==================== mc_ctrl_hs
**mc_ctrl_hs: clock distribution**

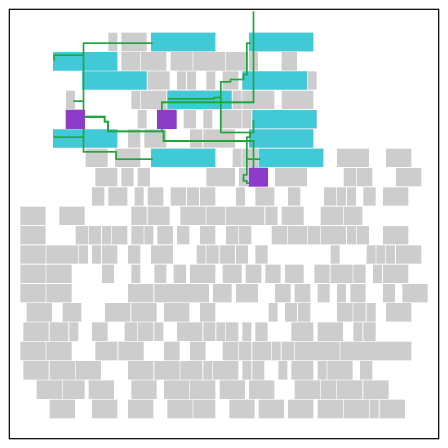

### src/rtl/mc_ctrl_hs.sv
// mc_ctrl_hs: multicycle RV64I control FSM; memory accesses complete on req/ack handshakes.
// Latency R/I 4, load 5, store 4, branch 3 (+1 per wait cycle); a stalled request aborts after TIMEOUT_CYC cycles.
module mc_ctrl_hs #(
  parameter int TIMEOUT_CYC = 16,
  parameter bit TIMEOUT_EN  = 1'b1
) (
  input  logic        CLK,
  input  logic        RST,
  input  logic [31:0] INSTR,
  input  logic        ALU_EQ,
  input  logic        IMEM_ACK,
  input  logic        DMEM_ACK,
  output logic        IMEM_REQ,
  output logic        DMEM_REQ,
  output logic        DMEM_WE,
  output logic        LOAD_IR,
  output logic        WR_OLD_PC,
  output logic        WRITE_PC,
  output logic        WR_ALU_OUT,
  output logic        WR_MDR,
  output logic        WR_BANCO_REG,
  output logic        PC_SRC,
  output logic [1:0]  SELETOR_MUX_A,
  output logic [1:0]  SELETOR_MUX_B,
  output logic        SELECT_MUX_DATA,
  output logic [2:0]  OPERACAO,
  output logic        HALTED,
  output logic        EXC,
  output logic [1:0]  EXC_CAUSE
);

  localparam int CW = $clog2(TIMEOUT_CYC + 1);
  localparam logic [CW-1:0] TMO_LAST = CW'(TIMEOUT_CYC - 1);

  localparam logic [6:0]  OPC_R      = 7'b0110011;
  localparam logic [6:0]  OPC_I      = 7'b0010011;
  localparam logic [6:0]  OPC_LOAD   = 7'b0000011;
  localparam logic [6:0]  OPC_STORE  = 7'b0100011;
  localparam logic [6:0]  OPC_BRANCH = 7'b1100011;
  localparam logic [31:0] EBREAK     = 32'h0010_0073;
  localparam logic [2:0]  F3_BEQ     = 3'b000;
  localparam logic [2:0]  F3_BNE     = 3'b001;

  localparam logic [2:0] OP_NONE = 3'b000;
  localparam logic [2:0] OP_ADD  = 3'b001;
  localparam logic [2:0] OP_SUB  = 3'b010;
  localparam logic [2:0] OP_AND  = 3'b011;
  localparam logic [2:0] OP_XOR  = 3'b100;
  localparam logic [2:0] OP_OR   = 3'b101;

  localparam logic [1:0] MUXA_PC     = 2'b00;
  localparam logic [1:0] MUXA_REG    = 2'b01;
  localparam logic [1:0] MUXA_OLDPC  = 2'b10;
  localparam logic [1:0] MUXB_REG    = 2'b00;
  localparam logic [1:0] MUXB_FOUR   = 2'b01;
  localparam logic [1:0] MUXB_IMM    = 2'b10;
  localparam logic [1:0] MUXB_IMMSH  = 2'b11;

  localparam logic [1:0] CAUSE_ILL = 2'b01;
  localparam logic [1:0] CAUSE_TMO = 2'b10;

  typedef enum logic [3:0] {
    S_RESET,
    S_FETCH,
    S_DECODE,
    S_EXEC_R,
    S_EXEC_I,
    S_WB_ALU,
    S_MEM_ADDR,
    S_LD_REQ,
    S_LD_WB,
    S_ST_REQ,
    S_BRANCH,
    S_HALT,
    S_EXC
  } state_t;

  state_t        state, state_nxt;
  logic [CW-1:0] tmo_cnt;
  logic [1:0]    exc_cause_q, cause_nxt;
  logic          tmo_hit, req_wait;
  logic [2:0]    r_op, i_op;

  logic [6:0] opcode, funct7;
  logic [2:0] funct3;
  assign opcode = INSTR[6:0];
  assign funct3 = INSTR[14:12];
  assign funct7 = INSTR[31:25];

  always_comb begin
    r_op = OP_NONE;
    case ({funct7, funct3})
      {7'b0000000, 3'b000}: r_op = OP_ADD;
      {7'b0100000, 3'b000}: r_op = OP_SUB;
      {7'b0000000, 3'b111}: r_op = OP_AND;
      {7'b0000000, 3'b100}: r_op = OP_XOR;
      {7'b0000000, 3'b110}: r_op = OP_OR;
      default:              r_op = OP_NONE;
    endcase
  end

  always_comb begin
    i_op = OP_NONE;
    case (funct3)
      3'b000:  i_op = OP_ADD;
      3'b111:  i_op = OP_AND;
      3'b100:  i_op = OP_XOR;
      3'b110:  i_op = OP_OR;
      default: i_op = OP_NONE;
    endcase
  end

  // tmo_cnt holds the number of already-elapsed unacknowledged request cycles
  assign tmo_hit  = TIMEOUT_EN && (tmo_cnt == TMO_LAST);
  assign req_wait = (IMEM_REQ && !IMEM_ACK) || (DMEM_REQ && !DMEM_ACK);

  always_comb begin
    state_nxt       = state;
    cause_nxt       = exc_cause_q;
    IMEM_REQ        = 1'b0;
    DMEM_REQ        = 1'b0;
    DMEM_WE         = 1'b0;
    LOAD_IR         = 1'b0;
    WR_OLD_PC       = 1'b0;
    WRITE_PC        = 1'b0;
    WR_ALU_OUT      = 1'b0;
    WR_MDR          = 1'b0;
    WR_BANCO_REG    = 1'b0;
    PC_SRC          = 1'b0;
    SELETOR_MUX_A   = MUXA_PC;
    SELETOR_MUX_B   = MUXB_REG;
    SELECT_MUX_DATA = 1'b0;
    OPERACAO        = OP_NONE;
    case (state)
      S_RESET: state_nxt = S_FETCH;
      S_FETCH: begin
        IMEM_REQ      = 1'b1;
        SELETOR_MUX_A = MUXA_PC;
        SELETOR_MUX_B = MUXB_FOUR;
        OPERACAO      = OP_ADD;
        if (IMEM_ACK) begin
          LOAD_IR   = 1'b1;
          WR_OLD_PC = 1'b1;
          WRITE_PC  = 1'b1;
          state_nxt = S_DECODE;
        end else if (tmo_hit) begin
          state_nxt = S_EXC;
          cause_nxt = CAUSE_TMO;
        end
      end
      S_DECODE: begin
        // branch target is precomputed here so BRANCH only needs the compare
        SELETOR_MUX_A = MUXA_OLDPC;
        SELETOR_MUX_B = MUXB_IMMSH;
        OPERACAO      = OP_ADD;
        WR_ALU_OUT    = 1'b1;
        if (INSTR == EBREAK) begin
          state_nxt = S_HALT;
        end else begin
          case (opcode)
            OPC_R:                state_nxt = S_EXEC_R;
            OPC_I:                state_nxt = S_EXEC_I;
            OPC_LOAD, OPC_STORE:  state_nxt = S_MEM_ADDR;
            OPC_BRANCH:           state_nxt = S_BRANCH;
            default: begin
              state_nxt = S_EXC;
              cause_nxt = CAUSE_ILL;
            end
          endcase
        end
      end
      S_EXEC_R, S_EXEC_I: begin
        SELETOR_MUX_A = MUXA_REG;
        SELETOR_MUX_B = (state == S_EXEC_R) ? MUXB_REG : MUXB_IMM;
        OPERACAO      = (state == S_EXEC_R) ? r_op : i_op;
        if (OPERACAO != OP_NONE) begin
          WR_ALU_OUT = 1'b1;
          state_nxt  = S_WB_ALU;
        end else begin
          state_nxt = S_EXC;
          cause_nxt = CAUSE_ILL;
        end
      end
      S_WB_ALU: begin
        WR_BANCO_REG    = 1'b1;
        SELECT_MUX_DATA = 1'b0;
        state_nxt       = S_FETCH;
      end
      S_MEM_ADDR: begin
        SELETOR_MUX_A = MUXA_REG;
        SELETOR_MUX_B = MUXB_IMM;
        OPERACAO      = OP_ADD;
        WR_ALU_OUT    = 1'b1;
        state_nxt     = (opcode == OPC_LOAD) ? S_LD_REQ : S_ST_REQ;
      end
      S_LD_REQ: begin
        DMEM_REQ = 1'b1;
        if (DMEM_ACK) begin
          WR_MDR    = 1'b1;
          state_nxt = S_LD_WB;
        end else if (tmo_hit) begin
          state_nxt = S_EXC;
          cause_nxt = CAUSE_TMO;
        end
      end
      S_LD_WB: begin
        WR_BANCO_REG    = 1'b1;
        SELECT_MUX_DATA = 1'b1;
        state_nxt       = S_FETCH;
      end
      S_ST_REQ: begin
        DMEM_REQ = 1'b1;
        DMEM_WE  = 1'b1;
        if (DMEM_ACK) begin
          state_nxt = S_FETCH;
        end else if (tmo_hit) begin
          state_nxt = S_EXC;
          cause_nxt = CAUSE_TMO;
        end
      end
      S_BRANCH: begin
        SELETOR_MUX_A = MUXA_REG;
        SELETOR_MUX_B = MUXB_REG;
        OPERACAO      = OP_SUB;
        state_nxt     = S_FETCH;
        if (funct3 == F3_BEQ || funct3 == F3_BNE) begin
          if (ALU_EQ == (funct3 == F3_BEQ)) begin
            WRITE_PC = 1'b1;
            PC_SRC   = 1'b1;
          end
        end else begin
          state_nxt = S_EXC;
          cause_nxt = CAUSE_ILL;
        end
      end
      S_HALT:  state_nxt = S_HALT;
      S_EXC:   state_nxt = S_EXC;
      default: state_nxt = S_RESET;
    endcase
  end

  always_ff @(posedge CLK or posedge RST) begin
    if (RST) begin
      state       <= S_RESET;
      tmo_cnt     <= '0;
      exc_cause_q <= '0;
    end else begin
      state       <= state_nxt;
      exc_cause_q <= cause_nxt;
      if (state_nxt != state) begin
        tmo_cnt <= '0;
      end else if (req_wait && TIMEOUT_EN) begin
        tmo_cnt <= tmo_cnt + CW'(1);
      end
    end
  end

  assign HALTED    = (state == S_HALT);
  assign EXC       = (state == S_EXC);
  assign EXC_CAUSE = exc_cause_q;

endmodule
### config.mk
export PLATFORM = sky130hd
export DESIGN_NAME = mc_ctrl_hs
export DESIGN_NICKNAME = d
export VERILOG_FILES = /design/src/rtl/mc_ctrl_hs.sv
export SDC_FILE = /design/constraint.sdc
export NUM_CORES = 1
export LEC_CHECK = 0
export CORE_UTILIZATION = 40
export CTS_CLUSTER_DIAMETER = 200
export CTS_CLUSTER_SIZE = 28
export DETAILED_ROUTE_END_ITERATION = 10
export PLACE_DENSITY = 0.83
export SLEW_MARGIN = 10
export SYNTH_ARGS = -nofsm -noshare
export SYNTH_HDL_FRONTEND = slang
export SYNTH_SLANG_ARGS = --single-unit
### constraint.sdc
create_clock -name CLK -period 6.87 [get_ports CLK]
set_input_delay 1.0305 -clock CLK [delete_from_list [all_inputs] [get_ports CLK]]
set_output_delay 1.0305 -clock CLK [all_outputs]
set_load 0.005 [all_outputs]
==================== he_null_csr_slave
$ cat src/rtl/he_null_csr_slave.sv
// HE-NULL MMIO CSR responder: DFH/GUID/SCRATCHPAD/WR_COUNT register map with a
// 2-entry in-order read completion FIFO.
module he_null_csr_slave #(
    parameter logic [63:0] DFH_VALUE = 64'h1000_0000_0000_1000,
    parameter logic [63:0] GUID_L    = 64'h0,
    parameter logic [63:0] GUID_H    = 64'h0,
    parameter int          ADDR_W    = 20,
    parameter int          TAG_W     = 10
) (
    input  logic              clk,
    input  logic              rst_n,
    input  logic              req_valid,
    output logic              req_ready,
    input  logic              req_write,
    input  logic [ADDR_W-1:0] req_addr,
    input  logic              req_dw32,
    input  logic [63:0]       req_wdata,
    input  logic [TAG_W-1:0]  req_tag,
    output logic              cpl_valid,
    input  logic              cpl_ready,
    output logic [63:0]       cpl_data,
    output logic [TAG_W-1:0]  cpl_tag
);
    // Handshake: a request transfers on a clock edge where req_valid && req_ready,
    // a completion transfers where cpl_valid && cpl_ready; a source keeps its
    // payload stable while valid is high and ready is low.
    localparam int WORD_W = ADDR_W - 3;

    logic              ready_en;
    logic [63:0]       scratchpad;
    logic [15:0]       wr_count;
    logic [1:0]        fifo_count;
    logic              wr_ptr;
    logic              rd_ptr;
    logic [63:0]       fifo_data [2];
    logic [TAG_W-1:0]  fifo_tag  [2];

    logic [WORD_W-1:0] word;
    logic              half_sel;
    logic              wr_accept;
    logic              rd_accept;
    logic              pop;
    logic [63:0]       reg_value;
    logic [63:0]       rd_data;
    logic              unused_addr_bits;

    assign word             = req_addr[ADDR_W-1:3];
    assign half_sel         = req_addr[2];
    assign unused_addr_bits = ^req_addr[1:0];

    // Depends only on flops, so cpl_ready never reaches req_ready combinationally.
    assign req_ready = ready_en && (fifo_count != 2'd2);
    assign wr_accept = req_valid && req_ready && req_write;
    assign rd_accept = req_valid && req_ready && !req_write;

    assign cpl_valid = (fifo_count != 2'd0);
    assign cpl_data  = fifo_data[rd_ptr];
    assign cpl_tag   = fifo_tag[rd_ptr];
    assign pop       = cpl_valid && cpl_ready;

    always_comb begin
        reg_value = 64'h0;
        if (word == WORD_W'(0))      reg_value = DFH_VALUE;
        else if (word == WORD_W'(1)) reg_value = GUID_L;
        else if (word == WORD_W'(2)) reg_value = GUID_H;
        else if (word == WORD_W'(3)) reg_value = scratchpad;
        else if (word == WORD_W'(4)) reg_value = {48'h0, wr_count};
    end

    // 32-bit reads return the selected half low-justified; a misaligned 64-bit read is zero.
    always_comb begin
        rd_data = 64'h0;
        if (req_dw32)      rd_data = half_sel ? {32'h0, reg_value[63:32]} : {32'h0, reg_value[31:0]};
        else if (!half_sel) rd_data = reg_value;
    end

    always_ff @(posedge clk or negedge rst_n) begin
        if (!rst_n) begin
            ready_en   <= 1'b0;
            scratchpad <= 64'h0;
            wr_count   <= 16'h0;
        end else begin
            ready_en <= 1'b1;
            if (wr_accept) begin
                wr_count <= wr_count + 16'd1;
                if (word == WORD_W'(3)) begin
                    if (req_dw32) begin
                        if (half_sel) scratchpad[63:32] <= req_wdata[31:0];
                        else          scratchpad[31:0]  <= req_wdata[31:0];
                    end else if (!half_sel) begin
                        scratchpad <= req_wdata;
                    end
                end
            end
        end
    end

    always_ff @(posedge clk or negedge rst_n) begin
        if (!rst_n) begin
            fifo_count <= 2'd0;
            wr_ptr     <= 1'b0;
            rd_ptr     <= 1'b0;
            for (int i = 0; i < 2; i++) begin
                fifo_data[i] <= 64'h0;
                fifo_tag[i]  <= '0;
            end
        end else begin
            if (rd_accept) begin
                fifo_data[wr_ptr] <= rd_data;
                fifo_tag[wr_ptr]  <= req_tag;
                wr_ptr            <= ~wr_ptr;
            end
            if (pop) rd_ptr <= ~rd_ptr;
            case ({rd_accept, pop})
                2'b10:   fifo_count <= fifo_count + 2'd1;
                2'b01:   fifo_count <= fifo_count - 2'd1;
                default: fifo_count <= fifo_count;
            endcase
        end
    end

endmodule

$ cat config.mk
export PLATFORM = sky130hd
export DESIGN_NAME = he_null_csr_slave
export DESIGN_NICKNAME = d
export VERILOG_FILES = /design/src/rtl/he_null_csr_slave.sv
export SDC_FILE = /design/constraint.sdc
export NUM_CORES = 1
export LEC_CHECK = 0
export ABC_AREA = 1
export ABC_CLOCK_PERIOD_IN_PS = 3700
export CORE_ASPECT_RATIO = 1.2
export CORE_MARGIN = 1.5
export CORE_UTILIZATION = 45
export CTS_CLUSTER_SIZE = 8
export DETAILED_ROUTE_END_ITERATION = 10
export PLACE_DENSITY_LB_ADDON = 0.2
export SLEW_MARGIN = 40
export SYNTH_ARGS = -nofsm -noshare
export SYNTH_HDL_FRONTEND = slang
export SYNTH_SLANG_ARGS = --single-unit
export TNS_END_PERCENT = 100
$ cat constraint.sdc
create_clock -name clk -period 3.7 [get_ports clk]
set_input_delay 0.555 -clock clk [delete_from_list [all_inputs] [get_ports clk]]
set_output_delay 0.555 -clock clk [all_outputs]
set_load 0.02 [all_outputs]
**mc_ctrl_hs: routed metal, one color a layer**

Scale bar: 20 um.
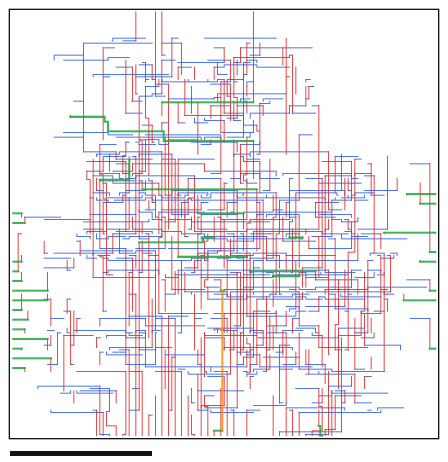
metal 2 -> red  # wire length 1,810 um
metal 4 -> orange  # wire length 19.7 um
metal 1 -> blue  # wire length 1,730 um
metal 3 -> green  # wire length 166 um
via count: 1,567
routed len/inst: 13.5 um
total wire length: 3730 um

About 'clock distribution' of mc_ctrl_hs:
clock wires -> green  # length 153 um
flip-flops -> cyan  # count 11
clock drivers -> purple  # count 3
routed clock nets = 4
Clk power: 0.0000442 W
clock power share: 7.9%
Final Skew: 0.000933 ns

==> Slide: Implementation Results, mc_ctrl_hs <==
Flow Results at a Glance

Outcome
  • Status: complete, no violations

Final timing
  • Unrepaired setup endpoints after global routing: no
  • Final Hold Fails: 0
  • Cycle use final: 60.5%

Drt
  • Met3 layer wire length in the routed design: 165 um
  • Via-to-Cell Ratio: 5.68
  • Router iterations before antenna repair: 5
  • Drt drc: 0

Global route
  • Initial antenna violation count: 0
  • Met3 global-route usage: 3.46%

Synthesis
  • Post-Syn Area: 1360 um2
  • Synth top cells by count: nor2_1 (19), nand2_1 (16), a21oi_1 (14)
  • Yosys top cell by instances: nor2_1
  • Number of enable flip-flop cells: 0

Critical path
  • Worst reg2reg path startpoint: state[1]
  • R2r endpoint: tmo_cnt[4]

Final layout
  • Area taken by flip-flops and latches: 275 um2
  • Non-clock buffer share: 29.8%
  • Clock buffers: 4

Pwr
  • Power share of the combinational group: 66.7%
  • Total power: 0.000562 W

Clock network
  • CTS resizes: 0
  • Root buffer cell: clkbuf_4
  • Late-Pin Clk Latency: 0.27 ns

Floorplan
  • # Taps: 44
[mc_ctrl_hs: critical path, stage by stage]
cell and delay, ns:
clkdlybuf4s50_1 0.40, nor4_1 0.46, and3b_1 0.32, a21oi_1 0.09
nor2_1 0.10, nor2_1 0.05, nor3_1 0.17, clkdlybuf4s50_1 0.52
[mc_ctrl_hs: sequential cells by signal, indices dropped and copies added, names as in the netlist]
| signal | count |
|---|---|
| EXC_CAUSE | 2 |
| state | 4 |
| tmo_cnt | 5 |
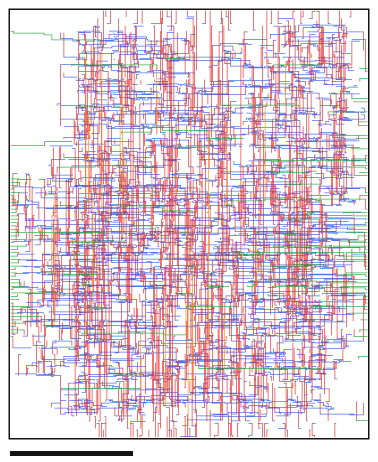
**Above:** he_null_csr_slave (routed metal, one color a layer).
Scale bar: 50 um.
metal 1 -> blue  # wire length 12,500 um
metal 3 -> green  # wire length 1,640 um
metal 4 -> orange  # wire length 909 um
metal 2 -> red  # wire length 14,700 um
total wire length: 29,700 um
via count: 9,341
gr usage total: 24.0%

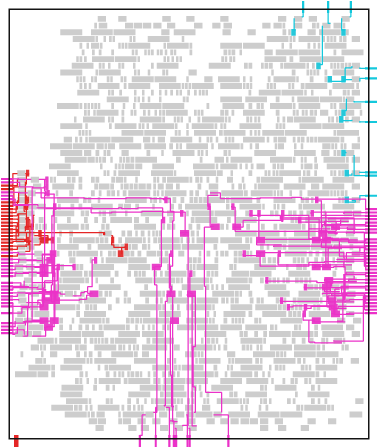
**Above:** he_null_csr_slave (wires at chosen ports, followed through buffers).
req_addr -> red  # direction input, end cells 14, buffers 18, wire 254 um
cpl_tag -> cyan  # direction output, end cells 10, buffers 10, wire 113 um
req_wdata -> magenta  # direction input, end cells 64, buffers 64, wire 2,930 um
I/O pin cnt: 176
port bufs: 173

==> Slide: Implementation Results, he_null_csr_slave <==
Flow Results at a Glance

Outcome
  • Status: complete, no violations

Critical path
  • R2r endpoint: fifo_tag[10]
  • Kind of critical path: register to primary output
  • Crit end category: primary output
  • CP startpoint: rd_ptr

Synthesis
  • Mux share: 2.93%
  • Syn Inst Count: 1,345
  • Yosys top cell by instances: nand2_1
  • YS chip area: 10,900 um2
  • Synth top cells by count: nand2_1 (518), dfrtp_1 (233), o21ai_0 (165)

Drt
  • Metal-1 WL: 12,500 um

Clock network
  • CTS tree: done
  • Clk slew on worst S/H paths: 0.05 ns
  • Clock tree sinks: 233
  • Root buffer cell: clkbuf_16

Final layout
  • Logic share of the area: 31.6%
  • Post-route cell area: 13,900 um2
  • Layout cell share with drive strength beyond 1: 5.28%
  • NumNets Final: 1,595

Pwr
  • Sw Ratio: 28.8%

Hold path
  • Hold EP: fifo_tag[5]
## he_null_csr_slave: critical path, cell delays in order, from the launching register on
cell and delay [ns]:
dfrtp_4 0.79, buf_4 0.45, nand2_1 0.08, o21ai_0 0.14
clkdlybuf4s50_1 0.66
## he_null_csr_slave: cell families after synthesis
group	after synthesis
flops	233
buf+inv	169
mux	32
xor+xnor	16
compound gates	218
other cells	1
fa+ha+maj	2
simple gates	674
## he_null_csr_slave: registers in the layout, summed over array words and instances (netlist names)
register    cells
fifo_data     128
fifo_tag       20
wr_ptr          1
ready_en        1
fifo_count      2
scratchpad     64
wr_count       16
rd_ptr          1

==================== sram_arbiter
**sram_arbiter: clock distribution**

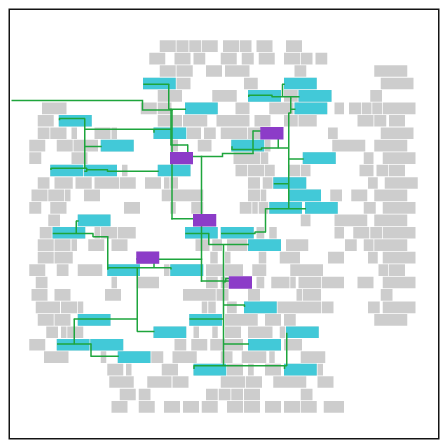

**config.mk**
```make
export PLATFORM = sky130hd
export DESIGN_NAME = sram_arbiter
export DESIGN_NICKNAME = d
export VERILOG_FILES = /design/src/rtl/sram_pkg.sv /design/src/rtl/sram_rr_grant.sv /design/src/rtl/sram_arbiter.sv
export SDC_FILE = /design/constraint.sdc
export NUM_CORES = 1
export LEC_CHECK = 0
export CELL_PAD_IN_SITES_DETAIL_PLACEMENT = 0
export CELL_PAD_IN_SITES_GLOBAL_PLACEMENT = 1
export CORE_MARGIN = 4
export CORE_UTILIZATION = 24
export CTS_CLUSTER_SIZE = 30
export DETAILED_ROUTE_END_ITERATION = 8
export HOLD_SLACK_MARGIN = 0.06
export PLACE_DENSITY = 0.73
export SYNTH_ARGS = -nofsm -noshare
export SYNTH_HDL_FRONTEND = slang
export SYNTH_HIERARCHICAL = 1
export SYNTH_SLANG_ARGS = --single-unit
```
**constraint.sdc**
```tcl
create_clock -name Clk -period 2.1 [get_ports Clk]
set_clock_uncertainty 0.05 [all_clocks]
set_input_delay 0.315 -clock Clk [delete_from_list [all_inputs] [get_ports Clk]]
set_output_delay 0.315 -clock Clk [all_outputs]
set_load 0.1 [all_outputs]
```
**src/rtl/sram_pkg.sv**
```systemverilog
// Shared widths, owner-state encoding and port ids for the SRAM arbiter slice.
package sram_pkg;

    localparam int A_WIDTH_DEF = 15;
    localparam int D_WIDTH_DEF = 8;

    typedef enum logic [1:0] {
        OWN_NONE = 2'd0,
        OWN_A    = 2'd1,
        OWN_B    = 2'd2
    } owner_t;

    localparam logic PORT_A = 1'b0;
    localparam logic PORT_B = 1'b1;

    // Read-return tag carried alongside the SRAM pipeline.
    typedef struct packed {
        logic vld;
        logic port;
    } tag_t;

endpackage

```
**src/rtl/sram_rr_grant.sv**
```systemverilog
// Combinational two-port round-robin grant with bounded lock retention.
// Zero latency; a port without a grant simply waits (its Req stays high).
module sram_rr_grant
    import sram_pkg::*;
#(
    parameter int MAX_LOCK = 4
) (
    input  logic       req_a,
    input  logic       req_b,
    input  logic       lock_last,
    input  owner_t     owner,
    input  logic       last,
    input  logic [3:0] lock_cnt,
    output logic       gnt_a,
    output logic       gnt_b
);

    localparam logic [3:0] MAX_CNT = 4'(MAX_LOCK);

    logic hold;

    // The owner keeps the bus under contention only while its lock budget lasts.
    assign hold = (owner != OWN_NONE) && lock_last && (lock_cnt < MAX_CNT);

    always_comb begin
        gnt_a = 1'b0;
        gnt_b = 1'b0;
        if (req_a && !req_b) begin
            gnt_a = 1'b1;
        end else if (req_b && !req_a) begin
            gnt_b = 1'b1;
        end else if (req_a && req_b) begin
            if (hold) begin
                gnt_a = (owner == OWN_A);
                gnt_b = (owner == OWN_B);
            end else begin
                gnt_a = (last == PORT_B);
                gnt_b = (last == PORT_A);
            end
        end
    end

endmodule

```
**src/rtl/sram_arbiter.sv**
```systemverilog
// Serialises port A/B requests onto one single-port SRAM and routes read data back.
// Ack same cycle, command one cycle later, read data two cycles after Ack.
module sram_arbiter
    import sram_pkg::*;
#(
    parameter int A_WIDTH  = A_WIDTH_DEF,
    parameter int D_WIDTH  = D_WIDTH_DEF,
    parameter int MAX_LOCK = 4
) (
    input  logic               Clk,
    input  logic               Rst,
    input  logic               Req_A,
    input  logic               Wr_A,
    input  logic               Lock_A,
    input  logic [A_WIDTH-1:0] Addr_A,
    input  logic [D_WIDTH-1:0] WData_A,
    input  logic               Req_B,
    input  logic               Wr_B,
    input  logic               Lock_B,
    input  logic [A_WIDTH-1:0] Addr_B,
    input  logic [D_WIDTH-1:0] WData_B,
    output logic               Ack_A,
    output logic               Ack_B,
    output logic               RValid_A,
    output logic               RValid_B,
    output logic [D_WIDTH-1:0] RData_A,
    output logic [D_WIDTH-1:0] RData_B,
    output logic               Mem_En,
    output logic               Mem_RW,
    output logic [A_WIDTH-1:0] Mem_Addr,
    output logic [D_WIDTH-1:0] Mem_Din,
    input  logic [D_WIDTH-1:0] Mem_Dout
);

    localparam logic [3:0] MAX_CNT = 4'(MAX_LOCK);

    owner_t             owner, owner_nxt;
    logic               last, last_nxt;
    logic               lock_q, lock_q_nxt;
    logic [3:0]         lock_cnt, lock_cnt_nxt;
    logic               req_a, req_b;
    logic               gnt_a, gnt_b, gnt;
    logic               gnt_port, gnt_wr, gnt_lock;
    logic [A_WIDTH-1:0] gnt_addr;
    logic [D_WIDTH-1:0] gnt_wdata;
    tag_t               tag_s1, tag_s2;

    // Nothing is granted while reset is asserted.
    assign req_a = Req_A & ~Rst;
    assign req_b = Req_B & ~Rst;

    sram_rr_grant #(
        .MAX_LOCK (MAX_LOCK)
    ) u_grant (
        .req_a     (req_a),
        .req_b     (req_b),
        .lock_last (lock_q),
        .owner     (owner),
        .last      (last),
        .lock_cnt  (lock_cnt),
        .gnt_a     (gnt_a),
        .gnt_b     (gnt_b)
    );

    assign gnt       = gnt_a | gnt_b;
    assign gnt_port  = gnt_b ? PORT_B : PORT_A;
    assign gnt_wr    = gnt_b ? Wr_B    : Wr_A;
    assign gnt_lock  = gnt_b ? Lock_B  : Lock_A;
    assign gnt_addr  = gnt_b ? Addr_B  : Addr_A;
    assign gnt_wdata = gnt_b ? WData_B : WData_A;

    always_ff @(posedge Clk) begin
        if (Rst) begin
            owner    <= OWN_NONE;
            last     <= PORT_B;
            lock_q   <= 1'b0;
            lock_cnt <= 4'd0;
        end else begin
            owner    <= owner_nxt;
            last     <= last_nxt;
            lock_q   <= lock_q_nxt;
            lock_cnt <= lock_cnt_nxt;
        end
    end

    always_comb begin
        owner_nxt    = OWN_NONE;
        last_nxt     = last;
        lock_q_nxt   = lock_q;
        lock_cnt_nxt = 4'd0;
        if (gnt) begin
            owner_nxt  = gnt_b ? OWN_B : OWN_A;
            last_nxt   = gnt_port;
            lock_q_nxt = gnt_lock;
            // Saturate so a lone locked requester cannot wrap the counter.
            if (gnt_port == last && gnt_lock)
                lock_cnt_nxt = (lock_cnt >= MAX_CNT) ? MAX_CNT : lock_cnt + 4'd1;
            else
                lock_cnt_nxt = 4'd1;
        end
    end

    always_comb begin
        Ack_A    = gnt_a;
        Ack_B    = gnt_b;
        RValid_A = tag_s2.vld && (tag_s2.port == PORT_A);
        RValid_B = tag_s2.vld && (tag_s2.port == PORT_B);
        RData_A  = RValid_A ? Mem_Dout : '0;
        RData_B  = RValid_B ? Mem_Dout : '0;
    end

    // Issue stage and read-return tag pipeline.
    always_ff @(posedge Clk) begin
        if (Rst) begin
            Mem_En   <= 1'b0;
            Mem_RW   <= 1'b0;
            Mem_Addr <= '0;
            Mem_Din  <= '0;
            tag_s1   <= '0;
            tag_s2   <= '0;
        end else begin
            tag_s2 <= tag_s1;
            if (gnt) begin
                Mem_En      <= 1'b1;
                Mem_RW      <= gnt_wr;
                Mem_Addr    <= gnt_addr;
                Mem_Din     <= gnt_wr ? gnt_wdata : '0;
                tag_s1.vld  <= ~gnt_wr;
                tag_s1.port <= gnt_port;
            end else begin
                Mem_En <= 1'b0;
                Mem_RW <= 1'b0;
                tag_s1 <= '0;
            end
        end
    end

endmodule

```
==================== window_3x3_gen
===== src/rtl/window_pkg.sv =====
// rtl/window_pkg.sv - shared widths, window field offsets and FSM encoding for window_3x3_gen
//
// Purpose: constants shared by window_3x3_gen and line_buffer.
//   PIX_W / WIN_W        : pixel width (RGB444) and packed 3x3 window width
//   OFF_*                : bit offset of each neighbour slot inside color_data
//   ST_*                 : FSM state encoding
package window_pkg;

  localparam int PIX_W = 12;
  localparam int WIN_W = 9 * PIX_W;

  localparam int OFF_CENTRE    = 96;
  localparam int OFF_LEFT      = 84;
  localparam int OFF_RIGHT     = 72;
  localparam int OFF_UP        = 60;
  localparam int OFF_DOWN      = 48;
  localparam int OFF_UPLEFT    = 36;
  localparam int OFF_UPRIGHT   = 24;
  localparam int OFF_DOWNLEFT  = 12;
  localparam int OFF_DOWNRIGHT = 0;

  localparam logic [1:0] ST_IDLE  = 2'd0;
  localparam logic [1:0] ST_FILL  = 2'd1;
  localparam logic [1:0] ST_RUN   = 2'd2;
  localparam logic [1:0] ST_FLUSH = 2'd3;

endpackage


===== src/rtl/line_buffer.sv =====
// rtl/line_buffer.sv - one-line read-before-write pixel delay line
//
// Purpose: delays a pixel stream by exactly DEPTH enabled cycles.
// Ports:
//   clk   : clock
//   rst   : asynchronous active-high reset (read/write pointer only)
//   en    : advance the line by one pixel
//   din   : pixel written into the line
//   dout  : pixel written DEPTH enables ago (valid before the write)
module line_buffer
  import window_pkg::*;
#(
  parameter int DEPTH = 160
) (
  input  logic             clk,
  input  logic             rst,
  input  logic             en,
  input  logic [PIX_W-1:0] din,
  output logic [PIX_W-1:0] dout
);

  localparam int AW = (DEPTH > 1) ? $clog2(DEPTH) : 1;

  logic [PIX_W-1:0] mem [DEPTH];
  logic [AW-1:0]    ptr;

  // Same slot is read and then overwritten, so dout is the oldest pixel.
  assign dout = mem[ptr];

  always_ff @(posedge clk) begin
    if (en) begin
      mem[ptr] <= din;
    end
  end

  always_ff @(posedge clk or posedge rst) begin
    if (rst) begin
      ptr <= '0;
    end else if (en) begin
      ptr <= (ptr == AW'(DEPTH - 1)) ? '0 : ptr + AW'(1);
    end
  end

endmodule


===== src/rtl/window_3x3_gen.sv =====
// rtl/window_3x3_gen.sv - raster-order 3x3 neighbourhood window generator
//
// Purpose: turns a raster RGB444 pixel stream into one 3x3 window per pixel,
// in raster order of the centre pixel.
// Build option: WINDOW_BORDER_REPLICATE_EN - when defined, out-of-image
// neighbours replicate the nearest in-image pixel; otherwise they are zero.
// Ports:
//   clk          : clock
//   reset        : asynchronous active-high reset
//   sof          : start of frame, marks pixel (0,0) when pixel_valid
//   pixel_in     : RGB444 pixel
//   pixel_valid  : pixel_in valid, taken when in_ready is high
//   in_ready     : block accepts a pixel this cycle (low only while flushing)
//   color_data   : packed window {centre,left,right,up,down,ul,ur,dl,dr}
//   window_valid : one-cycle pulse per window
//   window_sof   : window is centred on (0,0)
module window_3x3_gen
  import window_pkg::*;
#(
  parameter int IMG_W = 160,
  parameter int IMG_H = 120
) (
  input  logic             clk,
  input  logic             reset,
  input  logic             sof,
  input  logic [PIX_W-1:0] pixel_in,
  input  logic             pixel_valid,
  output logic             in_ready,
  output logic [WIN_W-1:0] color_data,
  output logic             window_valid,
  output logic             window_sof
);

  localparam int CW = $clog2(IMG_W + 1);
  localparam int RW = $clog2(IMG_H + 1);

  logic [1:0]    state;
  logic [CW-1:0] in_col;
  logic [RW-1:0] in_row;
  logic [CW-1:0] c_col;
  logic [RW-1:0] c_row;
  logic [CW-1:0] flush_cnt;

  logic accept, shift, emit, in_last;
  logic top_edge, bot_edge, lft_edge, rgt_edge;
  logic row_out, col_out;

  logic [PIX_W-1:0] lb_din, lb1_out, lb2_out;
  // Two previous window columns: a = line above centre, b = centre line, c = line below.
  logic [PIX_W-1:0] a1, a2, b1, b2, c1, c2;
  logic [PIX_W-1:0] nb  [3][3];
  logic [PIX_W-1:0] win [3][3];
  logic [WIN_W-1:0] win_packed;

  assign in_ready = (state != ST_FLUSH);
  assign accept   = pixel_valid && in_ready;
  // While flushing, zeros are pushed through the pipeline; they only ever
  // land in bottom-row neighbours, which are out of image and get masked.
  assign lb_din   = (state == ST_FLUSH) ? '0 : pixel_in;
  assign shift    = (accept && (sof || state != ST_IDLE)) || (state == ST_FLUSH);
  assign emit     = (state == ST_RUN && accept && !sof) || (state == ST_FLUSH);
  assign in_last  = (in_col == CW'(IMG_W - 1)) && (in_row == RW'(IMG_H - 1));

  assign top_edge = (c_row == '0);
  assign bot_edge = (c_row == RW'(IMG_H - 1));
  assign lft_edge = (c_col == '0);
  assign rgt_edge = (c_col == CW'(IMG_W - 1));

  line_buffer #(.DEPTH(IMG_W)) u_lb1 (
    .clk  (clk),
    .rst  (reset),
    .en   (shift),
    .din  (lb_din),
    .dout (lb1_out)
  );

  line_buffer #(.DEPTH(IMG_W)) u_lb2 (
    .clk  (clk),
    .rst  (reset),
    .en   (shift),
    .din  (lb1_out),
    .dout (lb2_out)
  );

  always_ff @(posedge clk) begin
    if (shift) begin
      a2 <= a1;  a1 <= lb2_out;
      b2 <= b1;  b1 <= lb1_out;
      c2 <= c1;  c1 <= lb_din;
    end
  end

  // nb[row][col]: row 0 = up, 2 = down; col 0 = left, 2 = right.
  // The incoming column (line buffers + new pixel) is the right-hand column.
  always_comb begin
    nb[0][0] = a2;  nb[0][1] = a1;  nb[0][2] = lb2_out;
    nb[1][0] = b2;  nb[1][1] = b1;  nb[1][2] = lb1_out;
    nb[2][0] = c2;  nb[2][1] = c1;  nb[2][2] = lb_din;
  end

  always_comb begin
    row_out = 1'b0;
    col_out = 1'b0;
    for (int r = 0; r < 3; r++) begin
      for (int c = 0; c < 3; c++) begin
        row_out = (r == 0 && top_edge) || (r == 2 && bot_edge);
        col_out = (c == 0 && lft_edge) || (c == 2 && rgt_edge);
`ifdef WINDOW_BORDER_REPLICATE_EN
        // Nearest in-image pixel: pull the offending axis back to the centre.
        win[r][c] = nb[row_out ? 1 : r][col_out ? 1 : c];
`else
        win[r][c] = (row_out || col_out) ? '0 : nb[r][c];
`endif
      end
    end
  end

  always_comb begin
    win_packed = '0;
    win_packed[OFF_CENTRE    +: PIX_W] = win[1][1];
    win_packed[OFF_LEFT      +: PIX_W] = win[1][0];
    win_packed[OFF_RIGHT     +: PIX_W] = win[1][2];
    win_packed[OFF_UP        +: PIX_W] = win[0][1];
    win_packed[OFF_DOWN      +: PIX_W] = win[2][1];
    win_packed[OFF_UPLEFT    +: PIX_W] = win[0][0];
    win_packed[OFF_UPRIGHT   +: PIX_W] = win[0][2];
    win_packed[OFF_DOWNLEFT  +: PIX_W] = win[2][0];
    win_packed[OFF_DOWNRIGHT +: PIX_W] = win[2][2];
  end

  always_ff @(posedge clk or posedge reset) begin
    if (reset) begin
      state     <= ST_IDLE;
      in_col    <= '0;
      in_row    <= '0;
      c_col     <= '0;
      c_row     <= '0;
      flush_cnt <= '0;
    end else begin
      if (emit) begin
        if (rgt_edge) begin
          c_col <= '0;
          c_row <= bot_edge ? '0 : c_row + RW'(1);
        end else begin
          c_col <= c_col + CW'(1);
        end
      end
      case (state)
        ST_IDLE: begin
          if (accept && sof) begin
            state  <= ST_FILL;
            in_col <= CW'(1);
            in_row <= '0;
            c_col  <= '0;
            c_row  <= '0;
          end
        end
        ST_FILL, ST_RUN: begin
          if (accept) begin
            if (sof) begin
              // Restart: the sof pixel becomes (0,0) of the new frame.
              state  <= ST_FILL;
              in_col <= CW'(1);
              in_row <= '0;
              c_col  <= '0;
              c_row  <= '0;
            end else begin
              if (in_col == CW'(IMG_W - 1)) begin
                in_col <= '0;
                in_row <= (in_row == RW'(IMG_H - 1)) ? '0 : in_row + RW'(1);
              end else begin
                in_col <= in_col + CW'(1);
              end
              // Pixel (1,0) is the (IMG_W+1)th held pixel.
              if (state == ST_FILL && in_row == RW'(1) && in_col == '0) begin
                state <= ST_RUN;
              end
              if (state == ST_RUN && in_last) begin
                state     <= ST_FLUSH;
                flush_cnt <= '0;
              end
            end
          end
        end
        ST_FLUSH: begin
          flush_cnt <= flush_cnt + CW'(1);
          if (flush_cnt == CW'(IMG_W)) begin
            state <= ST_IDLE;
          end
        end
        default: state <= ST_IDLE;
      endcase
    end
  end

  always_ff @(posedge clk or posedge reset) begin
    if (reset) begin
      color_data   <= '0;
      window_valid <= 1'b0;
      window_sof   <= 1'b0;
    end else begin
      window_valid <= emit;
      window_sof   <= emit && top_edge && lft_edge;
      if (emit) begin
        color_data <= win_packed;
      end
    end
  end

endmodule


===== config.mk =====
export PLATFORM = sky130hd
export DESIGN_NAME = window_3x3_gen
export DESIGN_NICKNAME = d
export VERILOG_FILES = /design/src/rtl/window_pkg.sv /design/src/rtl/line_buffer.sv /design/src/rtl/window_3x3_gen.sv
export SDC_FILE = /design/constraint.sdc
export NUM_CORES = 2
export LEC_CHECK = 0
export CORE_ASPECT_RATIO = 1.2
export CORE_UTILIZATION = 50
export CTS_BUF_LIST = sky130_fd_sc_hd__clkbuf_4 sky130_fd_sc_hd__clkbuf_8
export DETAILED_ROUTE_END_ITERATION = 6
export PLACE_DENSITY = 0.73
export SLEW_MARGIN = 5
export SYNTH_ARGS = -nofsm -noshare
export SYNTH_HDL_FRONTEND = slang
export SYNTH_SLANG_ARGS = --single-unit

===== constraint.sdc =====
create_clock -name clk -period 16.7 [get_ports clk]
set_input_delay 1.67 -clock clk [delete_from_list [all_inputs] [get_ports clk]]
set_output_delay 1.67 -clock clk [all_outputs]
set_load 0.01 [all_outputs]

==================== qbus_virq_responder_flat
File: src/rtl/qbus_irq_pkg.sv
// Shared definitions for the vectored-interrupt responder family:
// FSM encoding, default "no request" vector and vector alignment mask.
package qbus_irq_pkg;

    typedef enum logic [1:0] {
        IDLE    = 2'd0,
        SERVE   = 2'd1,
        RELEASE = 2'd2
    } state_t;

    // Vector handed to the CPU when istb arrives with nothing pending.
    localparam logic [15:0] NOVEC_DEFAULT = 16'o000;

    // Vectors are word aligned; the two low bits are always cleared.
    localparam logic [15:0] VEC_MASK = 16'hFFFC;

endpackage

File: src/rtl/qbus_virq_responder_if.sv
// CPU-side vectored-interrupt pins.
//
// Handshake: the responder raises virq while a request is pending. The CPU
// raises istb and holds it until it sees iack. The responder raises iack
// with ivec valid and holds both stable for as long as istb stays high.
// When istb falls, iack and ivec drop on the next clock.
interface qbus_virq_if;
    logic        virq;
    logic        istb;
    logic [15:0] ivec;
    logic        iack;

    modport master (input virq, input ivec, input iack, output istb);
    modport slave  (output virq, output ivec, output iack, input istb);
endinterface

File: src/rtl/irq_prio_enc.sv
// Fixed-priority encoder: lowest set index wins. Reusable by any
// multi-source controller that needs an index plus a valid flag.
module irq_prio_enc #(
    parameter  int NCH = 4,
    localparam int IW  = (NCH > 1) ? $clog2(NCH) : 1
) (
    input  logic [NCH-1:0] req,
    output logic [IW-1:0]  idx,
    output logic           valid
);

    // Scan from highest to lowest so the lowest set bit is written last.
    always_comb begin
        idx   = '0;
        valid = |req;
        for (int i = NCH - 1; i >= 0; i--) begin
            if (req[i]) begin
                idx = i[IW-1:0];
            end
        end
    end

endmodule

File: src/rtl/qbus_virq_responder.sv
// Vectored-interrupt responder: arbitrates device request levels, drives
// virq to the CPU and answers the vector-fetch strobe with ivec/iack,
// pulsing irq_ack to the device that was served.
module qbus_virq_responder
    import qbus_irq_pkg::*;
#(
    parameter int          NCH   = 4,
    parameter logic [15:0] NOVEC = NOVEC_DEFAULT
) (
    input  logic              clk_p,
    input  logic              rst_n,
    input  logic [NCH-1:0]    irq_req,
    input  logic [16*NCH-1:0] vec_tbl,
    output logic [NCH-1:0]    irq_ack,
    qbus_virq_if.slave        bus,
    output state_t            state
);

    localparam int IW = (NCH > 1) ? $clog2(NCH) : 1;

    logic [IW-1:0]  win;
    logic           win_valid;
    logic [15:0]    win_vec;
    logic [NCH-1:0] win_onehot;

    irq_prio_enc #(.NCH(NCH)) u_prio (
        .req   (irq_req),
        .idx   (win),
        .valid (win_valid)
    );

    // Select the winner's aligned vector and build its acknowledge mask.
    always_comb begin
        win_vec    = vec_tbl[int'(win) * 16 +: 16] & VEC_MASK;
        win_onehot = '0;
        for (int i = 0; i < NCH; i++) begin
            win_onehot[i] = (int'(win) == i);
        end
    end

    // Responder FSM; every output is a register updated here.
    always_ff @(posedge clk_p) begin
        if (!rst_n) begin
            state    <= IDLE;
            bus.virq <= 1'b0;
            bus.iack <= 1'b0;
            bus.ivec <= 16'o0;
            irq_ack  <= '0;
        end else begin
            irq_ack <= '0;
            case (state)
                IDLE: begin
                    if (bus.istb) begin
                        // Arbitration uses only this cycle's request sample.
                        bus.virq <= 1'b0;
                        bus.iack <= 1'b1;
                        state    <= SERVE;
                        if (win_valid) begin
                            bus.ivec <= win_vec;
                            irq_ack  <= win_onehot;
                        end else begin
                            bus.ivec <= NOVEC;
                        end
                    end else begin
                        bus.virq <= |irq_req;
                    end
                end
                SERVE: begin
                    bus.virq <= 1'b0;
                    if (!bus.istb) begin
                        bus.iack <= 1'b0;
                        bus.ivec <= 16'o0;
                        state    <= RELEASE;
                    end
                end
                RELEASE: begin
                    // Gives the served device a cycle to drop its level.
                    bus.virq <= 1'b0;
                    state    <= IDLE;
                end
                default: begin
                    bus.virq <= 1'b0;
                    bus.iack <= 1'b0;
                    bus.ivec <= 16'o0;
                    state    <= IDLE;
                end
            endcase
        end
    end

endmodule

File: src/flat_wrapper.sv
// flat-port wrapper written by rule: the top's interface ports become plain ports
module qbus_virq_responder_flat import qbus_irq_pkg::*;
#(
    parameter int          NCH   = 4,
    parameter logic [15:0] NOVEC = NOVEC_DEFAULT
)
  (clk_p, rst_n, irq_req, vec_tbl, irq_ack, state, bus_virq, bus_ivec, bus_iack, bus_istb);
  qbus_virq_if bus_i ();
  input  logic clk_p;
  input  logic rst_n;
  input  logic [NCH-1:0] irq_req;
  input  logic [16*NCH-1:0] vec_tbl;
  output logic [NCH-1:0] irq_ack;
  output state_t state;
  output wire logic [$bits(bus_i.virq)-1:0] bus_virq;
  output wire logic [$bits(bus_i.ivec)-1:0] bus_ivec;
  output wire logic [$bits(bus_i.iack)-1:0] bus_iack;
  input wire logic [$bits(bus_i.istb)-1:0] bus_istb;
  assign bus_virq = bus_i.virq;
  assign bus_ivec = bus_i.ivec;
  assign bus_iack = bus_i.iack;
  assign bus_i.istb = bus_istb;
  qbus_virq_responder #(.NCH(NCH), .NOVEC(NOVEC)) u_core (.clk_p(clk_p), .rst_n(rst_n), .irq_req(irq_req), .vec_tbl(vec_tbl), .irq_ack(irq_ack), .bus(bus_i), .state(state));
endmodule
File: config.mk
export PLATFORM = sky130hd
export DESIGN_NAME = qbus_virq_responder_flat
export DESIGN_NICKNAME = d
export VERILOG_FILES = /design/src/rtl/qbus_irq_pkg.sv /design/src/rtl/qbus_virq_responder_if.sv /design/src/rtl/irq_prio_enc.sv /design/src/rtl/qbus_virq_responder.sv /design/src/flat_wrapper.sv
export SDC_FILE = /design/constraint.sdc
export NUM_CORES = 1
export LEC_CHECK = 0
export CORE_MARGIN = 2
export CORE_UTILIZATION = 31
export CTS_CLUSTER_DIAMETER = 120
export DETAILED_ROUTE_END_ITERATION = 16
export PLACE_DENSITY = 0.8
export SETUP_SLACK_MARGIN = 0.15
export SYNTH_ARGS = -nofsm -noshare
export SYNTH_HDL_FRONTEND = slang
export SYNTH_SLANG_ARGS = --single-unit
File: constraint.sdc
create_clock -name clk_p -period 1.9 [get_ports clk_p]
set_input_delay 0.285 -clock clk_p [delete_from_list [all_inputs] [get_ports clk_p]]
set_output_delay 0.285 -clock clk_p [all_outputs]
set_load 0.05 [all_outputs]
**qbus_virq_responder_flat: wires at chosen ports, followed through buffers**

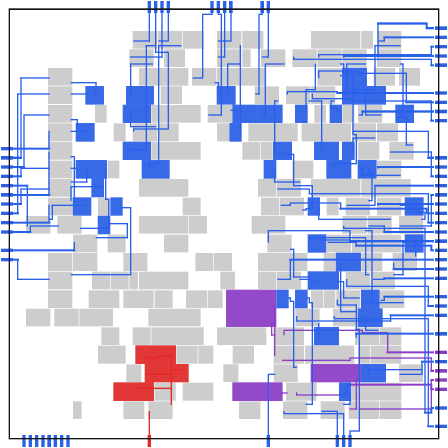
vec_tbl -> blue  # direction input, end cells 42, buffers 56, wire 1,230 um
irq_ack -> purple  # direction output, end cells 4, buffers 4, wire 105 um
bus_istb -> red  # direction input, end cells 5, buffers 1, wire 25.5 um
I/O pin cnt: 95
port bufs: 84

==> Slide: Implementation Results, qbus_virq_responder_flat <==
Flow Results at a Glance

Final layout
  • Final cell utilization of the core: 61.6%
  • Sequential share of cell area: 21.6%
  • Area taken by flip-flops and latches: 443 um2
  • Layout cell share with drive strength beyond 1: 16.0%

Pwr
  • Clock power share: 22.3%
  • Clk power: 0.000257 W

Drt
  • Routed len/inst: 16.0 um
  • Drt drc: 0
  • 1st-iter DRT viols: 114

Critical path
  • Critical Path RT: 2.11 ns
  • Critical Path Fanout Max: 18
  • Crit path capture: u_core.bus.ivec[11]
  • Crit-path slowest cell: clkdlybuf4s50_1
  • Register-to-register setup slack: 0.36 ns

Outcome
  • Status: complete, no violations

Synthesis
  • Complex Gates by Area: 37.2%
  • Post-synth top area share: 41.0%
  • Post-synth top area cell: dfxtp_1
  • Post-synth cell types: 27
  • Synth Seq Share: 41.0%
  • Post-Syn Area: 1070 um2
  • Syn Area/Cell: 9.76 um2
  • Number of enable flip-flop cells: 0

Hold path
  • Worst Min Path Start: u_core.state[0]

Global route
  • Largest net degree at the start of global routing: 19

Placement
  • DP Area: 2000 um2
  • Routability congestion estimate: 0.781

Final timing
  • Final worst slack: 0.228 ns

Clock network
  • CTS Buf Count: 3
[qbus_virq_responder_flat: layer usage]
metal | vias up | GRT usage, % | part of all wire (%)
met2 | 74 | 37.0 | 49
met3 | 2 | 5.23 | 9.4
met5 | - | 0 | 0
li1 | 607 | - | -
met4 | 0 | 6.39 | 0.53
met1 | 604 | 24.0 | 41
[qbus_virq_responder_flat: registers in the layout (all words and copies together), names as in the netlist]
register and cells:
u_core.bus.iack 1, u_core.bus.ivec 14, u_core.bus.virq 1, u_core.irq_ack 4, u_core.state 2
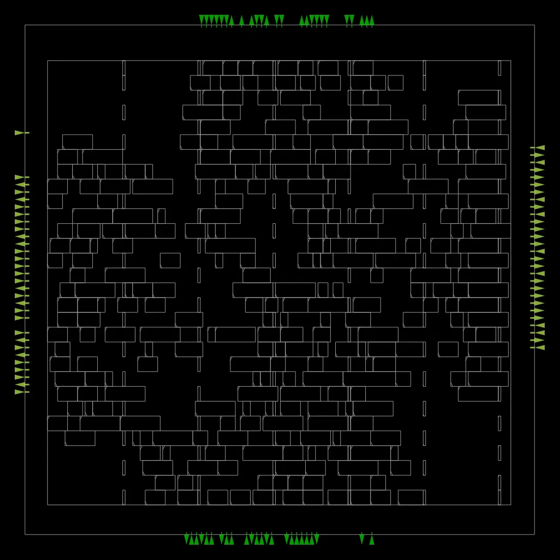
**Above:** sram_arbiter (placement view).
non-filler cells in the finished layout: 388
Rows: 30

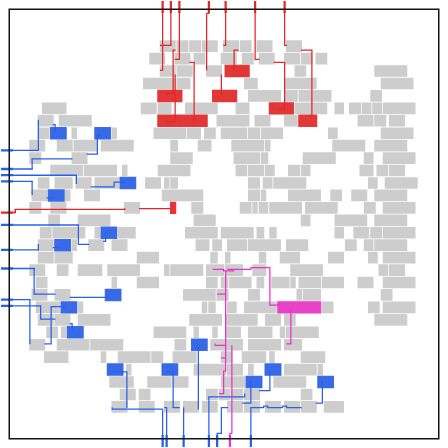
**Above:** sram_arbiter (wires at chosen ports, followed through buffers).
Addr_B -> blue  # direction input, end cells 15, buffers 15, wire 295 um
Ack_A -> magenta  # direction output, end cells 1, buffers 2, wire 87.7 um
WData_B -> red  # direction input, end cells 8, buffers 8, wire 186 um
I/O pin cnt: 107
port bufs: 106

## Picture notes: 'clock distribution' of sram_arbiter
clock drivers -> purple  # count 5
flip-flops -> cyan  # count 36
clock wires -> green  # length 513 um
routed clock nets = 6
Clk power: 0.000515 W
Late-Pin Clk Latency: 0.29 ns
clock power share: 26.3%

==> Slide: Implementation Results, sram_arbiter <==
Flow Results at a Glance

Pwr
  • Sw Ratio: 34.3%
  • Sequential power: 0.000748 W

Floorplan
  • Die Width: 93.6 um

Synthesis
  • Mux share: 25.1%
  • Post-synth top area share: 41.0%
  • Async SR Flop Fraction: 0%
  • Syn Area/Cell: 10.5 um2
  • Post-synth top area cell: dfxtp_1

Critical path
  • R2R depth: 7

Final layout
  • NumNets Final: 354
  • Final cell utilization of the core: 49.2%

Final timing
  • Unrepaired setup endpoints after global routing: yes

Global route
  • Number of global-route vias before repair: 1,720

Clock network
  • Number of setup buffers added after CTS: 1
  • CTS resizes: 5
  • CTS tree: done
  • # hold bufs at CTS: 0

Placement
  • Inst Count DP: 371
  • DP Area: 3210 um2

Hold path
  • Hold EP: tag_s2[1]
  • Hold path cells: 1

Drt
  • 1st-iter DRT viols: 55

Outcome
  • Status: complete, no violations
-- sram_arbiter: per-layer routing --
metal | track usage, % | wire (um) | vias to the layer above
met5 | 0 | 0 | -
met4 | 3.25 | 51 | 0
met3 | 3.86 | 450 | 6
met2 | 20.0 | 2500 | 63
met1 | 13.4 | 2200 | 733
li1 | - | - | 838
-- sram_arbiter: layout make-up --
class / instances / area share, %
Timing Repair Buffer: 127 / 41.7
Multi-Input combinational cell: 119 / 30.8
Sequential cell: 36 / 21.1
Tap cell: 96 / 3.51
Clock buffer: 6 / 2.42
Clock inverter: 2 / 0.293
Inverter: 2 / 0.220
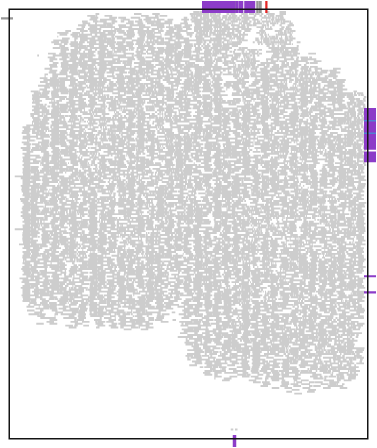
**Above:** window_3x3_gen (pin map).
Pins as bars across the die edge, other pins in gray.
color_data -> purple  # pins 108, direction output, edge 63 top, 43 right, 2 bottom
in_ready -> red  # pins 1, direction output, edge top
pixel_in -> cyan  # pins 12, direction input, edge 11 right, 1 top
all pins by edge = 70 top, 54 right, 2 bottom, 1 left
port bufs: 126
Chip Height: 616 um
Die Width: 514 um

==> Slide: Implementation Results, window_3x3_gen <==
Flow Results at a Glance

Outcome
  • Status: complete, no violations

Final layout
  • Logic share of the area: 19.1%
  • Non-filler cells in the finished layout: 13,100
  • Largest regs: u_lb1.mem: 1920 flops, u_lb2.mem: 1920 flops, color_data: 108 flops
  • Comb area: 33,800 um2
  • NumNets Final: 8,443

Critical path
  • Cell Chain, Critical Path: buf_4 > buf_4 > buf_4 > mux4_2 > o2111ai_1 > and4_1 > o2111ai_1 > nor4b_1 > nand2_4 > buf_4

Global route
  • Most Used Layer, Global Route: met2
  • Initial antenna violation count: 19

Hold path
  • Worst Min Path Start: c1[6]

Pwr
  • Net switching power: 0.0113 W
  • Leakage: 56.9 nW
  • Max rail drop VDD: 0.000186 V

Clock network
  • Late-Pin Clk Latency: 1.11 ns
  • CTS H-tree lvls: 6

Final timing
  • Unrepaired setup endpoints after global routing: no
  • Worst slew pin tran: 1.39 ns

Placement
  • DP Wirelength: 256,000 um
[window_3x3_gen: cells by family after synthesis]
logic type / synth area share, %
xor gates and xnor gates: 0.134
and+or+nand+nor: 3.16
adders and majority gates: 0.183
AOI/OAI and AO/OA: 3.89
buffers and inverters: 1.46
muxes: 13.8
DFF: 77.4
[window_3x3_gen: per-layer routing]
metal	wire, um	share of wire [%]
met1	143000	34
met2	203000	48
met3	43400	10
met4	29200	7.0
met5	103	0.025

==================== sm83_regfile_flat
$ cat src/rtl/sm83_pkg.sv
// Shared types for the SM83 register file and its IDU.
// Includes the write-enable vector, the register snapshot, the register selects and the IDU op/target codes.
package sm83_pkg;

    // Post-reset defaults for the program counter and the stack pointer.
    localparam logic [15:0] PC_RESET_DEF = 16'h0000;
    localparam logic [15:0] SP_RESET_DEF = 16'hFFFE;

    // One write-enable bit per target. ir is the MSB.
    typedef struct packed {
        logic ir;
        logic ie;
        logic a;
        logic f;
        logic gp8;
        logic gp16;
        logic pc;
        logic sp;
    } reg_wen_vec_t;

    // Snapshot of every architectural register.
    typedef struct packed {
        logic [7:0]  ir;
        logic [7:0]  ie;
        logic [7:0]  a;
        logic [7:0]  f;
        logic [7:0]  b;
        logic [7:0]  c;
        logic [7:0]  d;
        logic [7:0]  e;
        logic [7:0]  h;
        logic [7:0]  l;
        logic [15:0] pc;
        logic [15:0] sp;
    } reg_vec_t;

    // Codes 6 and 7 are unused; a write with either code is dropped.
    typedef enum logic [2:0] {
        REG_B = 3'd0,
        REG_C = 3'd1,
        REG_D = 3'd2,
        REG_E = 3'd3,
        REG_H = 3'd4,
        REG_L = 3'd5
    } gp_r8_sel_t;

    // Code 3 is unused; a write with that code is dropped.
    typedef enum logic [1:0] {
        REG_BC = 2'd0,
        REG_DE = 2'd1,
        REG_HL = 2'd2
    } gp_r16_sel_t;

    typedef enum logic [1:0] {
        IDU_NONE = 2'd0,
        IDU_INC  = 2'd1,
        IDU_DEC  = 2'd2
    } idu_op_t;

    // Codes 5..7 are unused: the IDU outputs 0 and writes nothing back.
    typedef enum logic [2:0] {
        IDU_PC = 3'd0,
        IDU_SP = 3'd1,
        IDU_BC = 3'd2,
        IDU_DE = 3'd3,
        IDU_HL = 3'd4
    } idu_tgt_t;

endpackage

$ cat src/rtl/sm83_regfile_if.sv
// Interface from the sequencer to the register file: write controls, IDU controls and register readback.
// master: drives wen/gp8_sel/gp16_sel/w8/w16/idu_op/idu_tgt and reads idu_out/regs. slave: the register file side.
interface sm83_regfile_if;
    import sm83_pkg::*;

    reg_wen_vec_t wen;
    gp_r8_sel_t   gp8_sel;
    gp_r16_sel_t  gp16_sel;
    logic [7:0]   w8;
    logic [15:0]  w16;
    idu_op_t      idu_op;
    idu_tgt_t     idu_tgt;
    logic [15:0]  idu_out;
    reg_vec_t     regs;

    modport master (
        output wen, gp8_sel, gp16_sel, w8, w16, idu_op, idu_tgt,
        input  idu_out, regs
    );

    modport slave (
        input  wen, gp8_sel, gp16_sel, w8, w16, idu_op, idu_tgt,
        output idu_out, regs
    );

endinterface

$ cat src/rtl/sm83_idu.sv
// 16-bit increment/decrement unit. The result wraps modulo 2^16.
// Ports: d_i is the operand, op_i is the operation and q_o is the result. Any op other than INC or DEC passes the operand through.
module sm83_idu
    import sm83_pkg::*;
(
    input  logic [15:0] d_i,
    input  idu_op_t     op_i,
    output logic [15:0] q_o
);

    always_comb begin
        q_o = d_i;
        case (op_i)
            IDU_INC: q_o = d_i + 16'd1;
            IDU_DEC: q_o = d_i - 16'd1;
            default: q_o = d_i;
        endcase
    end

endmodule

$ cat src/rtl/sm83_regfile.sv
// SM83 architectural register file with its IDU. Writes and IDU writeback take effect at the next clock edge.
// Ports: clk, rst (asynchronous, active-high) and bus (slave side of sm83_regfile_if).
module sm83_regfile
    import sm83_pkg::*;
#(
    parameter logic [15:0] PC_RESET = PC_RESET_DEF,
    parameter logic [15:0] SP_RESET = SP_RESET_DEF
) (
    input  logic           clk,
    input  logic           rst,
    sm83_regfile_if.slave  bus
);

    reg_vec_t    rv_q;
    reg_vec_t    rv_d;
    reg_vec_t    rv_out;
    logic [15:0] idu_src;
    logic [15:0] idu_res;
    logic        idu_tgt_ok;
    logic        idu_wb;

    // Select the IDU operand. The IDU always reads the value held before the edge.
    always_comb begin
        idu_src    = 16'h0000;
        idu_tgt_ok = 1'b1;
        case (bus.idu_tgt)
            IDU_PC:  idu_src = rv_q.pc;
            IDU_SP:  idu_src = rv_q.sp;
            IDU_BC:  idu_src = {rv_q.b, rv_q.c};
            IDU_DE:  idu_src = {rv_q.d, rv_q.e};
            IDU_HL:  idu_src = {rv_q.h, rv_q.l};
            default: idu_tgt_ok = 1'b0;
        endcase
    end

    sm83_idu u_idu (
        .d_i  (idu_src),
        .op_i (bus.idu_op),
        .q_o  (idu_res)
    );

    // Gate the result on an invalid target, because DEC of a zero operand would otherwise produce FFFF.
    assign bus.idu_out = idu_tgt_ok ? idu_res : 16'h0000;
    assign idu_wb = idu_tgt_ok &&
                    (bus.idu_op == IDU_INC || bus.idu_op == IDU_DEC);

    // Priority from lowest to highest is IDU writeback, then gp16, then gp8, then the other explicit writes.
    // Each later stage overwrites only the bytes it targets.
    always_comb begin
        rv_d = rv_q;

        if (idu_wb) begin
            case (bus.idu_tgt)
                IDU_PC:  rv_d.pc = idu_res;
                IDU_SP:  rv_d.sp = idu_res;
                IDU_BC:  {rv_d.b, rv_d.c} = idu_res;
                IDU_DE:  {rv_d.d, rv_d.e} = idu_res;
                IDU_HL:  {rv_d.h, rv_d.l} = idu_res;
                default: ;
            endcase
        end

        if (bus.wen.gp16) begin
            case (bus.gp16_sel)
                REG_BC:  {rv_d.b, rv_d.c} = bus.w16;
                REG_DE:  {rv_d.d, rv_d.e} = bus.w16;
                REG_HL:  {rv_d.h, rv_d.l} = bus.w16;
                default: ;
            endcase
        end

        if (bus.wen.gp8) begin
            case (bus.gp8_sel)
                REG_B:   rv_d.b = bus.w8;
                REG_C:   rv_d.c = bus.w8;
                REG_D:   rv_d.d = bus.w8;
                REG_E:   rv_d.e = bus.w8;
                REG_H:   rv_d.h = bus.w8;
                REG_L:   rv_d.l = bus.w8;
                default: ;
            endcase
        end

        if (bus.wen.ir) rv_d.ir = bus.w8;
        if (bus.wen.ie) rv_d.ie = bus.w8;
        if (bus.wen.a)  rv_d.a  = bus.w8;
        if (bus.wen.f)  rv_d.f  = {bus.w8[7:4], 4'h0};
        if (bus.wen.pc) rv_d.pc = bus.w16;
        if (bus.wen.sp) rv_d.sp = bus.w16;
    end

    always_ff @(posedge clk or posedge rst) begin
        if (rst) begin
            rv_q    <= '0;
            rv_q.pc <= PC_RESET;
            rv_q.sp <= SP_RESET;
        end else begin
            rv_q <= rv_d;
        end
    end

    // The low nibble of F reads as zero regardless of what was stored.
    always_comb begin
        rv_out        = rv_q;
        rv_out.f[3:0] = 4'h0;
    end

    assign bus.regs = rv_out;

endmodule

$ cat src/flat_wrapper.sv
// flat-port wrapper written by rule: the top's interface ports become plain ports
module sm83_regfile_flat import sm83_pkg::*;
#(
    parameter logic [15:0] PC_RESET = PC_RESET_DEF,
    parameter logic [15:0] SP_RESET = SP_RESET_DEF
)
  (clk, rst, bus_wen, bus_gp8_sel, bus_gp16_sel, bus_w8, bus_w16, bus_idu_op, bus_idu_tgt, bus_idu_out, bus_regs);
  sm83_regfile_if bus_i ();
  input  logic clk;
  input  logic rst;
  input wire logic [$bits(bus_i.wen)-1:0] bus_wen;
  input wire logic [$bits(bus_i.gp8_sel)-1:0] bus_gp8_sel;
  input wire logic [$bits(bus_i.gp16_sel)-1:0] bus_gp16_sel;
  input wire logic [$bits(bus_i.w8)-1:0] bus_w8;
  input wire logic [$bits(bus_i.w16)-1:0] bus_w16;
  input wire logic [$bits(bus_i.idu_op)-1:0] bus_idu_op;
  input wire logic [$bits(bus_i.idu_tgt)-1:0] bus_idu_tgt;
  output wire logic [$bits(bus_i.idu_out)-1:0] bus_idu_out;
  output wire logic [$bits(bus_i.regs)-1:0] bus_regs;
  assign bus_i.wen = bus_wen;
  assign bus_i.gp8_sel = bus_gp8_sel;
  assign bus_i.gp16_sel = bus_gp16_sel;
  assign bus_i.w8 = bus_w8;
  assign bus_i.w16 = bus_w16;
  assign bus_i.idu_op = bus_idu_op;
  assign bus_i.idu_tgt = bus_idu_tgt;
  assign bus_idu_out = bus_i.idu_out;
  assign bus_regs = bus_i.regs;
  sm83_regfile #(.PC_RESET(PC_RESET), .SP_RESET(SP_RESET)) u_core (.clk(clk), .rst(rst), .bus(bus_i));
endmodule
$ cat config.mk
export PLATFORM = sky130hd
export DESIGN_NAME = sm83_regfile_flat
export DESIGN_NICKNAME = d
export VERILOG_FILES = /design/src/rtl/sm83_pkg.sv /design/src/rtl/sm83_regfile_if.sv /design/src/rtl/sm83_idu.sv /design/src/rtl/sm83_regfile.sv /design/src/flat_wrapper.sv
export SDC_FILE = /design/constraint.sdc
export NUM_CORES = 1
export LEC_CHECK = 0
export CAP_MARGIN = 20
export CORE_MARGIN = 4
export CORE_UTILIZATION = 46
export CTS_CLUSTER_SIZE = 14
export DETAILED_ROUTE_END_ITERATION = 6
export PLACE_DENSITY = 0.81
export SETUP_SLACK_MARGIN = 0.1
export SYNTH_ARGS = -nofsm -noshare
export SYNTH_HDL_FRONTEND = slang
export SYNTH_HIERARCHICAL = 1
export SYNTH_SLANG_ARGS = --single-unit
export TNS_END_PERCENT = 20
$ cat constraint.sdc
create_clock -name clk -period 3.3 [get_ports clk]
set_input_delay 0.33 -clock clk [delete_from_list [all_inputs] [get_ports clk]]
set_output_delay 0.33 -clock clk [all_outputs]
set_load 0.05 [all_outputs]
==================== spi_flash_rd_seq
$ cat src/rtl/spi_flash_rd_seq.sv
`default_nettype none
// ============================================================================
// Module   : spi_flash_rd_seq
// Brief    : APB master that drives CoreSPI through a complete SPI-flash READ
//            (0x03) transfer and streams the returned bytes on a valid/ready
//            byte interface. Exactly one SPI frame is in flight at any time.
// Revision : 1.0 - initial release
// ============================================================================
module spi_flash_rd_seq #(
  parameter logic [6:0] ADDR_TXDATA  = 7'h0C,
  parameter logic [6:0] ADDR_RXDATA  = 7'h08,
  parameter logic [6:0] ADDR_STAT    = 7'h20,
  parameter logic [6:0] ADDR_SSEL    = 7'h24,
  parameter int         STAT_RXEMPTY = 2,
  parameter int         STAT_TXFULL  = 3,
  parameter int         CNT_W        = 16
) (
  input  logic             PCLK,
  input  logic             PRESETN,
  input  logic             req_valid,
  output logic             req_ready,
  input  logic [23:0]      req_addr,
  input  logic [CNT_W-1:0] req_len,
  output logic [7:0]       rd_data,
  output logic             rd_valid,
  input  logic             rd_ready,
  output logic             busy,
  output logic             done,
  output logic             err,
  output logic [6:0]       M_PADDR,
  output logic             M_PSEL,
  output logic             M_PENABLE,
  output logic             M_PWRITE,
  output logic [31:0]      M_PWDATA,
  input  logic [31:0]      M_PRDATA,
  input  logic             M_PREADY,
  input  logic             M_PSLVERR
);

  localparam logic [7:0] c_CMD_READ   = 8'h03;
  // Frame index value from which received bytes are real read data.
  localparam logic [2:0] c_FRAME_DATA = 3'd4;

  typedef enum logic [3:0] {
    S_IDLE    = 4'd0,
    S_SS_ON   = 4'd1,
    S_TX_POLL = 4'd2,
    S_TX_WR   = 4'd3,
    S_RX_POLL = 4'd4,
    S_RX_RD   = 4'd5,
    S_OUT     = 4'd6,
    S_SS_OFF  = 4'd7,
    S_DONE    = 4'd8
  } state_t;

  typedef enum logic [1:0] {
    PH_IDLE   = 2'd0,
    PH_SETUP  = 2'd1,
    PH_ACCESS = 2'd2
  } ph_t;

  state_t           r_state;
  state_t           w_state_nx;
  ph_t              r_ph;
  ph_t              w_ph_nx;

  logic [23:0]      r_addr;
  logic [CNT_W-1:0] r_rem;
  logic [2:0]       r_frame;
  logic [7:0]       r_rd_data;
  logic             r_err;

  logic             w_accept;
  logic             w_acc_done;
  logic             w_err_hit;
  logic             w_is_acc;
  logic [6:0]       w_paddr;
  logic             w_pwrite;
  logic [7:0]       w_wbyte;
  logic [7:0]       w_tx_byte;
  logic             w_apb_sel;
  wire logic        w_unused_prdata = ^M_PRDATA[31:8];

  assign req_ready  = (r_state == S_IDLE) || (r_state == S_DONE);
  assign busy       = !req_ready;
  assign done       = (r_state == S_DONE);
  assign err        = r_err;
  assign rd_valid   = (r_state == S_OUT);
  assign rd_data    = r_rd_data;

  assign w_accept   = req_valid && req_ready;
  assign w_acc_done = (r_ph == PH_ACCESS) && M_PREADY;
  assign w_err_hit  = w_acc_done && M_PSLVERR;

  // APB outputs come straight from registered state, so an async reset
  // drops PSEL immediately; address/data are zeroed outside an access.
  assign w_apb_sel  = (r_ph != PH_IDLE);
  assign M_PSEL     = w_apb_sel;
  assign M_PENABLE  = (r_ph == PH_ACCESS);
  assign M_PADDR    = w_apb_sel ? w_paddr : 7'd0;
  assign M_PWRITE   = w_apb_sel && w_pwrite;
  assign M_PWDATA   = w_apb_sel ? {24'd0, w_wbyte} : 32'd0;

  // Select the byte for the current frame: command, three address bytes, then dummies.
  always_comb begin
    w_tx_byte = 8'h00;
    case (r_frame)
      3'd0:    w_tx_byte = c_CMD_READ;
      3'd1:    w_tx_byte = r_addr[23:16];
      3'd2:    w_tx_byte = r_addr[15:8];
      3'd3:    w_tx_byte = r_addr[7:0];
      default: w_tx_byte = 8'h00;
    endcase
  end

  // Sequencer state and APB phase registers.
  always_ff @(posedge PCLK or negedge PRESETN) begin
    if (!PRESETN) begin
      r_state <= S_IDLE;
      r_ph    <= PH_IDLE;
    end else begin
      r_state <= w_state_nx;
      r_ph    <= w_ph_nx;
    end
  end

  // Next-state, APB phase progression and per-state APB access parameters.
  always_comb begin
    w_state_nx = r_state;
    w_ph_nx    = r_ph;
    w_is_acc   = 1'b0;
    w_paddr    = 7'd0;
    w_pwrite   = 1'b0;
    w_wbyte    = 8'h00;
    case (r_state)
      S_IDLE, S_DONE: begin
        if (w_accept) begin
          w_state_nx = (req_len == '0) ? S_DONE : S_SS_ON;
        end else begin
          w_state_nx = S_IDLE;
        end
      end
      S_SS_ON: begin
        w_is_acc = 1'b1;
        w_paddr  = ADDR_SSEL;
        w_pwrite = 1'b1;
        w_wbyte  = 8'h01;
        if (w_acc_done) begin
          w_state_nx = M_PSLVERR ? S_SS_OFF : S_TX_POLL;
        end
      end
      S_TX_POLL: begin
        w_is_acc = 1'b1;
        w_paddr  = ADDR_STAT;
        if (w_acc_done) begin
          if (M_PSLVERR)                 w_state_nx = S_SS_OFF;
          else if (M_PRDATA[STAT_TXFULL]) w_state_nx = S_TX_POLL;
          else                           w_state_nx = S_TX_WR;
        end
      end
      S_TX_WR: begin
        w_is_acc = 1'b1;
        w_paddr  = ADDR_TXDATA;
        w_pwrite = 1'b1;
        w_wbyte  = w_tx_byte;
        if (w_acc_done) begin
          w_state_nx = M_PSLVERR ? S_SS_OFF : S_RX_POLL;
        end
      end
      S_RX_POLL: begin
        w_is_acc = 1'b1;
        w_paddr  = ADDR_STAT;
        if (w_acc_done) begin
          if (M_PSLVERR)                  w_state_nx = S_SS_OFF;
          else if (M_PRDATA[STAT_RXEMPTY]) w_state_nx = S_RX_POLL;
          else                            w_state_nx = S_RX_RD;
        end
      end
      S_RX_RD: begin
        w_is_acc = 1'b1;
        w_paddr  = ADDR_RXDATA;
        if (w_acc_done) begin
          if (M_PSLVERR)                     w_state_nx = S_SS_OFF;
          else if (r_frame != c_FRAME_DATA)  w_state_nx = S_TX_POLL;
          else                               w_state_nx = S_OUT;
        end
      end
      S_OUT: begin
        // Next frame is not launched until the consumer takes this byte.
        if (rd_ready) begin
          w_state_nx = (r_rem == CNT_W'(1)) ? S_SS_OFF : S_TX_POLL;
        end
      end
      S_SS_OFF: begin
        w_is_acc = 1'b1;
        w_paddr  = ADDR_SSEL;
        w_pwrite = 1'b1;
        w_wbyte  = 8'h00;
        // Slave-select release is best effort: its own error is not acted on.
        if (w_acc_done) begin
          w_state_nx = S_DONE;
        end
      end
      default: w_state_nx = S_IDLE;
    endcase

    if (w_is_acc) begin
      case (r_ph)
        PH_IDLE:   w_ph_nx = PH_SETUP;
        PH_SETUP:  w_ph_nx = PH_ACCESS;
        PH_ACCESS: if (M_PREADY) w_ph_nx = PH_IDLE;
        default:   w_ph_nx = PH_IDLE;
      endcase
    end
  end

  // Request latch, byte/frame counters, captured read byte and sticky error.
  always_ff @(posedge PCLK or negedge PRESETN) begin
    if (!PRESETN) begin
      r_addr    <= 24'd0;
      r_rem     <= '0;
      r_frame   <= 3'd0;
      r_rd_data <= 8'h00;
      r_err     <= 1'b0;
    end else begin
      if (w_accept) begin
        r_addr  <= req_addr;
        r_rem   <= req_len;
        r_frame <= 3'd0;
        r_err   <= 1'b0;
      end
      if (w_err_hit && (r_state != S_SS_OFF)) begin
        r_err <= 1'b1;
      end
      if ((r_state == S_RX_RD) && w_acc_done && !M_PSLVERR) begin
        if (r_frame != c_FRAME_DATA) begin
          r_frame <= r_frame + 3'd1;
        end else begin
          r_rd_data <= M_PRDATA[7:0];
        end
      end
      if ((r_state == S_OUT) && rd_ready) begin
        r_rem <= r_rem - CNT_W'(1);
      end
    end
  end

endmodule
`default_nettype wire

$ cat config.mk
export PLATFORM = sky130hd
export DESIGN_NAME = spi_flash_rd_seq
export DESIGN_NICKNAME = d
export VERILOG_FILES = /design/src/rtl/spi_flash_rd_seq.sv
export SDC_FILE = /design/constraint.sdc
export NUM_CORES = 1
export LEC_CHECK = 0
export ABC_CLOCK_PERIOD_IN_PS = 2750
export CAP_MARGIN = 20
export CORE_UTILIZATION = 25
export DETAILED_ROUTE_END_ITERATION = 16
export HOLD_SLACK_MARGIN = 0.12
export REMOVE_ABC_BUFFERS = 1
export SLEW_MARGIN = 20
export SYNTH_ARGS = -nofsm -noshare
export SYNTH_HDL_FRONTEND = slang
export SYNTH_SLANG_ARGS = --single-unit
export TNS_END_PERCENT = 100
$ cat constraint.sdc
create_clock -name PCLK -period 2.75 [get_ports PCLK]
set_clock_uncertainty 0.1 [all_clocks]
set_input_delay 0.4125 -clock PCLK [delete_from_list [all_inputs] [get_ports PCLK]]
set_output_delay 0.4125 -clock PCLK [all_outputs]
set_load 0.005 [all_outputs]
**sm83_regfile_flat: clock distribution**

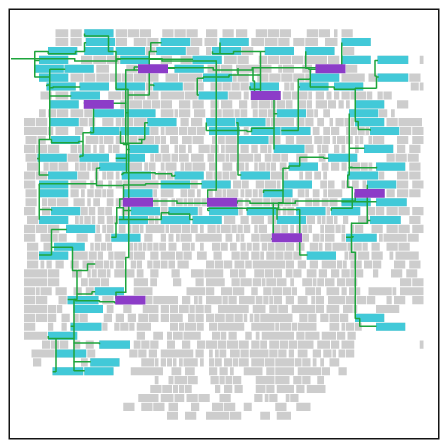
clock wires -> green  # length 1,350 um
flip-flops -> cyan  # count 108
clock drivers -> purple  # count 9
routed clock nets = 10
Final Skew: 0.00982 ns
Clk power: 0.00123 W
clock power share: 20.0%
Late-Pin Clk Latency: 0.36 ns

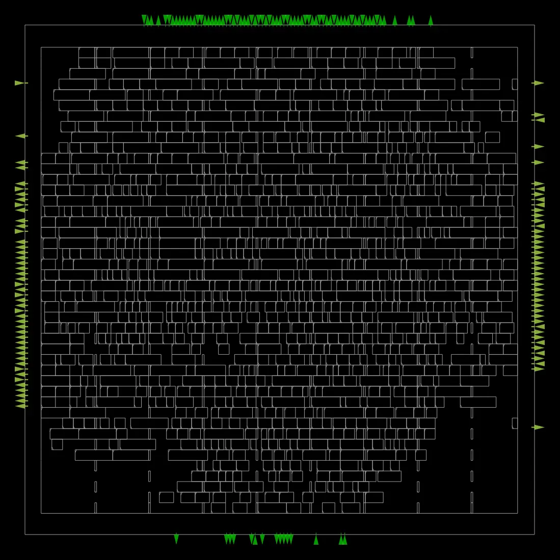
**Above:** sm83_regfile_flat (placement view).
Rows: 44
final cell utilization of the core: 73.6%
Placeable Area: 14,600 um2
sequential share of cell area: 25.3%
# Taps: 184

==> Slide: Implementation Results, sm83_regfile_flat <==
Flow Results at a Glance

Outcome
  • Status: finished with violations
  • Failing checks: negative setup slack

Critical path
  • WP depth: 14
  • R2r endpoint: u_core/bus.regs[47]
  • Register-to-register setup slack: -0.14 ns

Drt
  • 1st-iter DRT viols: 1,326
  • Router iterations before antenna repair: 7

Final timing
  • Final worst slack: -0.537 ns
  • Unrepaired setup endpoints after global routing: yes
  • Final min period: 3.84 ns
  • Final Setup Violations: 18

Clock network
  • Clock tree sinks: 108
  • CTS H-tree lvls: 3

Global route
  • Met3 global-route usage: 9.67%

Final layout
  • Seq Cell Count: 108
  • Number of logic gates: 581

Synthesis
  • Post-synth top area share: 33.5%
  • Post-synthesis adder-cell area fraction: 0.541%
  • Mux share: 9.93%
  • YS chip area: 6940 um2

Floorplan
  • Die ar.: 17,100 um2
==> sm83_regfile_flat: stage by stage <==
stage	instances	util (%)	power [W]	hold WS (ns)
floorplan	787	-	0.00336	0.484
CTS	1238	71.6	0.00597	0.512
finish	1249	73.6	0.00615	0.506
detailed placement	1199	66.5	0.00461	0.494
global placement	1199	66.5	0.00458	0.489
global route	1249	73.6	0.00634	0.526
==> sm83_regfile_flat: timing repair <==
item,in CTS,in global routing
setup endpoints to repair,42,40
buffers inserted,23,10
pin swaps,21,28
gates cloned,0,0
resized,53,45
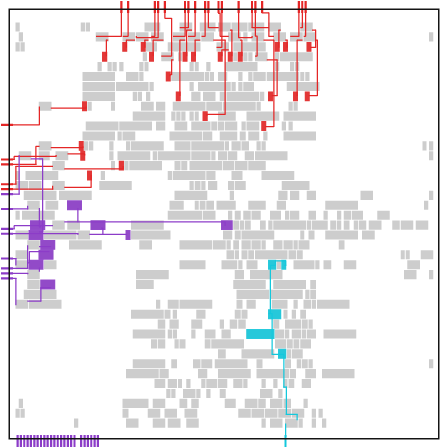
**Above:** spi_flash_rd_seq (wires at chosen ports, followed through buffers).
M_PRDATA -> purple  # direction input, end cells 10, buffers 8, wire 190 um
rd_ready -> cyan  # direction input, end cells 5, buffers 1, wire 60.4 um
req_addr -> red  # direction input, end cells 24, buffers 24, wire 500 um
I/O pin cnt: 133
port bufs: 80

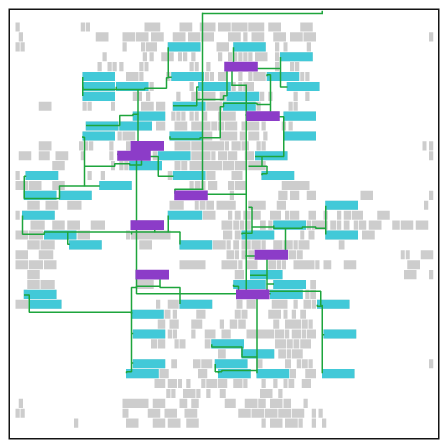
**Above:** spi_flash_rd_seq (clock distribution).
clock wires -> green  # length 865 um
flip-flops -> cyan  # count 58
clock drivers -> purple  # count 9
routed clock nets = 10
Late-Pin Clk Latency: 0.32 ns
Clk power: 0.00113 W
clock power share: 26.8%

==> Slide: Implementation Results, spi_flash_rd_seq <==
Flow Results at a Glance

Synthesis
  • Syn Inst Count: 383
  • Syn Area/Cell: 8.72 um2
  • Complex Gates by Area: 14.3%
  • Post-synth top area share: 43.5%
  • Post-synthesis adder-cell area fraction: 2.62%
  • Simple share: 25.3%

Drt
  • Total wire length: 8760 um
  • Highest routed metal layer: met4
  • Routed len/inst: 13.5 um
  • Via-to-Cell Ratio: 4.65

Global route
  • Initial antenna violation count: 0
  • Met1 track demand over resource: 17.4%
  • Largest net degree at the start of global routing: 59

Pwr
  • Total power: 0.00424 W

Floorplan
  • Placeable Area: 12,800 um2

Final layout
  • Logic share of the area: 35.9%
  • Non-filler cells in the finished layout: 651
  • Seq Cell Count: 58
  • Max reg flops: 24
  • Comb area: 1690 um2
  • Layout cell share with drive strength beyond 1: 12.9%

Critical path
  • CP startpoint: r_state[2]
  • CP startpoint kind: register

Clock network
  • Clk slew on worst S/H paths: 0.05 ns
  • CTS Buffer Depth: 2
  • CTS tree: done

Placement
  • Inst Count DP: 632

Outcome
  • Status: complete, no violations

Final timing
  • Setup TNS: 0 ns
spi_flash_rd_seq: where the power goes:
part / internal [W] / switching (W) / leakage [nW] / total, W
logic: 0.000779 / 0.000877 / 1.24 / 0.00166
clock network: 0.000768 / 0.000367 / 0.152 / 0.00113
registers: 0.00118 / 0.000266 / 0.734 / 0.00145
spi_flash_rd_seq: worst reg2reg max path, stage by stage, from the launching register on:
cell and delay, ns:
dfrtp_1 0.40, buf_4 0.20, nor3_4 0.27, nand2_1 0.40, nand2_1 0.35, o21ai_0 0.14, a21o_1 0.19

==================== conv_mac_sequencer_flat
**conv_mac_sequencer_flat: routed metal, one color a layer**

Scale bar: 20 um.
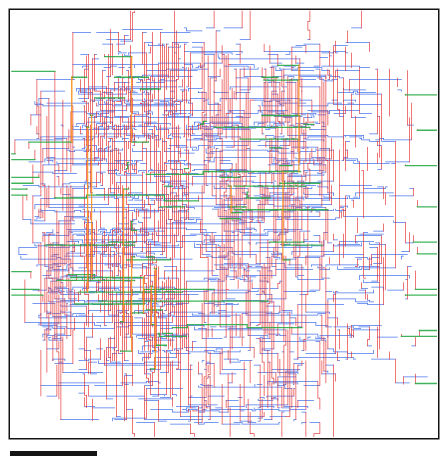

`config.mk`:
```
export PLATFORM = sky130hd
export DESIGN_NAME = conv_mac_sequencer_flat
export DESIGN_NICKNAME = d
export VERILOG_FILES = /design/src/rtl/conv_mac_sequencer_if.sv /design/src/rtl/conv_mac_sequencer.sv /design/src/flat_wrapper.sv
export SDC_FILE = /design/constraint.sdc
export NUM_CORES = 1
export LEC_CHECK = 0
export ABC_AREA = 1
export ABC_CLOCK_PERIOD_IN_PS = 1900
export CORE_MARGIN = 2
export CORE_UTILIZATION = 45
export DETAILED_ROUTE_END_ITERATION = 10
export PLACE_DENSITY = 0.68
export REMOVE_ABC_BUFFERS = 1
export SETUP_SLACK_MARGIN = 0.4
export SYNTH_ARGS = -nofsm -noshare
export SYNTH_HDL_FRONTEND = slang
export SYNTH_SLANG_ARGS = --single-unit
```
`constraint.sdc`:
```
create_clock -name clk -period 1.9 [get_ports clk]
set_clock_uncertainty 0.2 [all_clocks]
set_input_delay 0.38 -clock clk [delete_from_list [all_inputs] [get_ports clk]]
set_output_delay 0.38 -clock clk [all_outputs]
set_load 0.005 [all_outputs]
```
`src/rtl/conv_mac_sequencer_if.sv`:
```
// Host and memory-side signals of the convolution MAC sequencer.
// master = sequencer side, slave = host / memory / MAC side.
interface conv_mac_sequencer_if #(
    parameter int unsigned CADDR_W = 5,
    parameter int unsigned SADDR_W = 12,
    parameter int unsigned OADDR_W = 12
);
    logic               start;
    logic               busy;
    logic               done;
    logic               rd_en;
    logic [CADDR_W-1:0] coef_addr;
    logic [SADDR_W-1:0] sig_addr;
    logic               mac_en;
    logic               mac_clr;
    logic               res_we;
    logic [OADDR_W-1:0] res_addr;

    modport master (
        input  start,
        output busy, done, rd_en, coef_addr, sig_addr, mac_en, mac_clr, res_we, res_addr
    );

    modport slave (
        output start,
        input  busy, done, rd_en, coef_addr, sig_addr, mac_en, mac_clr, res_we, res_addr
    );
endinterface

```
`src/rtl/conv_mac_sequencer.sv`:
```
// Sequences y[n] = sum_k h[k]*x[n-k] over one shared registered MAC, one term per clock.
// Read stage -> MAC stage -> result write stage; back-to-back outputs need no stall.
module conv_mac_sequencer #(
    parameter int unsigned TAPS    = 20,
    parameter int unsigned SIG_LEN = 2401,
    parameter int unsigned CADDR_W = 5,
    parameter int unsigned SADDR_W = 12,
    parameter int unsigned OADDR_W = 12
) (
    input logic                  clk,
    input logic                  rst_n,
    conv_mac_sequencer_if.master bus
);
    localparam logic [1:0] StIdle  = 2'd0;
    localparam logic [1:0] StRun   = 2'd1;
    localparam logic [1:0] StDrain = 2'd2;
    localparam logic [1:0] StDone  = 2'd3;

    localparam logic [OADDR_W-1:0] NLast    = OADDR_W'(TAPS + SIG_LEN - 2);
    localparam logic [OADDR_W-1:0] SigLastO = OADDR_W'(SIG_LEN - 1);
    localparam logic [SADDR_W-1:0] SigLastS = SADDR_W'(SIG_LEN - 1);
    localparam logic [CADDR_W-1:0] TapLast  = CADDR_W'(TAPS - 1);
    localparam logic               TailInit = (SIG_LEN == 1);

    logic [1:0]         state_q, state_d;
    logic               drain_q, drain_d;
    logic               busy_q, busy_d;
    logic               done_q, done_d;
    logic               rd_en_q, rd_en_d;
    logic [OADDR_W-1:0] n_q, n_d;
    logic [CADDR_W-1:0] k_q, k_d;
    logic [SADDR_W-1:0] s_q, s_d;
    logic [CADDR_W-1:0] kmin_q, kmin_d;
    logic [CADDR_W-1:0] kmax_q, kmax_d;
    // tail: n has reached SIG_LEN-1, so kmin(n+1) is kmin(n)+1 rather than 0
    logic               tail_q, tail_d;
    logic               mac_en_q, mac_en_d;
    logic               mac_clr_q, mac_clr_d;
    logic               wlast_q, wlast_d;
    logic [OADDR_W-1:0] wn_q, wn_d;
    logic               res_we_q, res_we_d;
    logic [OADDR_W-1:0] res_addr_q, res_addr_d;

    always_comb begin
        state_d    = state_q;
        drain_d    = drain_q;
        busy_d     = busy_q;
        done_d     = 1'b0;
        rd_en_d    = rd_en_q;
        n_d        = n_q;
        k_d        = k_q;
        s_d        = s_q;
        kmin_d     = kmin_q;
        kmax_d     = kmax_q;
        tail_d     = tail_q;
        mac_en_d   = rd_en_q;
        mac_clr_d  = rd_en_q & (k_q == kmin_q);
        wlast_d    = rd_en_q & (k_q == kmax_q);
        wn_d       = rd_en_q ? n_q : wn_q;
        res_we_d   = wlast_q;
        res_addr_d = wlast_q ? wn_q : res_addr_q;

        case (state_q)
            StIdle: begin
                if (bus.start) begin
                    state_d = StRun;
                    rd_en_d = 1'b1;
                    busy_d  = 1'b1;
                    n_d     = '0;
                    k_d     = '0;
                    s_d     = '0;
                    kmin_d  = '0;
                    kmax_d  = '0;
                    tail_d  = TailInit;
                end
            end
            StRun: begin
                if (k_q == kmax_q) begin
                    if (n_q == NLast) begin
                        state_d = StDrain;
                        rd_en_d = 1'b0;
                        drain_d = 1'b0;
                    end else begin
                        n_d    = n_q + 1'b1;
                        tail_d = tail_q | ((n_q + 1'b1) == SigLastO);
                        kmin_d = tail_q ? kmin_q + 1'b1 : '0;
                        kmax_d = (kmax_q != TapLast) ? kmax_q + 1'b1 : kmax_q;
                        k_d    = kmin_d;
                        s_d    = tail_d ? SigLastS : SADDR_W'(n_q + 1'b1);
                    end
                end else begin
                    k_d = k_q + 1'b1;
                    s_d = s_q - 1'b1;
                end
            end
            StDrain: begin
                if (drain_q) begin
                    state_d = StDone;
                    busy_d  = 1'b0;
                    done_d  = 1'b1;
                end else begin
                    drain_d = 1'b1;
                end
            end
            StDone: state_d = StIdle;
            default: state_d = StIdle;
        endcase
    end

    always_ff @(posedge clk or negedge rst_n) begin
        if (!rst_n) begin
            state_q    <= StIdle;
            drain_q    <= 1'b0;
            busy_q     <= 1'b0;
            done_q     <= 1'b0;
            rd_en_q    <= 1'b0;
            n_q        <= '0;
            k_q        <= '0;
            s_q        <= '0;
            kmin_q     <= '0;
            kmax_q     <= '0;
            tail_q     <= 1'b0;
            mac_en_q   <= 1'b0;
            mac_clr_q  <= 1'b0;
            wlast_q    <= 1'b0;
            wn_q       <= '0;
            res_we_q   <= 1'b0;
            res_addr_q <= '0;
        end else begin
            state_q    <= state_d;
            drain_q    <= drain_d;
            busy_q     <= busy_d;
            done_q     <= done_d;
            rd_en_q    <= rd_en_d;
            n_q        <= n_d;
            k_q        <= k_d;
            s_q        <= s_d;
            kmin_q     <= kmin_d;
            kmax_q     <= kmax_d;
            tail_q     <= tail_d;
            mac_en_q   <= mac_en_d;
            mac_clr_q  <= mac_clr_d;
            wlast_q    <= wlast_d;
            wn_q       <= wn_d;
            res_we_q   <= res_we_d;
            res_addr_q <= res_addr_d;
        end
    end

    assign bus.busy      = busy_q;
    assign bus.done      = done_q;
    assign bus.rd_en     = rd_en_q;
    assign bus.coef_addr = k_q;
    assign bus.sig_addr  = s_q;
    assign bus.mac_en    = mac_en_q;
    assign bus.mac_clr   = mac_clr_q;
    assign bus.res_we    = res_we_q;
    assign bus.res_addr  = res_addr_q;
endmodule

```
`src/flat_wrapper.sv`:
```
// flat-port wrapper written by rule: the top's interface ports become plain ports
module conv_mac_sequencer_flat 
#(
    parameter int unsigned TAPS    = 20,
    parameter int unsigned SIG_LEN = 2401,
    parameter int unsigned CADDR_W = 5,
    parameter int unsigned SADDR_W = 12,
    parameter int unsigned OADDR_W = 12
)
  (clk, rst_n, bus_start, bus_busy, bus_done, bus_rd_en, bus_coef_addr, bus_sig_addr, bus_mac_en, bus_mac_clr, bus_res_we, bus_res_addr);
  conv_mac_sequencer_if #(.CADDR_W(CADDR_W), .SADDR_W(SADDR_W), .OADDR_W(OADDR_W)) bus_i ();
  input logic clk;
  input logic rst_n;
  input wire logic [$bits(bus_i.start)-1:0] bus_start;
  output wire logic [$bits(bus_i.busy)-1:0] bus_busy;
  output wire logic [$bits(bus_i.done)-1:0] bus_done;
  output wire logic [$bits(bus_i.rd_en)-1:0] bus_rd_en;
  output wire logic [$bits(bus_i.coef_addr)-1:0] bus_coef_addr;
  output wire logic [$bits(bus_i.sig_addr)-1:0] bus_sig_addr;
  output wire logic [$bits(bus_i.mac_en)-1:0] bus_mac_en;
  output wire logic [$bits(bus_i.mac_clr)-1:0] bus_mac_clr;
  output wire logic [$bits(bus_i.res_we)-1:0] bus_res_we;
  output wire logic [$bits(bus_i.res_addr)-1:0] bus_res_addr;
  assign bus_i.start = bus_start;
  assign bus_busy = bus_i.busy;
  assign bus_done = bus_i.done;
  assign bus_rd_en = bus_i.rd_en;
  assign bus_coef_addr = bus_i.coef_addr;
  assign bus_sig_addr = bus_i.sig_addr;
  assign bus_mac_en = bus_i.mac_en;
  assign bus_mac_clr = bus_i.mac_clr;
  assign bus_res_we = bus_i.res_we;
  assign bus_res_addr = bus_i.res_addr;
  conv_mac_sequencer #(.TAPS(TAPS), .SIG_LEN(SIG_LEN), .CADDR_W(CADDR_W), .SADDR_W(SADDR_W), .OADDR_W(OADDR_W)) u_core (.clk(clk), .rst_n(rst_n), .bus(bus_i));
endmodule
```
==================== tx_sequencer
--- config.mk ---
export PLATFORM = sky130hd
export DESIGN_NAME = tx_sequencer
export DESIGN_NICKNAME = d
export VERILOG_FILES = /design/src/rtl/tx_seq_pkg.sv /design/src/rtl/tx_sequencer.sv
export SDC_FILE = /design/constraint.sdc
export NUM_CORES = 1
export LEC_CHECK = 0
export ABC_CLOCK_PERIOD_IN_PS = 1950
export CORE_MARGIN = 2
export CORE_UTILIZATION = 49
export DETAILED_ROUTE_END_ITERATION = 6
export PLACE_DENSITY = 0.8
export REMOVE_ABC_BUFFERS = 1
export SYNTH_ARGS = -nofsm -noshare
export SYNTH_HDL_FRONTEND = slang
export SYNTH_SLANG_ARGS = --single-unit
--- constraint.sdc ---
create_clock -name clk -period 1.95 [get_ports clk]
set_input_delay 0.39 -clock clk [delete_from_list [all_inputs] [get_ports clk]]
set_output_delay 0.39 -clock clk [all_outputs]
set_load 0.01 [all_outputs]
--- src/rtl/tx_seq_pkg.sv ---
// rtl/tx_seq_pkg.sv - shared state and mode definitions for the UART result sequencer
package tx_seq_pkg;

  typedef enum logic [2:0] {
    S_IDLE,
    S_FETCH,
    S_LOAD,
    S_SEND,
    S_WAIT,
    S_DONE
  } tx_seq_state_t;

  localparam logic MODE_VECTOR = 1'b0;
  localparam logic MODE_SCALAR = 1'b1;

endpackage

--- src/rtl/tx_sequencer.sv ---
// rtl/tx_sequencer.sv - streams a vector result from memory, or a 16-bit scalar, to a UART one byte at a time
module tx_sequencer
  import tx_seq_pkg::*;
#(
  parameter int NBytes = 1024,
  parameter int ADDR_W = (NBytes > 1) ? $clog2(NBytes) : 1
) (
  input  logic              clk,
  input  logic              reset,
  input  logic              start,
  input  logic              mode,
  input  logic [15:0]       scalar_result,
  input  logic [7:0]        mem_data,
  input  logic              tx_flag,
  output logic [ADDR_W-1:0] mem_addr,
  output logic              mem_rd_en,
  output logic              send,
  output logic [7:0]        tx_byte,
  output logic              busy,
  output logic              done
);

  localparam logic [ADDR_W-1:0] LAST_VEC = ADDR_W'(NBytes - 1);
  localparam logic [ADDR_W-1:0] LAST_SCL = ADDR_W'(1);

  tx_seq_state_t     r_state, w_state_nxt;
  logic [ADDR_W-1:0] r_cnt, w_cnt_nxt;
  logic [7:0]        r_tx_byte, w_tx_byte_nxt;
  logic              r_mode, w_mode_nxt;
  logic [15:0]       r_scalar, w_scalar_nxt;
  logic [ADDR_W-1:0] w_last;

  assign w_last = (r_mode == MODE_SCALAR) ? LAST_SCL : LAST_VEC;

  always_ff @(posedge clk or posedge reset) begin
    if (reset) begin
      r_state   <= S_IDLE;
      r_cnt     <= '0;
      r_tx_byte <= '0;
      r_mode    <= MODE_VECTOR;
      r_scalar  <= '0;
    end else begin
      r_state   <= w_state_nxt;
      r_cnt     <= w_cnt_nxt;
      r_tx_byte <= w_tx_byte_nxt;
      r_mode    <= w_mode_nxt;
      r_scalar  <= w_scalar_nxt;
    end
  end

  always_comb begin
    w_state_nxt   = r_state;
    w_cnt_nxt     = r_cnt;
    w_tx_byte_nxt = r_tx_byte;
    w_mode_nxt    = r_mode;
    w_scalar_nxt  = r_scalar;
    case (r_state)
      S_IDLE: begin
        if (start) begin
          w_mode_nxt   = mode;
          w_scalar_nxt = scalar_result;
          w_cnt_nxt    = '0;
          w_state_nxt  = S_FETCH;
        end
      end
      S_FETCH: w_state_nxt = S_LOAD;
      S_LOAD: begin
        // Scalar goes out high byte first
        if (r_mode == MODE_SCALAR)
          w_tx_byte_nxt = (r_cnt == '0) ? r_scalar[15:8] : r_scalar[7:0];
        else
          w_tx_byte_nxt = mem_data;
        w_state_nxt = S_SEND;
      end
      S_SEND: w_state_nxt = S_WAIT;
      S_WAIT: begin
        if (tx_flag) begin
          if (r_cnt == w_last) begin
            w_state_nxt = S_DONE;
          end else begin
            w_cnt_nxt   = r_cnt + 1'b1;
            w_state_nxt = S_FETCH;
          end
        end
      end
      S_DONE:  w_state_nxt = S_IDLE;
      default: w_state_nxt = S_IDLE;
    endcase
  end

  assign mem_addr  = r_cnt;
  assign tx_byte   = r_tx_byte;
  assign mem_rd_en = (r_state == S_FETCH) && (r_mode == MODE_VECTOR);
  assign send      = (r_state == S_SEND);
  assign done      = (r_state == S_DONE);
  assign busy      = (r_state != S_IDLE);

endmodule
==================== button_event_ctrl
==> src/rtl/btn_evt_pkg.sv <==
// Shared types for the button event controller: event kinds, per-button FSM
// states and the event record stored in the output FIFO.
package btn_evt_pkg;

    // Widest button index the event record can carry (up to 16 buttons).
    localparam int BTN_IDX_W = 4;

    typedef enum logic [1:0] {
        EVT_SHORT  = 2'b00,
        EVT_LONG   = 2'b01,
        EVT_REPEAT = 2'b10
    } evt_kind_t;

    typedef enum logic [1:0] {
        ST_IDLE = 2'b00,
        ST_HELD = 2'b01,
        ST_LONG = 2'b10
    } btn_state_t;

    typedef struct packed {
        logic [BTN_IDX_W-1:0] btn;
        evt_kind_t            kind;
    } evt_t;

    function automatic int max_int(input int a, input int b);
        return (a > b) ? a : b;
    endfunction

endpackage

==> src/rtl/btn_hold_fsm.sv <==
// Per-button hold classifier: turns press/release strobes into SHORT / LONG
// (and, with BTN_EVT_AUTOREPEAT_EN defined, REPEAT) events. The event output
// is combinational in the cycle the condition is detected.
module btn_hold_fsm
    import btn_evt_pkg::*;
#(
    parameter int LONG_CLKS   = 12500000,
    parameter int REPEAT_CLKS = 2500000
) (
    input  logic       i_clk,
    input  logic       i_rst,
    input  logic       press_stb,
    input  logic       release_stb,
    output logic       evt_valid,
    output logic [1:0] evt_kind
);

    localparam int CNT_MAX = max_int(LONG_CLKS, REPEAT_CLKS);
    localparam int CNT_W   = $clog2(CNT_MAX + 1);
    localparam logic [CNT_W-1:0] LONG_LAST = CNT_W'(LONG_CLKS - 1);
`ifdef BTN_EVT_AUTOREPEAT_EN
    localparam logic [CNT_W-1:0] REPEAT_LAST = CNT_W'(REPEAT_CLKS - 1);
`endif

    btn_state_t       state_reg, state_next;
    logic [CNT_W-1:0] hold_cnt_reg, hold_cnt_next;
    logic             press_only, release_only;

    // A press and release in the same cycle cancel each other out.
    assign press_only   = press_stb & ~release_stb;
    assign release_only = release_stb & ~press_stb;

    // State and hold counter registers.
    always_ff @(posedge i_clk) begin
        if (i_rst) begin
            state_reg    <= ST_IDLE;
            hold_cnt_reg <= '0;
        end else begin
            state_reg    <= state_next;
            hold_cnt_reg <= hold_cnt_next;
        end
    end

    // Next state, counter update and event detection; release beats a threshold hit.
    always_comb begin
        state_next    = state_reg;
        hold_cnt_next = hold_cnt_reg;
        evt_valid     = 1'b0;
        evt_kind      = EVT_SHORT;
        case (state_reg)
            ST_IDLE: begin
                if (press_only) begin
                    state_next    = ST_HELD;
                    hold_cnt_next = '0;
                end
            end
            ST_HELD: begin
                if (release_only) begin
                    evt_valid     = 1'b1;
                    evt_kind      = EVT_SHORT;
                    state_next    = ST_IDLE;
                    hold_cnt_next = '0;
                end else if (hold_cnt_reg == LONG_LAST) begin
                    evt_valid     = 1'b1;
                    evt_kind      = EVT_LONG;
                    state_next    = ST_LONG;
                    hold_cnt_next = '0;
                end else begin
                    hold_cnt_next = hold_cnt_reg + CNT_W'(1);
                end
            end
            ST_LONG: begin
                if (release_only) begin
                    state_next    = ST_IDLE;
                    hold_cnt_next = '0;
                end
`ifdef BTN_EVT_AUTOREPEAT_EN
                else if (hold_cnt_reg == REPEAT_LAST) begin
                    evt_valid     = 1'b1;
                    evt_kind      = EVT_REPEAT;
                    hold_cnt_next = '0;
                end else begin
                    hold_cnt_next = hold_cnt_reg + CNT_W'(1);
                end
`endif
            end
            default: begin
                state_next    = ST_IDLE;
                hold_cnt_next = '0;
            end
        endcase
    end

endmodule

==> src/rtl/button_event_ctrl.sv <==
// Button event scheduler: per-button hold FSMs feed one pending slot each, a
// fixed-priority arbiter (lowest index wins) moves one slot per cycle into a
// first-word-fall-through FIFO read by the CPU. Events that find their slot
// occupied are dropped and flagged in the sticky overflow bit.
// Optional feature: define BTN_EVT_AUTOREPEAT_EN for REPEAT events while held.
module button_event_ctrl
    import btn_evt_pkg::*;
#(
    parameter int  NUM_BTNS    = 4,
    parameter int  LONG_CLKS   = 12500000,
    parameter int  REPEAT_CLKS = 2500000,
    parameter int  FIFO_DEPTH  = 4,
    localparam int BTN_W       = (NUM_BTNS > 1) ? $clog2(NUM_BTNS) : 1
) (
    input  logic                i_clk,
    input  logic                i_rst,
    input  logic [NUM_BTNS-1:0] i_press_stb,
    input  logic [NUM_BTNS-1:0] i_release_stb,
    output logic                o_evt_valid,
    input  logic                i_evt_ready,
    output logic [BTN_W-1:0]    o_evt_btn,
    output logic [1:0]          o_evt_kind,
    output logic                o_overflow
);

    localparam int PTR_W = $clog2(FIFO_DEPTH);
    localparam logic [PTR_W:0] FIFO_FULL_CNT = (PTR_W + 1)'(FIFO_DEPTH);

    logic [NUM_BTNS-1:0] fsm_evt_valid;
    logic [1:0]          fsm_evt_kind [NUM_BTNS];

    logic [NUM_BTNS-1:0] pend_valid_reg;
    logic [1:0]          pend_kind_reg [NUM_BTNS];

    logic                grant_any;
    logic [BTN_W-1:0]    grant_idx;
    logic [1:0]          grant_kind;
    logic [NUM_BTNS-1:0] grant_onehot;
    logic [NUM_BTNS-1:0] grant_vec;

    evt_t                mem_reg [FIFO_DEPTH];
    evt_t                push_evt;
    evt_t                head_evt;
    logic [PTR_W-1:0]    wr_ptr_reg, rd_ptr_reg;
    logic [PTR_W:0]      count_reg;
    logic                push, pop, fifo_full;
    logic                overflow_reg;

    genvar gi;
    generate
        for (gi = 0; gi < NUM_BTNS; gi++) begin : g_btn
            btn_hold_fsm #(
                .LONG_CLKS   (LONG_CLKS),
                .REPEAT_CLKS (REPEAT_CLKS)
            ) u_hold_fsm (
                .i_clk       (i_clk),
                .i_rst       (i_rst),
                .press_stb   (i_press_stb[gi]),
                .release_stb (i_release_stb[gi]),
                .evt_valid   (fsm_evt_valid[gi]),
                .evt_kind    (fsm_evt_kind[gi])
            );
        end
    endgenerate

    // Pending slots: an empty slot captures a new event; a granted slot clears.
    // A slot drained this cycle still counts as occupied for a same-cycle event.
    always_ff @(posedge i_clk) begin
        for (int i = 0; i < NUM_BTNS; i++) begin
            if (i_rst) begin
                pend_valid_reg[i] <= 1'b0;
                pend_kind_reg[i]  <= EVT_SHORT;
            end else if (!pend_valid_reg[i] && fsm_evt_valid[i]) begin
                pend_valid_reg[i] <= 1'b1;
                pend_kind_reg[i]  <= fsm_evt_kind[i];
            end else if (grant_vec[i]) begin
                pend_valid_reg[i] <= 1'b0;
            end
        end
    end

    // Fixed-priority arbiter: scan from the top so the lowest pending index wins.
    always_comb begin
        grant_any    = 1'b0;
        grant_idx    = '0;
        grant_kind   = EVT_SHORT;
        grant_onehot = '0;
        for (int i = NUM_BTNS - 1; i >= 0; i--) begin
            if (pend_valid_reg[i]) begin
                grant_any       = 1'b1;
                grant_idx       = BTN_W'(i);
                grant_kind      = pend_kind_reg[i];
                grant_onehot    = '0;
                grant_onehot[i] = 1'b1;
            end
        end
    end

    assign fifo_full     = (count_reg == FIFO_FULL_CNT);
    assign o_evt_valid   = (count_reg != '0);
    assign pop           = o_evt_valid & i_evt_ready;
    assign push          = grant_any & (~fifo_full | pop);
    assign grant_vec     = push ? grant_onehot : '0;
    assign push_evt.btn  = BTN_IDX_W'(grant_idx);
    assign push_evt.kind = evt_kind_t'(grant_kind);

    // FIFO storage; contents need no reset because the outputs are gated by valid.
    always_ff @(posedge i_clk) begin
        if (push) begin
            mem_reg[wr_ptr_reg] <= push_evt;
        end
    end

    // FIFO pointers and occupancy; push and pop together leave the count unchanged.
    always_ff @(posedge i_clk) begin
        if (i_rst) begin
            wr_ptr_reg <= '0;
            rd_ptr_reg <= '0;
            count_reg  <= '0;
        end else begin
            if (push) wr_ptr_reg <= wr_ptr_reg + PTR_W'(1);
            if (pop)  rd_ptr_reg <= rd_ptr_reg + PTR_W'(1);
            if (push && !pop)      count_reg <= count_reg + (PTR_W + 1)'(1);
            else if (pop && !push) count_reg <= count_reg - (PTR_W + 1)'(1);
        end
    end

    // Sticky overflow: any event that hits an occupied pending slot.
    always_ff @(posedge i_clk) begin
        if (i_rst)                                   overflow_reg <= 1'b0;
        else if (|(fsm_evt_valid & pend_valid_reg))  overflow_reg <= 1'b1;
    end

    assign head_evt   = mem_reg[rd_ptr_reg];
    assign o_evt_btn  = o_evt_valid ? BTN_W'(head_evt.btn) : '0;
    assign o_evt_kind = o_evt_valid ? head_evt.kind : EVT_SHORT;
    assign o_overflow = overflow_reg;

endmodule
==> config.mk <==
export PLATFORM = sky130hd
export DESIGN_NAME = button_event_ctrl
export DESIGN_NICKNAME = d
export VERILOG_FILES = /design/src/rtl/btn_evt_pkg.sv /design/src/rtl/btn_hold_fsm.sv /design/src/rtl/button_event_ctrl.sv
export SDC_FILE = /design/constraint.sdc
export NUM_CORES = 1
export LEC_CHECK = 0
export CAP_MARGIN = 15
export CORE_UTILIZATION = 49
export DETAILED_ROUTE_END_ITERATION = 8
export DONT_BUFFER_PORTS = 1
export GPL_ROUTABILITY_DRIVEN = 0
export GPL_TIMING_DRIVEN = 0
export PLACE_DENSITY = 0.69
export REMOVE_ABC_BUFFERS = 1
export SETUP_SLACK_MARGIN = 0.02
export SYNTH_ARGS = -nofsm -noshare
export SYNTH_HDL_FRONTEND = slang
export SYNTH_SLANG_ARGS = --single-unit
==> constraint.sdc <==
create_clock -name i_clk -period 3 [get_ports i_clk]
set_clock_uncertainty 0.15 [all_clocks]
set_input_delay 0.45 -clock i_clk [delete_from_list [all_inputs] [get_ports i_clk]]
set_output_delay 0.45 -clock i_clk [all_outputs]
set_load 0.005 [all_outputs]
==================== hazard_unit
$ cat src/rtl/hazard_unit.sv
// Pipeline hazard controller: load-use bubble, timed MDU stall and branch squash,
// plus a saturating count of cycles in which the PC was held.
//
//   state | meaning
//   ------+------------------------------------------------------------
//   RUN   | normal issue; branch > MDU start > load-use resolved here
//   BUSY  | MDU op still occupying EX; front end held, cnt timing it out
module hazard_unit #(
  parameter int MDU_LATENCY = 4,
  parameter int CNT_W       = 32
) (
  input  logic             clk,
  input  logic             rst,
  input  logic [4:0]       rs1_idr,
  input  logic [4:0]       rs2_idr,
  input  logic             uses_rs1_idr,
  input  logic             uses_rs2_idr,
  input  logic [4:0]       rd_exr,
  input  logic             RegWrite_exr,
  input  logic             MemRead_exr,
  input  logic             mdu_start_exr,
  input  logic             branch_taken_exr,
  output logic             PC_write,
  output logic             IFID_write,
  output logic             IFID_flush,
  output logic             IDEX_write,
  output logic             IDEX_flush,
  output logic             EXMEM_flush,
  output logic [CNT_W-1:0] stall_cnt
);

  typedef enum logic {
    RUN  = 1'b0,
    BUSY = 1'b1
  } state_t;

  localparam logic [3:0] CNT_INIT = (MDU_LATENCY >= 3) ? 4'(MDU_LATENCY - 3) : 4'd0;
  localparam logic [CNT_W-1:0] CNT_ONE = {{(CNT_W-1){1'b0}}, 1'b1};

  state_t           state_q, state_d;
  logic [3:0]       cnt_q, cnt_d;
  logic             mdu_rel_q, mdu_rel_d;
  logic [CNT_W-1:0] stall_cnt_q, stall_cnt_d;
  logic             lu;
  logic             rs1_hit, rs2_hit;

  assign rs1_hit = uses_rs1_idr && (rs1_idr == rd_exr);
  assign rs2_hit = uses_rs2_idr && (rs2_idr == rd_exr);
  assign lu      = MemRead_exr && RegWrite_exr && (rd_exr != 5'd0) && (rs1_hit || rs2_hit);

  // mdu_rel_q marks the cycle after the last stall cycle: the op is still in EX
  // with mdu_start_exr held, and must not be mistaken for a new MDU op.
  always_comb begin
    state_d     = state_q;
    cnt_d       = cnt_q;
    mdu_rel_d   = 1'b0;
    PC_write    = 1'b1;
    IFID_write  = 1'b1;
    IDEX_write  = 1'b1;
    IFID_flush  = 1'b0;
    IDEX_flush  = 1'b0;
    EXMEM_flush = 1'b0;

    if (!rst) begin
      unique case (state_q)
        RUN: begin
          if (branch_taken_exr) begin
            IFID_flush = 1'b1;
            IDEX_flush = 1'b1;
          end else if (mdu_start_exr && !mdu_rel_q && (MDU_LATENCY >= 2)) begin
            PC_write    = 1'b0;
            IFID_write  = 1'b0;
            IDEX_write  = 1'b0;
            EXMEM_flush = 1'b1;
            if (MDU_LATENCY >= 3) begin
              cnt_d   = CNT_INIT;
              state_d = BUSY;
            end else begin
              mdu_rel_d = 1'b1;
            end
          end else if (lu) begin
            PC_write   = 1'b0;
            IFID_write = 1'b0;
            IDEX_flush = 1'b1;
          end
        end
        BUSY: begin
          PC_write    = 1'b0;
          IFID_write  = 1'b0;
          IDEX_write  = 1'b0;
          EXMEM_flush = 1'b1;
          if (cnt_q == 4'd0) begin
            state_d   = RUN;
            mdu_rel_d = 1'b1;
          end else begin
            cnt_d = cnt_q - 4'd1;
          end
        end
        default: state_d = RUN;
      endcase
    end
  end

  always_comb begin
    stall_cnt_d = stall_cnt_q;
    if (!PC_write && !(&stall_cnt_q)) begin
      stall_cnt_d = stall_cnt_q + CNT_ONE;
    end
  end

  always_ff @(posedge clk) begin
    if (rst) begin
      state_q     <= RUN;
      cnt_q       <= 4'd0;
      mdu_rel_q   <= 1'b0;
      stall_cnt_q <= '0;
    end else begin
      state_q     <= state_d;
      cnt_q       <= cnt_d;
      mdu_rel_q   <= mdu_rel_d;
      stall_cnt_q <= stall_cnt_d;
    end
  end

  assign stall_cnt = stall_cnt_q;

endmodule

$ cat config.mk
export PLATFORM = sky130hd
export DESIGN_NAME = hazard_unit
export DESIGN_NICKNAME = d
export VERILOG_FILES = /design/src/rtl/hazard_unit.sv
export SDC_FILE = /design/constraint.sdc
export NUM_CORES = 1
export LEC_CHECK = 0
export CORE_MARGIN = 4
export CORE_UTILIZATION = 40
export CTS_CLUSTER_DIAMETER = 60
export DETAILED_ROUTE_END_ITERATION = 10
export PLACE_DENSITY_LB_ADDON = 0.12
export SLEW_MARGIN = 20
export SYNTH_ARGS = -nofsm -noshare
export SYNTH_HDL_FRONTEND = slang
export SYNTH_SLANG_ARGS = --single-unit
$ cat constraint.sdc
create_clock -name clk -period 6.4 [get_ports clk]
set_clock_uncertainty 0.1 [all_clocks]
set_input_delay 1.28 -clock clk [delete_from_list [all_inputs] [get_ports clk]]
set_output_delay 1.28 -clock clk [all_outputs]
set_load 0.02 [all_outputs]
**conv_mac_sequencer_flat: placement view**

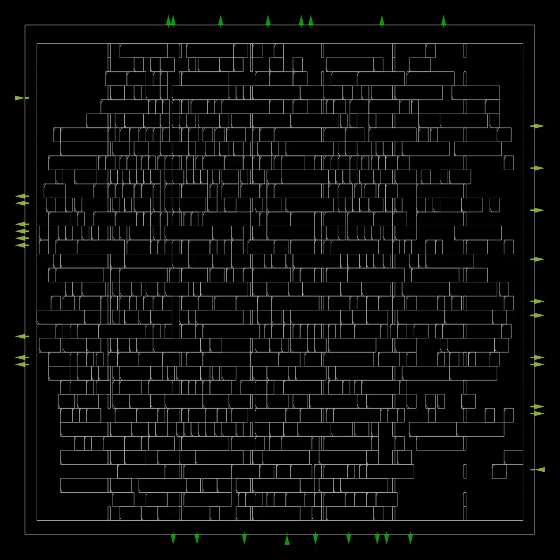
non-filler cells in the finished layout: 767
Placeable Area: 8720 um2
# Taps: 108

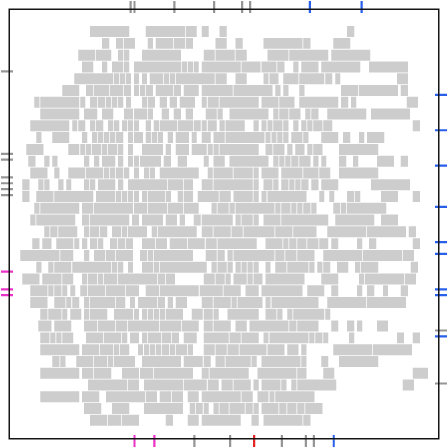
**Above:** conv_mac_sequencer_flat (pin map).
Pins as bars across the die edge, other pins in gray.
bus_res_addr -> blue  # pins 12, direction output, edge 9 right, 2 top, 1 bottom
bus_coef_addr -> magenta  # pins 5, direction output, edge 3 left, 2 bottom
bus_rd_en -> red  # pins 1, direction output, edge bottom
all pins by edge = 11 right, 10 left, 9 bottom, 8 top
port bufs: 37
Chip Height: 98.8 um
Die Width: 98.8 um

## Picture notes: 'routed metal, one color a layer' of conv_mac_sequencer_flat
metal 1 -> blue  # wire length 4,900 um
metal 3 -> green  # wire length 629 um
metal 4 -> orange  # wire length 254 um
metal 2 -> red  # wire length 5,870 um
routed len/inst: 15.2 um
gr usage total: 23.8%

==> Slide: Implementation Results, conv_mac_sequencer_flat <==
Flow Results at a Glance

Outcome
  • Status: finished with violations
  • Failing checks: negative setup slack

Hold path
  • Hold EP: u_core.wn_q[11]
  • Worst Min Path Start: u_core.wn_q[11]

Pwr
  • Max rail drop VDD: 0.000976 V
  • Seq pwr share: 21.3%
  • Leading power group: combinational cells
  • Net switching power: 0.00397 W
  • PD cells: 1590 nW/um2

Drt
  • Highest routed metal layer: met4

Synthesis
  • Complex Gates by Area: 11.1%

Critical path
  • Crit end category: register
  • CP arrival: 2.06 ns

Final timing
  • Final Setup Violations: 37
  • Worst slew pin tran: 0.428 ns
  • Final worst slack: -0.113 ns
## conv_mac_sequencer_flat: timing repair
action | CTS | global route
hold buffers | 1 | 0
pin swaps | 25 | 32
buffers inserted | 41 | 12
cloned | 1 | 1
setup endpoints to repair | 81 | 58
endpoints found under the hold margin | 31 | 0
gates resized | 237 | 75
## conv_mac_sequencer_flat: flip-flops by register name, indices dropped and copies added, names as in the netlist, 2 cells and up
signal,flops
u_core.bus.res_addr,12
u_core.bus.sig_addr,12
u_core.n_q,12
u_core.wn_q,12
u_core.bus.coef_addr,5
u_core.kmax_q,5
u_core.kmin_q,5
u_core.state_q,2
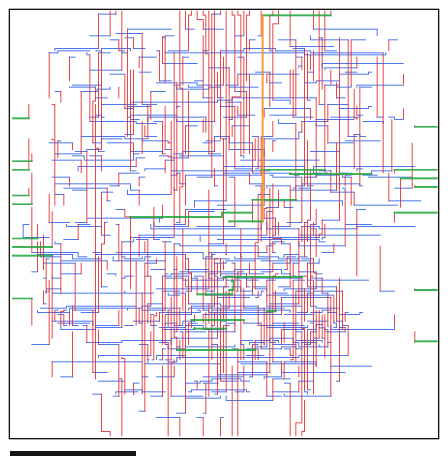
**Above:** tx_sequencer (routed metal, one color a layer).
Scale bar: 20 um.
metal 4 -> orange  # wire length 32.6 um
metal 1 -> blue  # wire length 2,090 um
metal 3 -> green  # wire length 179 um
metal 2 -> red  # wire length 2,330 um
total wire length: 4630 um
via count: 1,647
routed len/inst: 15.9 um
gr usage total: 22.3%

==> Slide: Implementation Results, tx_sequencer <==
Flow Results at a Glance

Pwr
  • PD cells: 1240 nW/um2
  • Leakage: 1.15 nW
  • Max rail drop VDD: 0.000949 V

Synthesis
  • Number of enable flip-flop cells: 0
  • Main flop type: dfrtp_1
  • Xor/xnor share: 0.439%
  • Post-synthesis adder-cell area fraction: 1.25%
  • Complex Gates by Area: 12.0%

Floorplan
  • Die Width: 67.8 um
  • Die ar.: 4600 um2
  • FP Util: 50.3%
  • Rows: 23

Final timing
  • Fmax achieved: 534 MHz

Global route
  • Number of global-route vias before repair: 1,610
  • Initial antenna violation count: 0

Final layout
  • Post-route cell area: 2710 um2
  • Non-filler cells in the finished layout: 291
  • Final cell utilization of the core: 68.3%

Run
  • Tool warning count: 26

Placement
  • Port bufs: 50
  • DP Wirelength: 3310 um
  • Inst Count DP: 279
  • Placement Setup Slack: -0.165 ns

Critical path
  • Critical Path Fanout Max: 4
  • Crit end category: primary output
  • Cell Chain, Critical Path: buf_4 > and3b_1 > clkdlybuf4s50_1

Clock network
  • Clock tree sinks: 38

Outcome
  • Status: complete, no violations

Drt
  • Met3 layer wire length in the routed design: 179 um
  • Via-to-Cell Ratio: 5.66
==> tx_sequencer: power groups by stage <==
| stage | sequential [W] | clock [W] | combinational (W) |
|---|---|---|---|
| 2_1_floorplan | 0.00134 | 0 | 0.000834 |
| 3_3_place_gp | 0.00132 | 0 | 0.00141 |
| 3_5_place_dp | 0.00133 | 0 | 0.00145 |
| 4_1_cts | 0.00128 | 0.000516 | 0.00157 |
| 5_1_grt | 0.00132 | 0.000560 | 0.00172 |
| 6_report | 0.00128 | 0.000504 | 0.00157 |
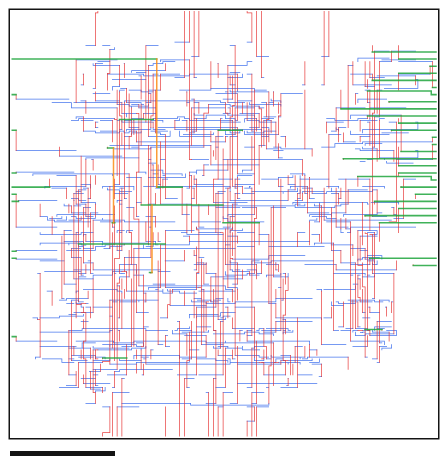
**Above:** hazard_unit (routed metal, one color a layer).
Scale bar: 20 um.
metal 2 -> red  # wire length 2,620 um
metal 3 -> green  # wire length 342 um
metal 4 -> orange  # wire length 51.7 um
metal 1 -> blue  # wire length 2,600 um
routed len/inst: 14.4 um
gr usage total: 17.4%
total wire length: 5610 um

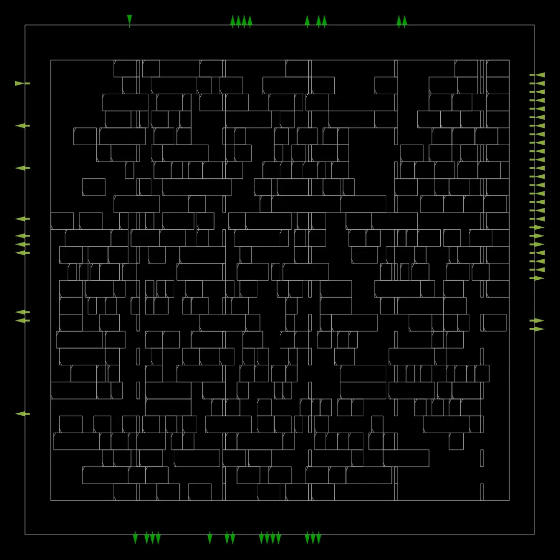
**Above:** hazard_unit (placement view).
non-filler cells in the finished layout: 389
Placeable Area: 5200 um2

==> Slide: Implementation Results, hazard_unit <==
Flow Results at a Glance

Final timing
  • Unrepaired setup endpoints after global routing: no
  • Cycle use final: 77.2%
  • Final Setup Violations: 0
  • Slew Limit Fails: 0

Critical path
  • Critical Path Fanout Max: 37
  • CP most frequent cell: clkdlybuf4s50_1
  • CP arrival: 3.56 ns
  • R2r endpoint: stall_cnt[8]

Clock network
  • Late-Pin Clk Latency: 0.28 ns
  • Root buffer cell: clkbuf_8

Final layout
  • Layout fillers: 523
  • Number of logic gates: 205
  • Inverters: 6

Synthesis
  • Syn Area/Cell: 8.19 um2

Drt
  • Via-to-Cell Ratio: 5.62
  • Router iterations before antenna repair: 4

Floorplan
  • # Taps: 70

Outcome
  • Status: complete, no violations
[hazard_unit: report_power, final]
group          total (W)  switching, W  leakage (nW)  internal [W]
Combinational  0.0000632     0.0000333         0.538     0.0000300
Clock           0.000249     0.0000829        0.0714      0.000166
Sequential      0.000243    0.00000393         0.307      0.000240
[hazard_unit: layer usage]
metal / vias up / share of wire (%) / global-route usage [%] / routed length [um]
met3: 6 / 6.1 / 3.18 / 341
met2: 58 / 47 / 28.7 / 2620
li1: 1111 / - / - / -
met1: 1012 / 46 / 22.8 / 2600
met5: - / 0 / 0 / 0
met4: 0 / 0.91 / 6.15 / 51
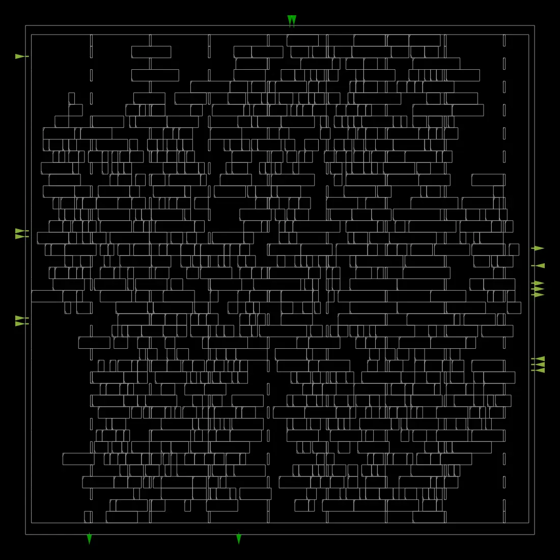
**Above:** button_event_ctrl (placement view).
Layout fillers: 1,142
non-filler cells in the finished layout: 935
Rows: 42

==> Slide: Implementation Results, button_event_ctrl <==
Flow Results at a Glance

Synthesis
  • Post-synth top area cell: dfxtp_1
  • YS chip area: 6720 um2
  • Async SR Flop Fraction: 0%

Final layout
  • Inverters: 26
  • Top Layout Cells: nor2_1 (119), dfxtp_1 (118), xnor2_1 (63)

Floorplan
  • # Taps: 176
  • I/O pin cnt: 17

Drt
  • Total wire length: 13,300 um
  • Routed len/inst: 14.2 um
  • Met2 wire len: 6010 um

Final timing
  • Max-slew headroom: 20.9%
  • Setup TNS: 0 ns
  • Final Setup Violations: 0

Critical path
  • Crit path capture: g_btn[1].u_hold_fsm.hold_cnt_reg[14]
  • CP startpoint kind: register
  • Critical Path RT: 3.16 ns

Global route
  • Largest net degree at the start of global routing: 26
  • Initial antenna violation count: 0

Outcome
  • Status: complete, no violations

Clock network
  • CTS tree: done

Placement
  • DP Wirelength: 9100 um

Hold path
  • Worst Min Path Start: i_rst
-- button_event_ctrl: kinds of logic after synthesis --
family | after synthesis | synth area share [%]
muxes | 11 | 2.25
xor gates and xnor gates | 89 | 11.6
and+or+nand+nor | 389 | 31.9
other | 1 | 0.0558
buffers and inverters | 54 | 3.46
DFF | 134 | 42.3
AOI/OAI and AO/OA | 61 | 6.42
adders and majority gates | 10 | 1.97
-- button_event_ctrl: report_power, final --
group / switching (W) / internal [W]
sequential: 0.0000612 / 0.00187
combinational: 0.000218 / 0.000167
clock: 0.000738 / 0.00143

## Gallery

Wires at chosen ports, followed through buffers.
image #1
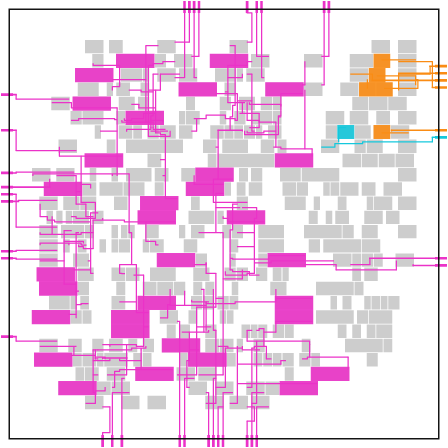
image #2
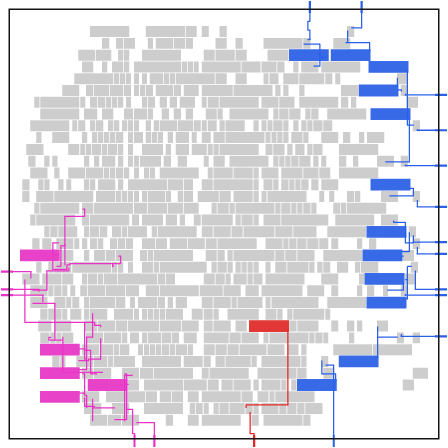
image #3
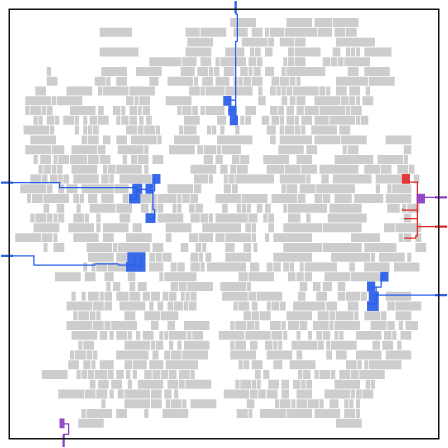
image #4
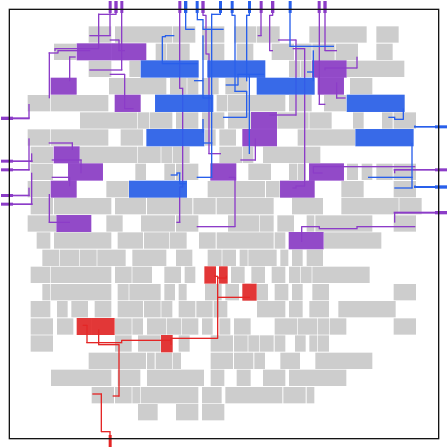
| from | picture |
|---|---|
| hazard_unit | image #1 |
| conv_mac_sequencer_flat | image #2 |
| button_event_ctrl | image #3 |
| tx_sequencer | image #4 |
- fewest cells: image #4
- most cells: image #3

Key to image #2:
bus_res_addr -> blue  # direction output, end cells 12, buffers 12, wire 210 um
bus_coef_addr -> magenta  # direction output, end cells 5, buffers 13, wire 264 um
bus_rd_en -> red  # direction output, end cells 1, buffers 1, wire 34.2 um



==> screenshots <==
Pin map.
Pins as bars across the die edge, other pins in gray.
shot_01.png
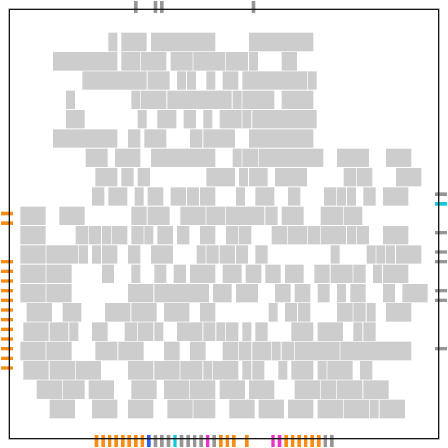
shot_02.png
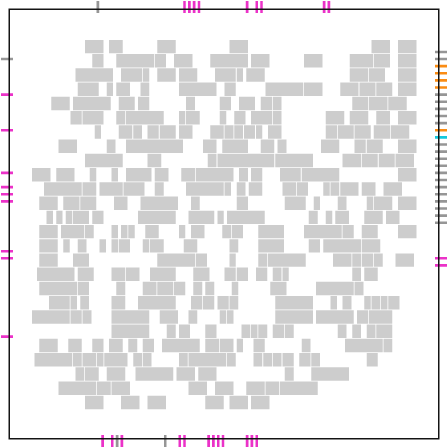
shot_03.png
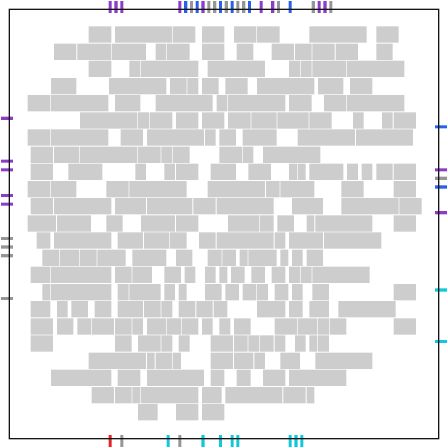
shot_04.png
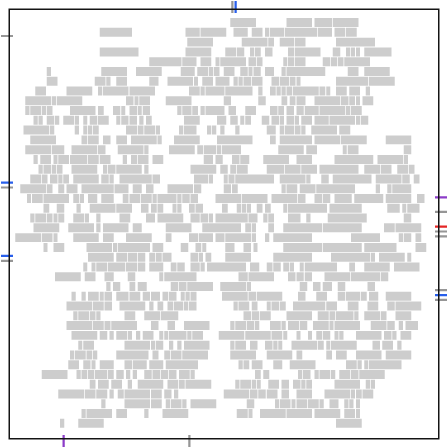
shot_05.png
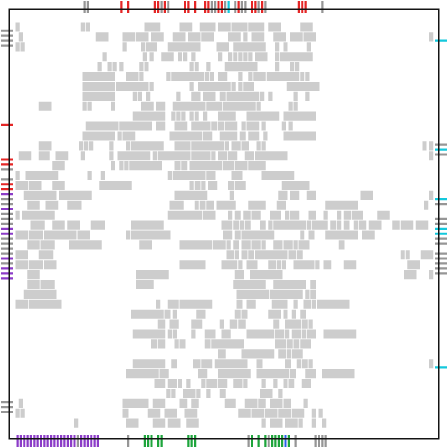
shot_06.png
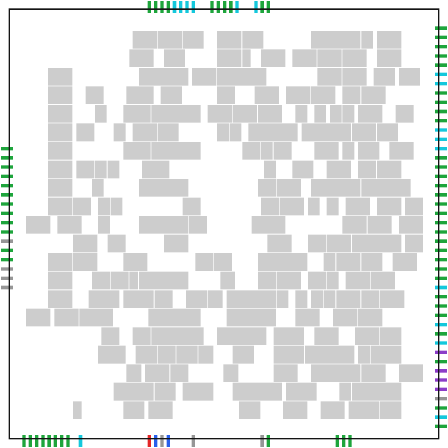
shot_02.png: hazard_unit
shot_03.png: tx_sequencer
shot_06.png: qbus_virq_responder_flat
shot_05.png: spi_flash_rd_seq
shot_01.png: mc_ctrl_hs
shot_04.png: button_event_ctrl
The one with the fewest pins is shot_04.png.
The one with the most pins is shot_05.png.


==> screenshots <==
Pin map.
Pins as bars across the die edge, other pins in gray.
picture 1
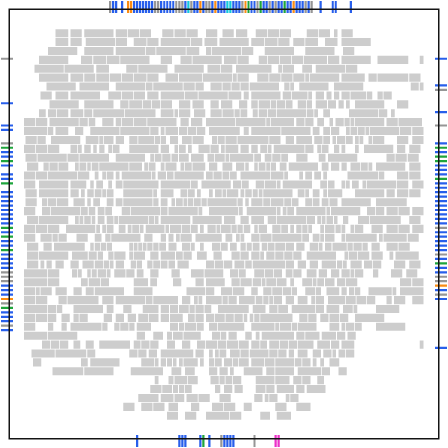
picture 2
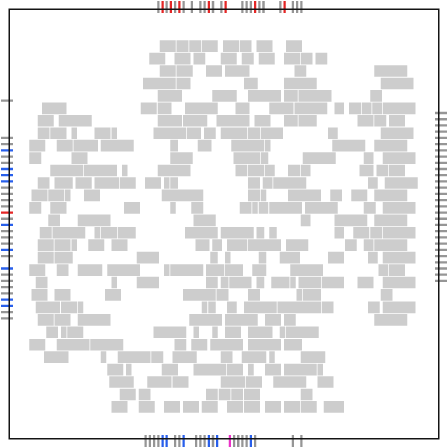
picture 3
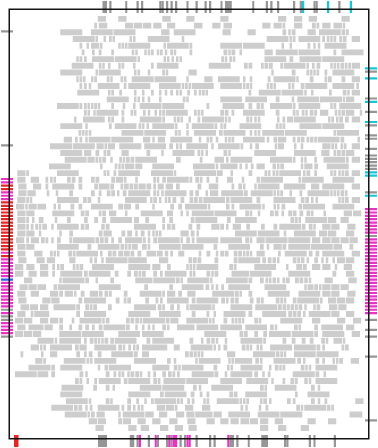
sm83_regfile_flat -> picture 1
sram_arbiter -> picture 2
he_null_csr_slave -> picture 3

Key to picture 2:
WData_B -> red  # pins 8, direction input, edge 7 top, 1 left
Ack_A -> magenta  # pins 1, direction output, edge bottom
Addr_B -> blue  # pins 15, direction input, edge 9 left, 6 bottom

No activity file was given, so power comes from the tool's default toggle rates.
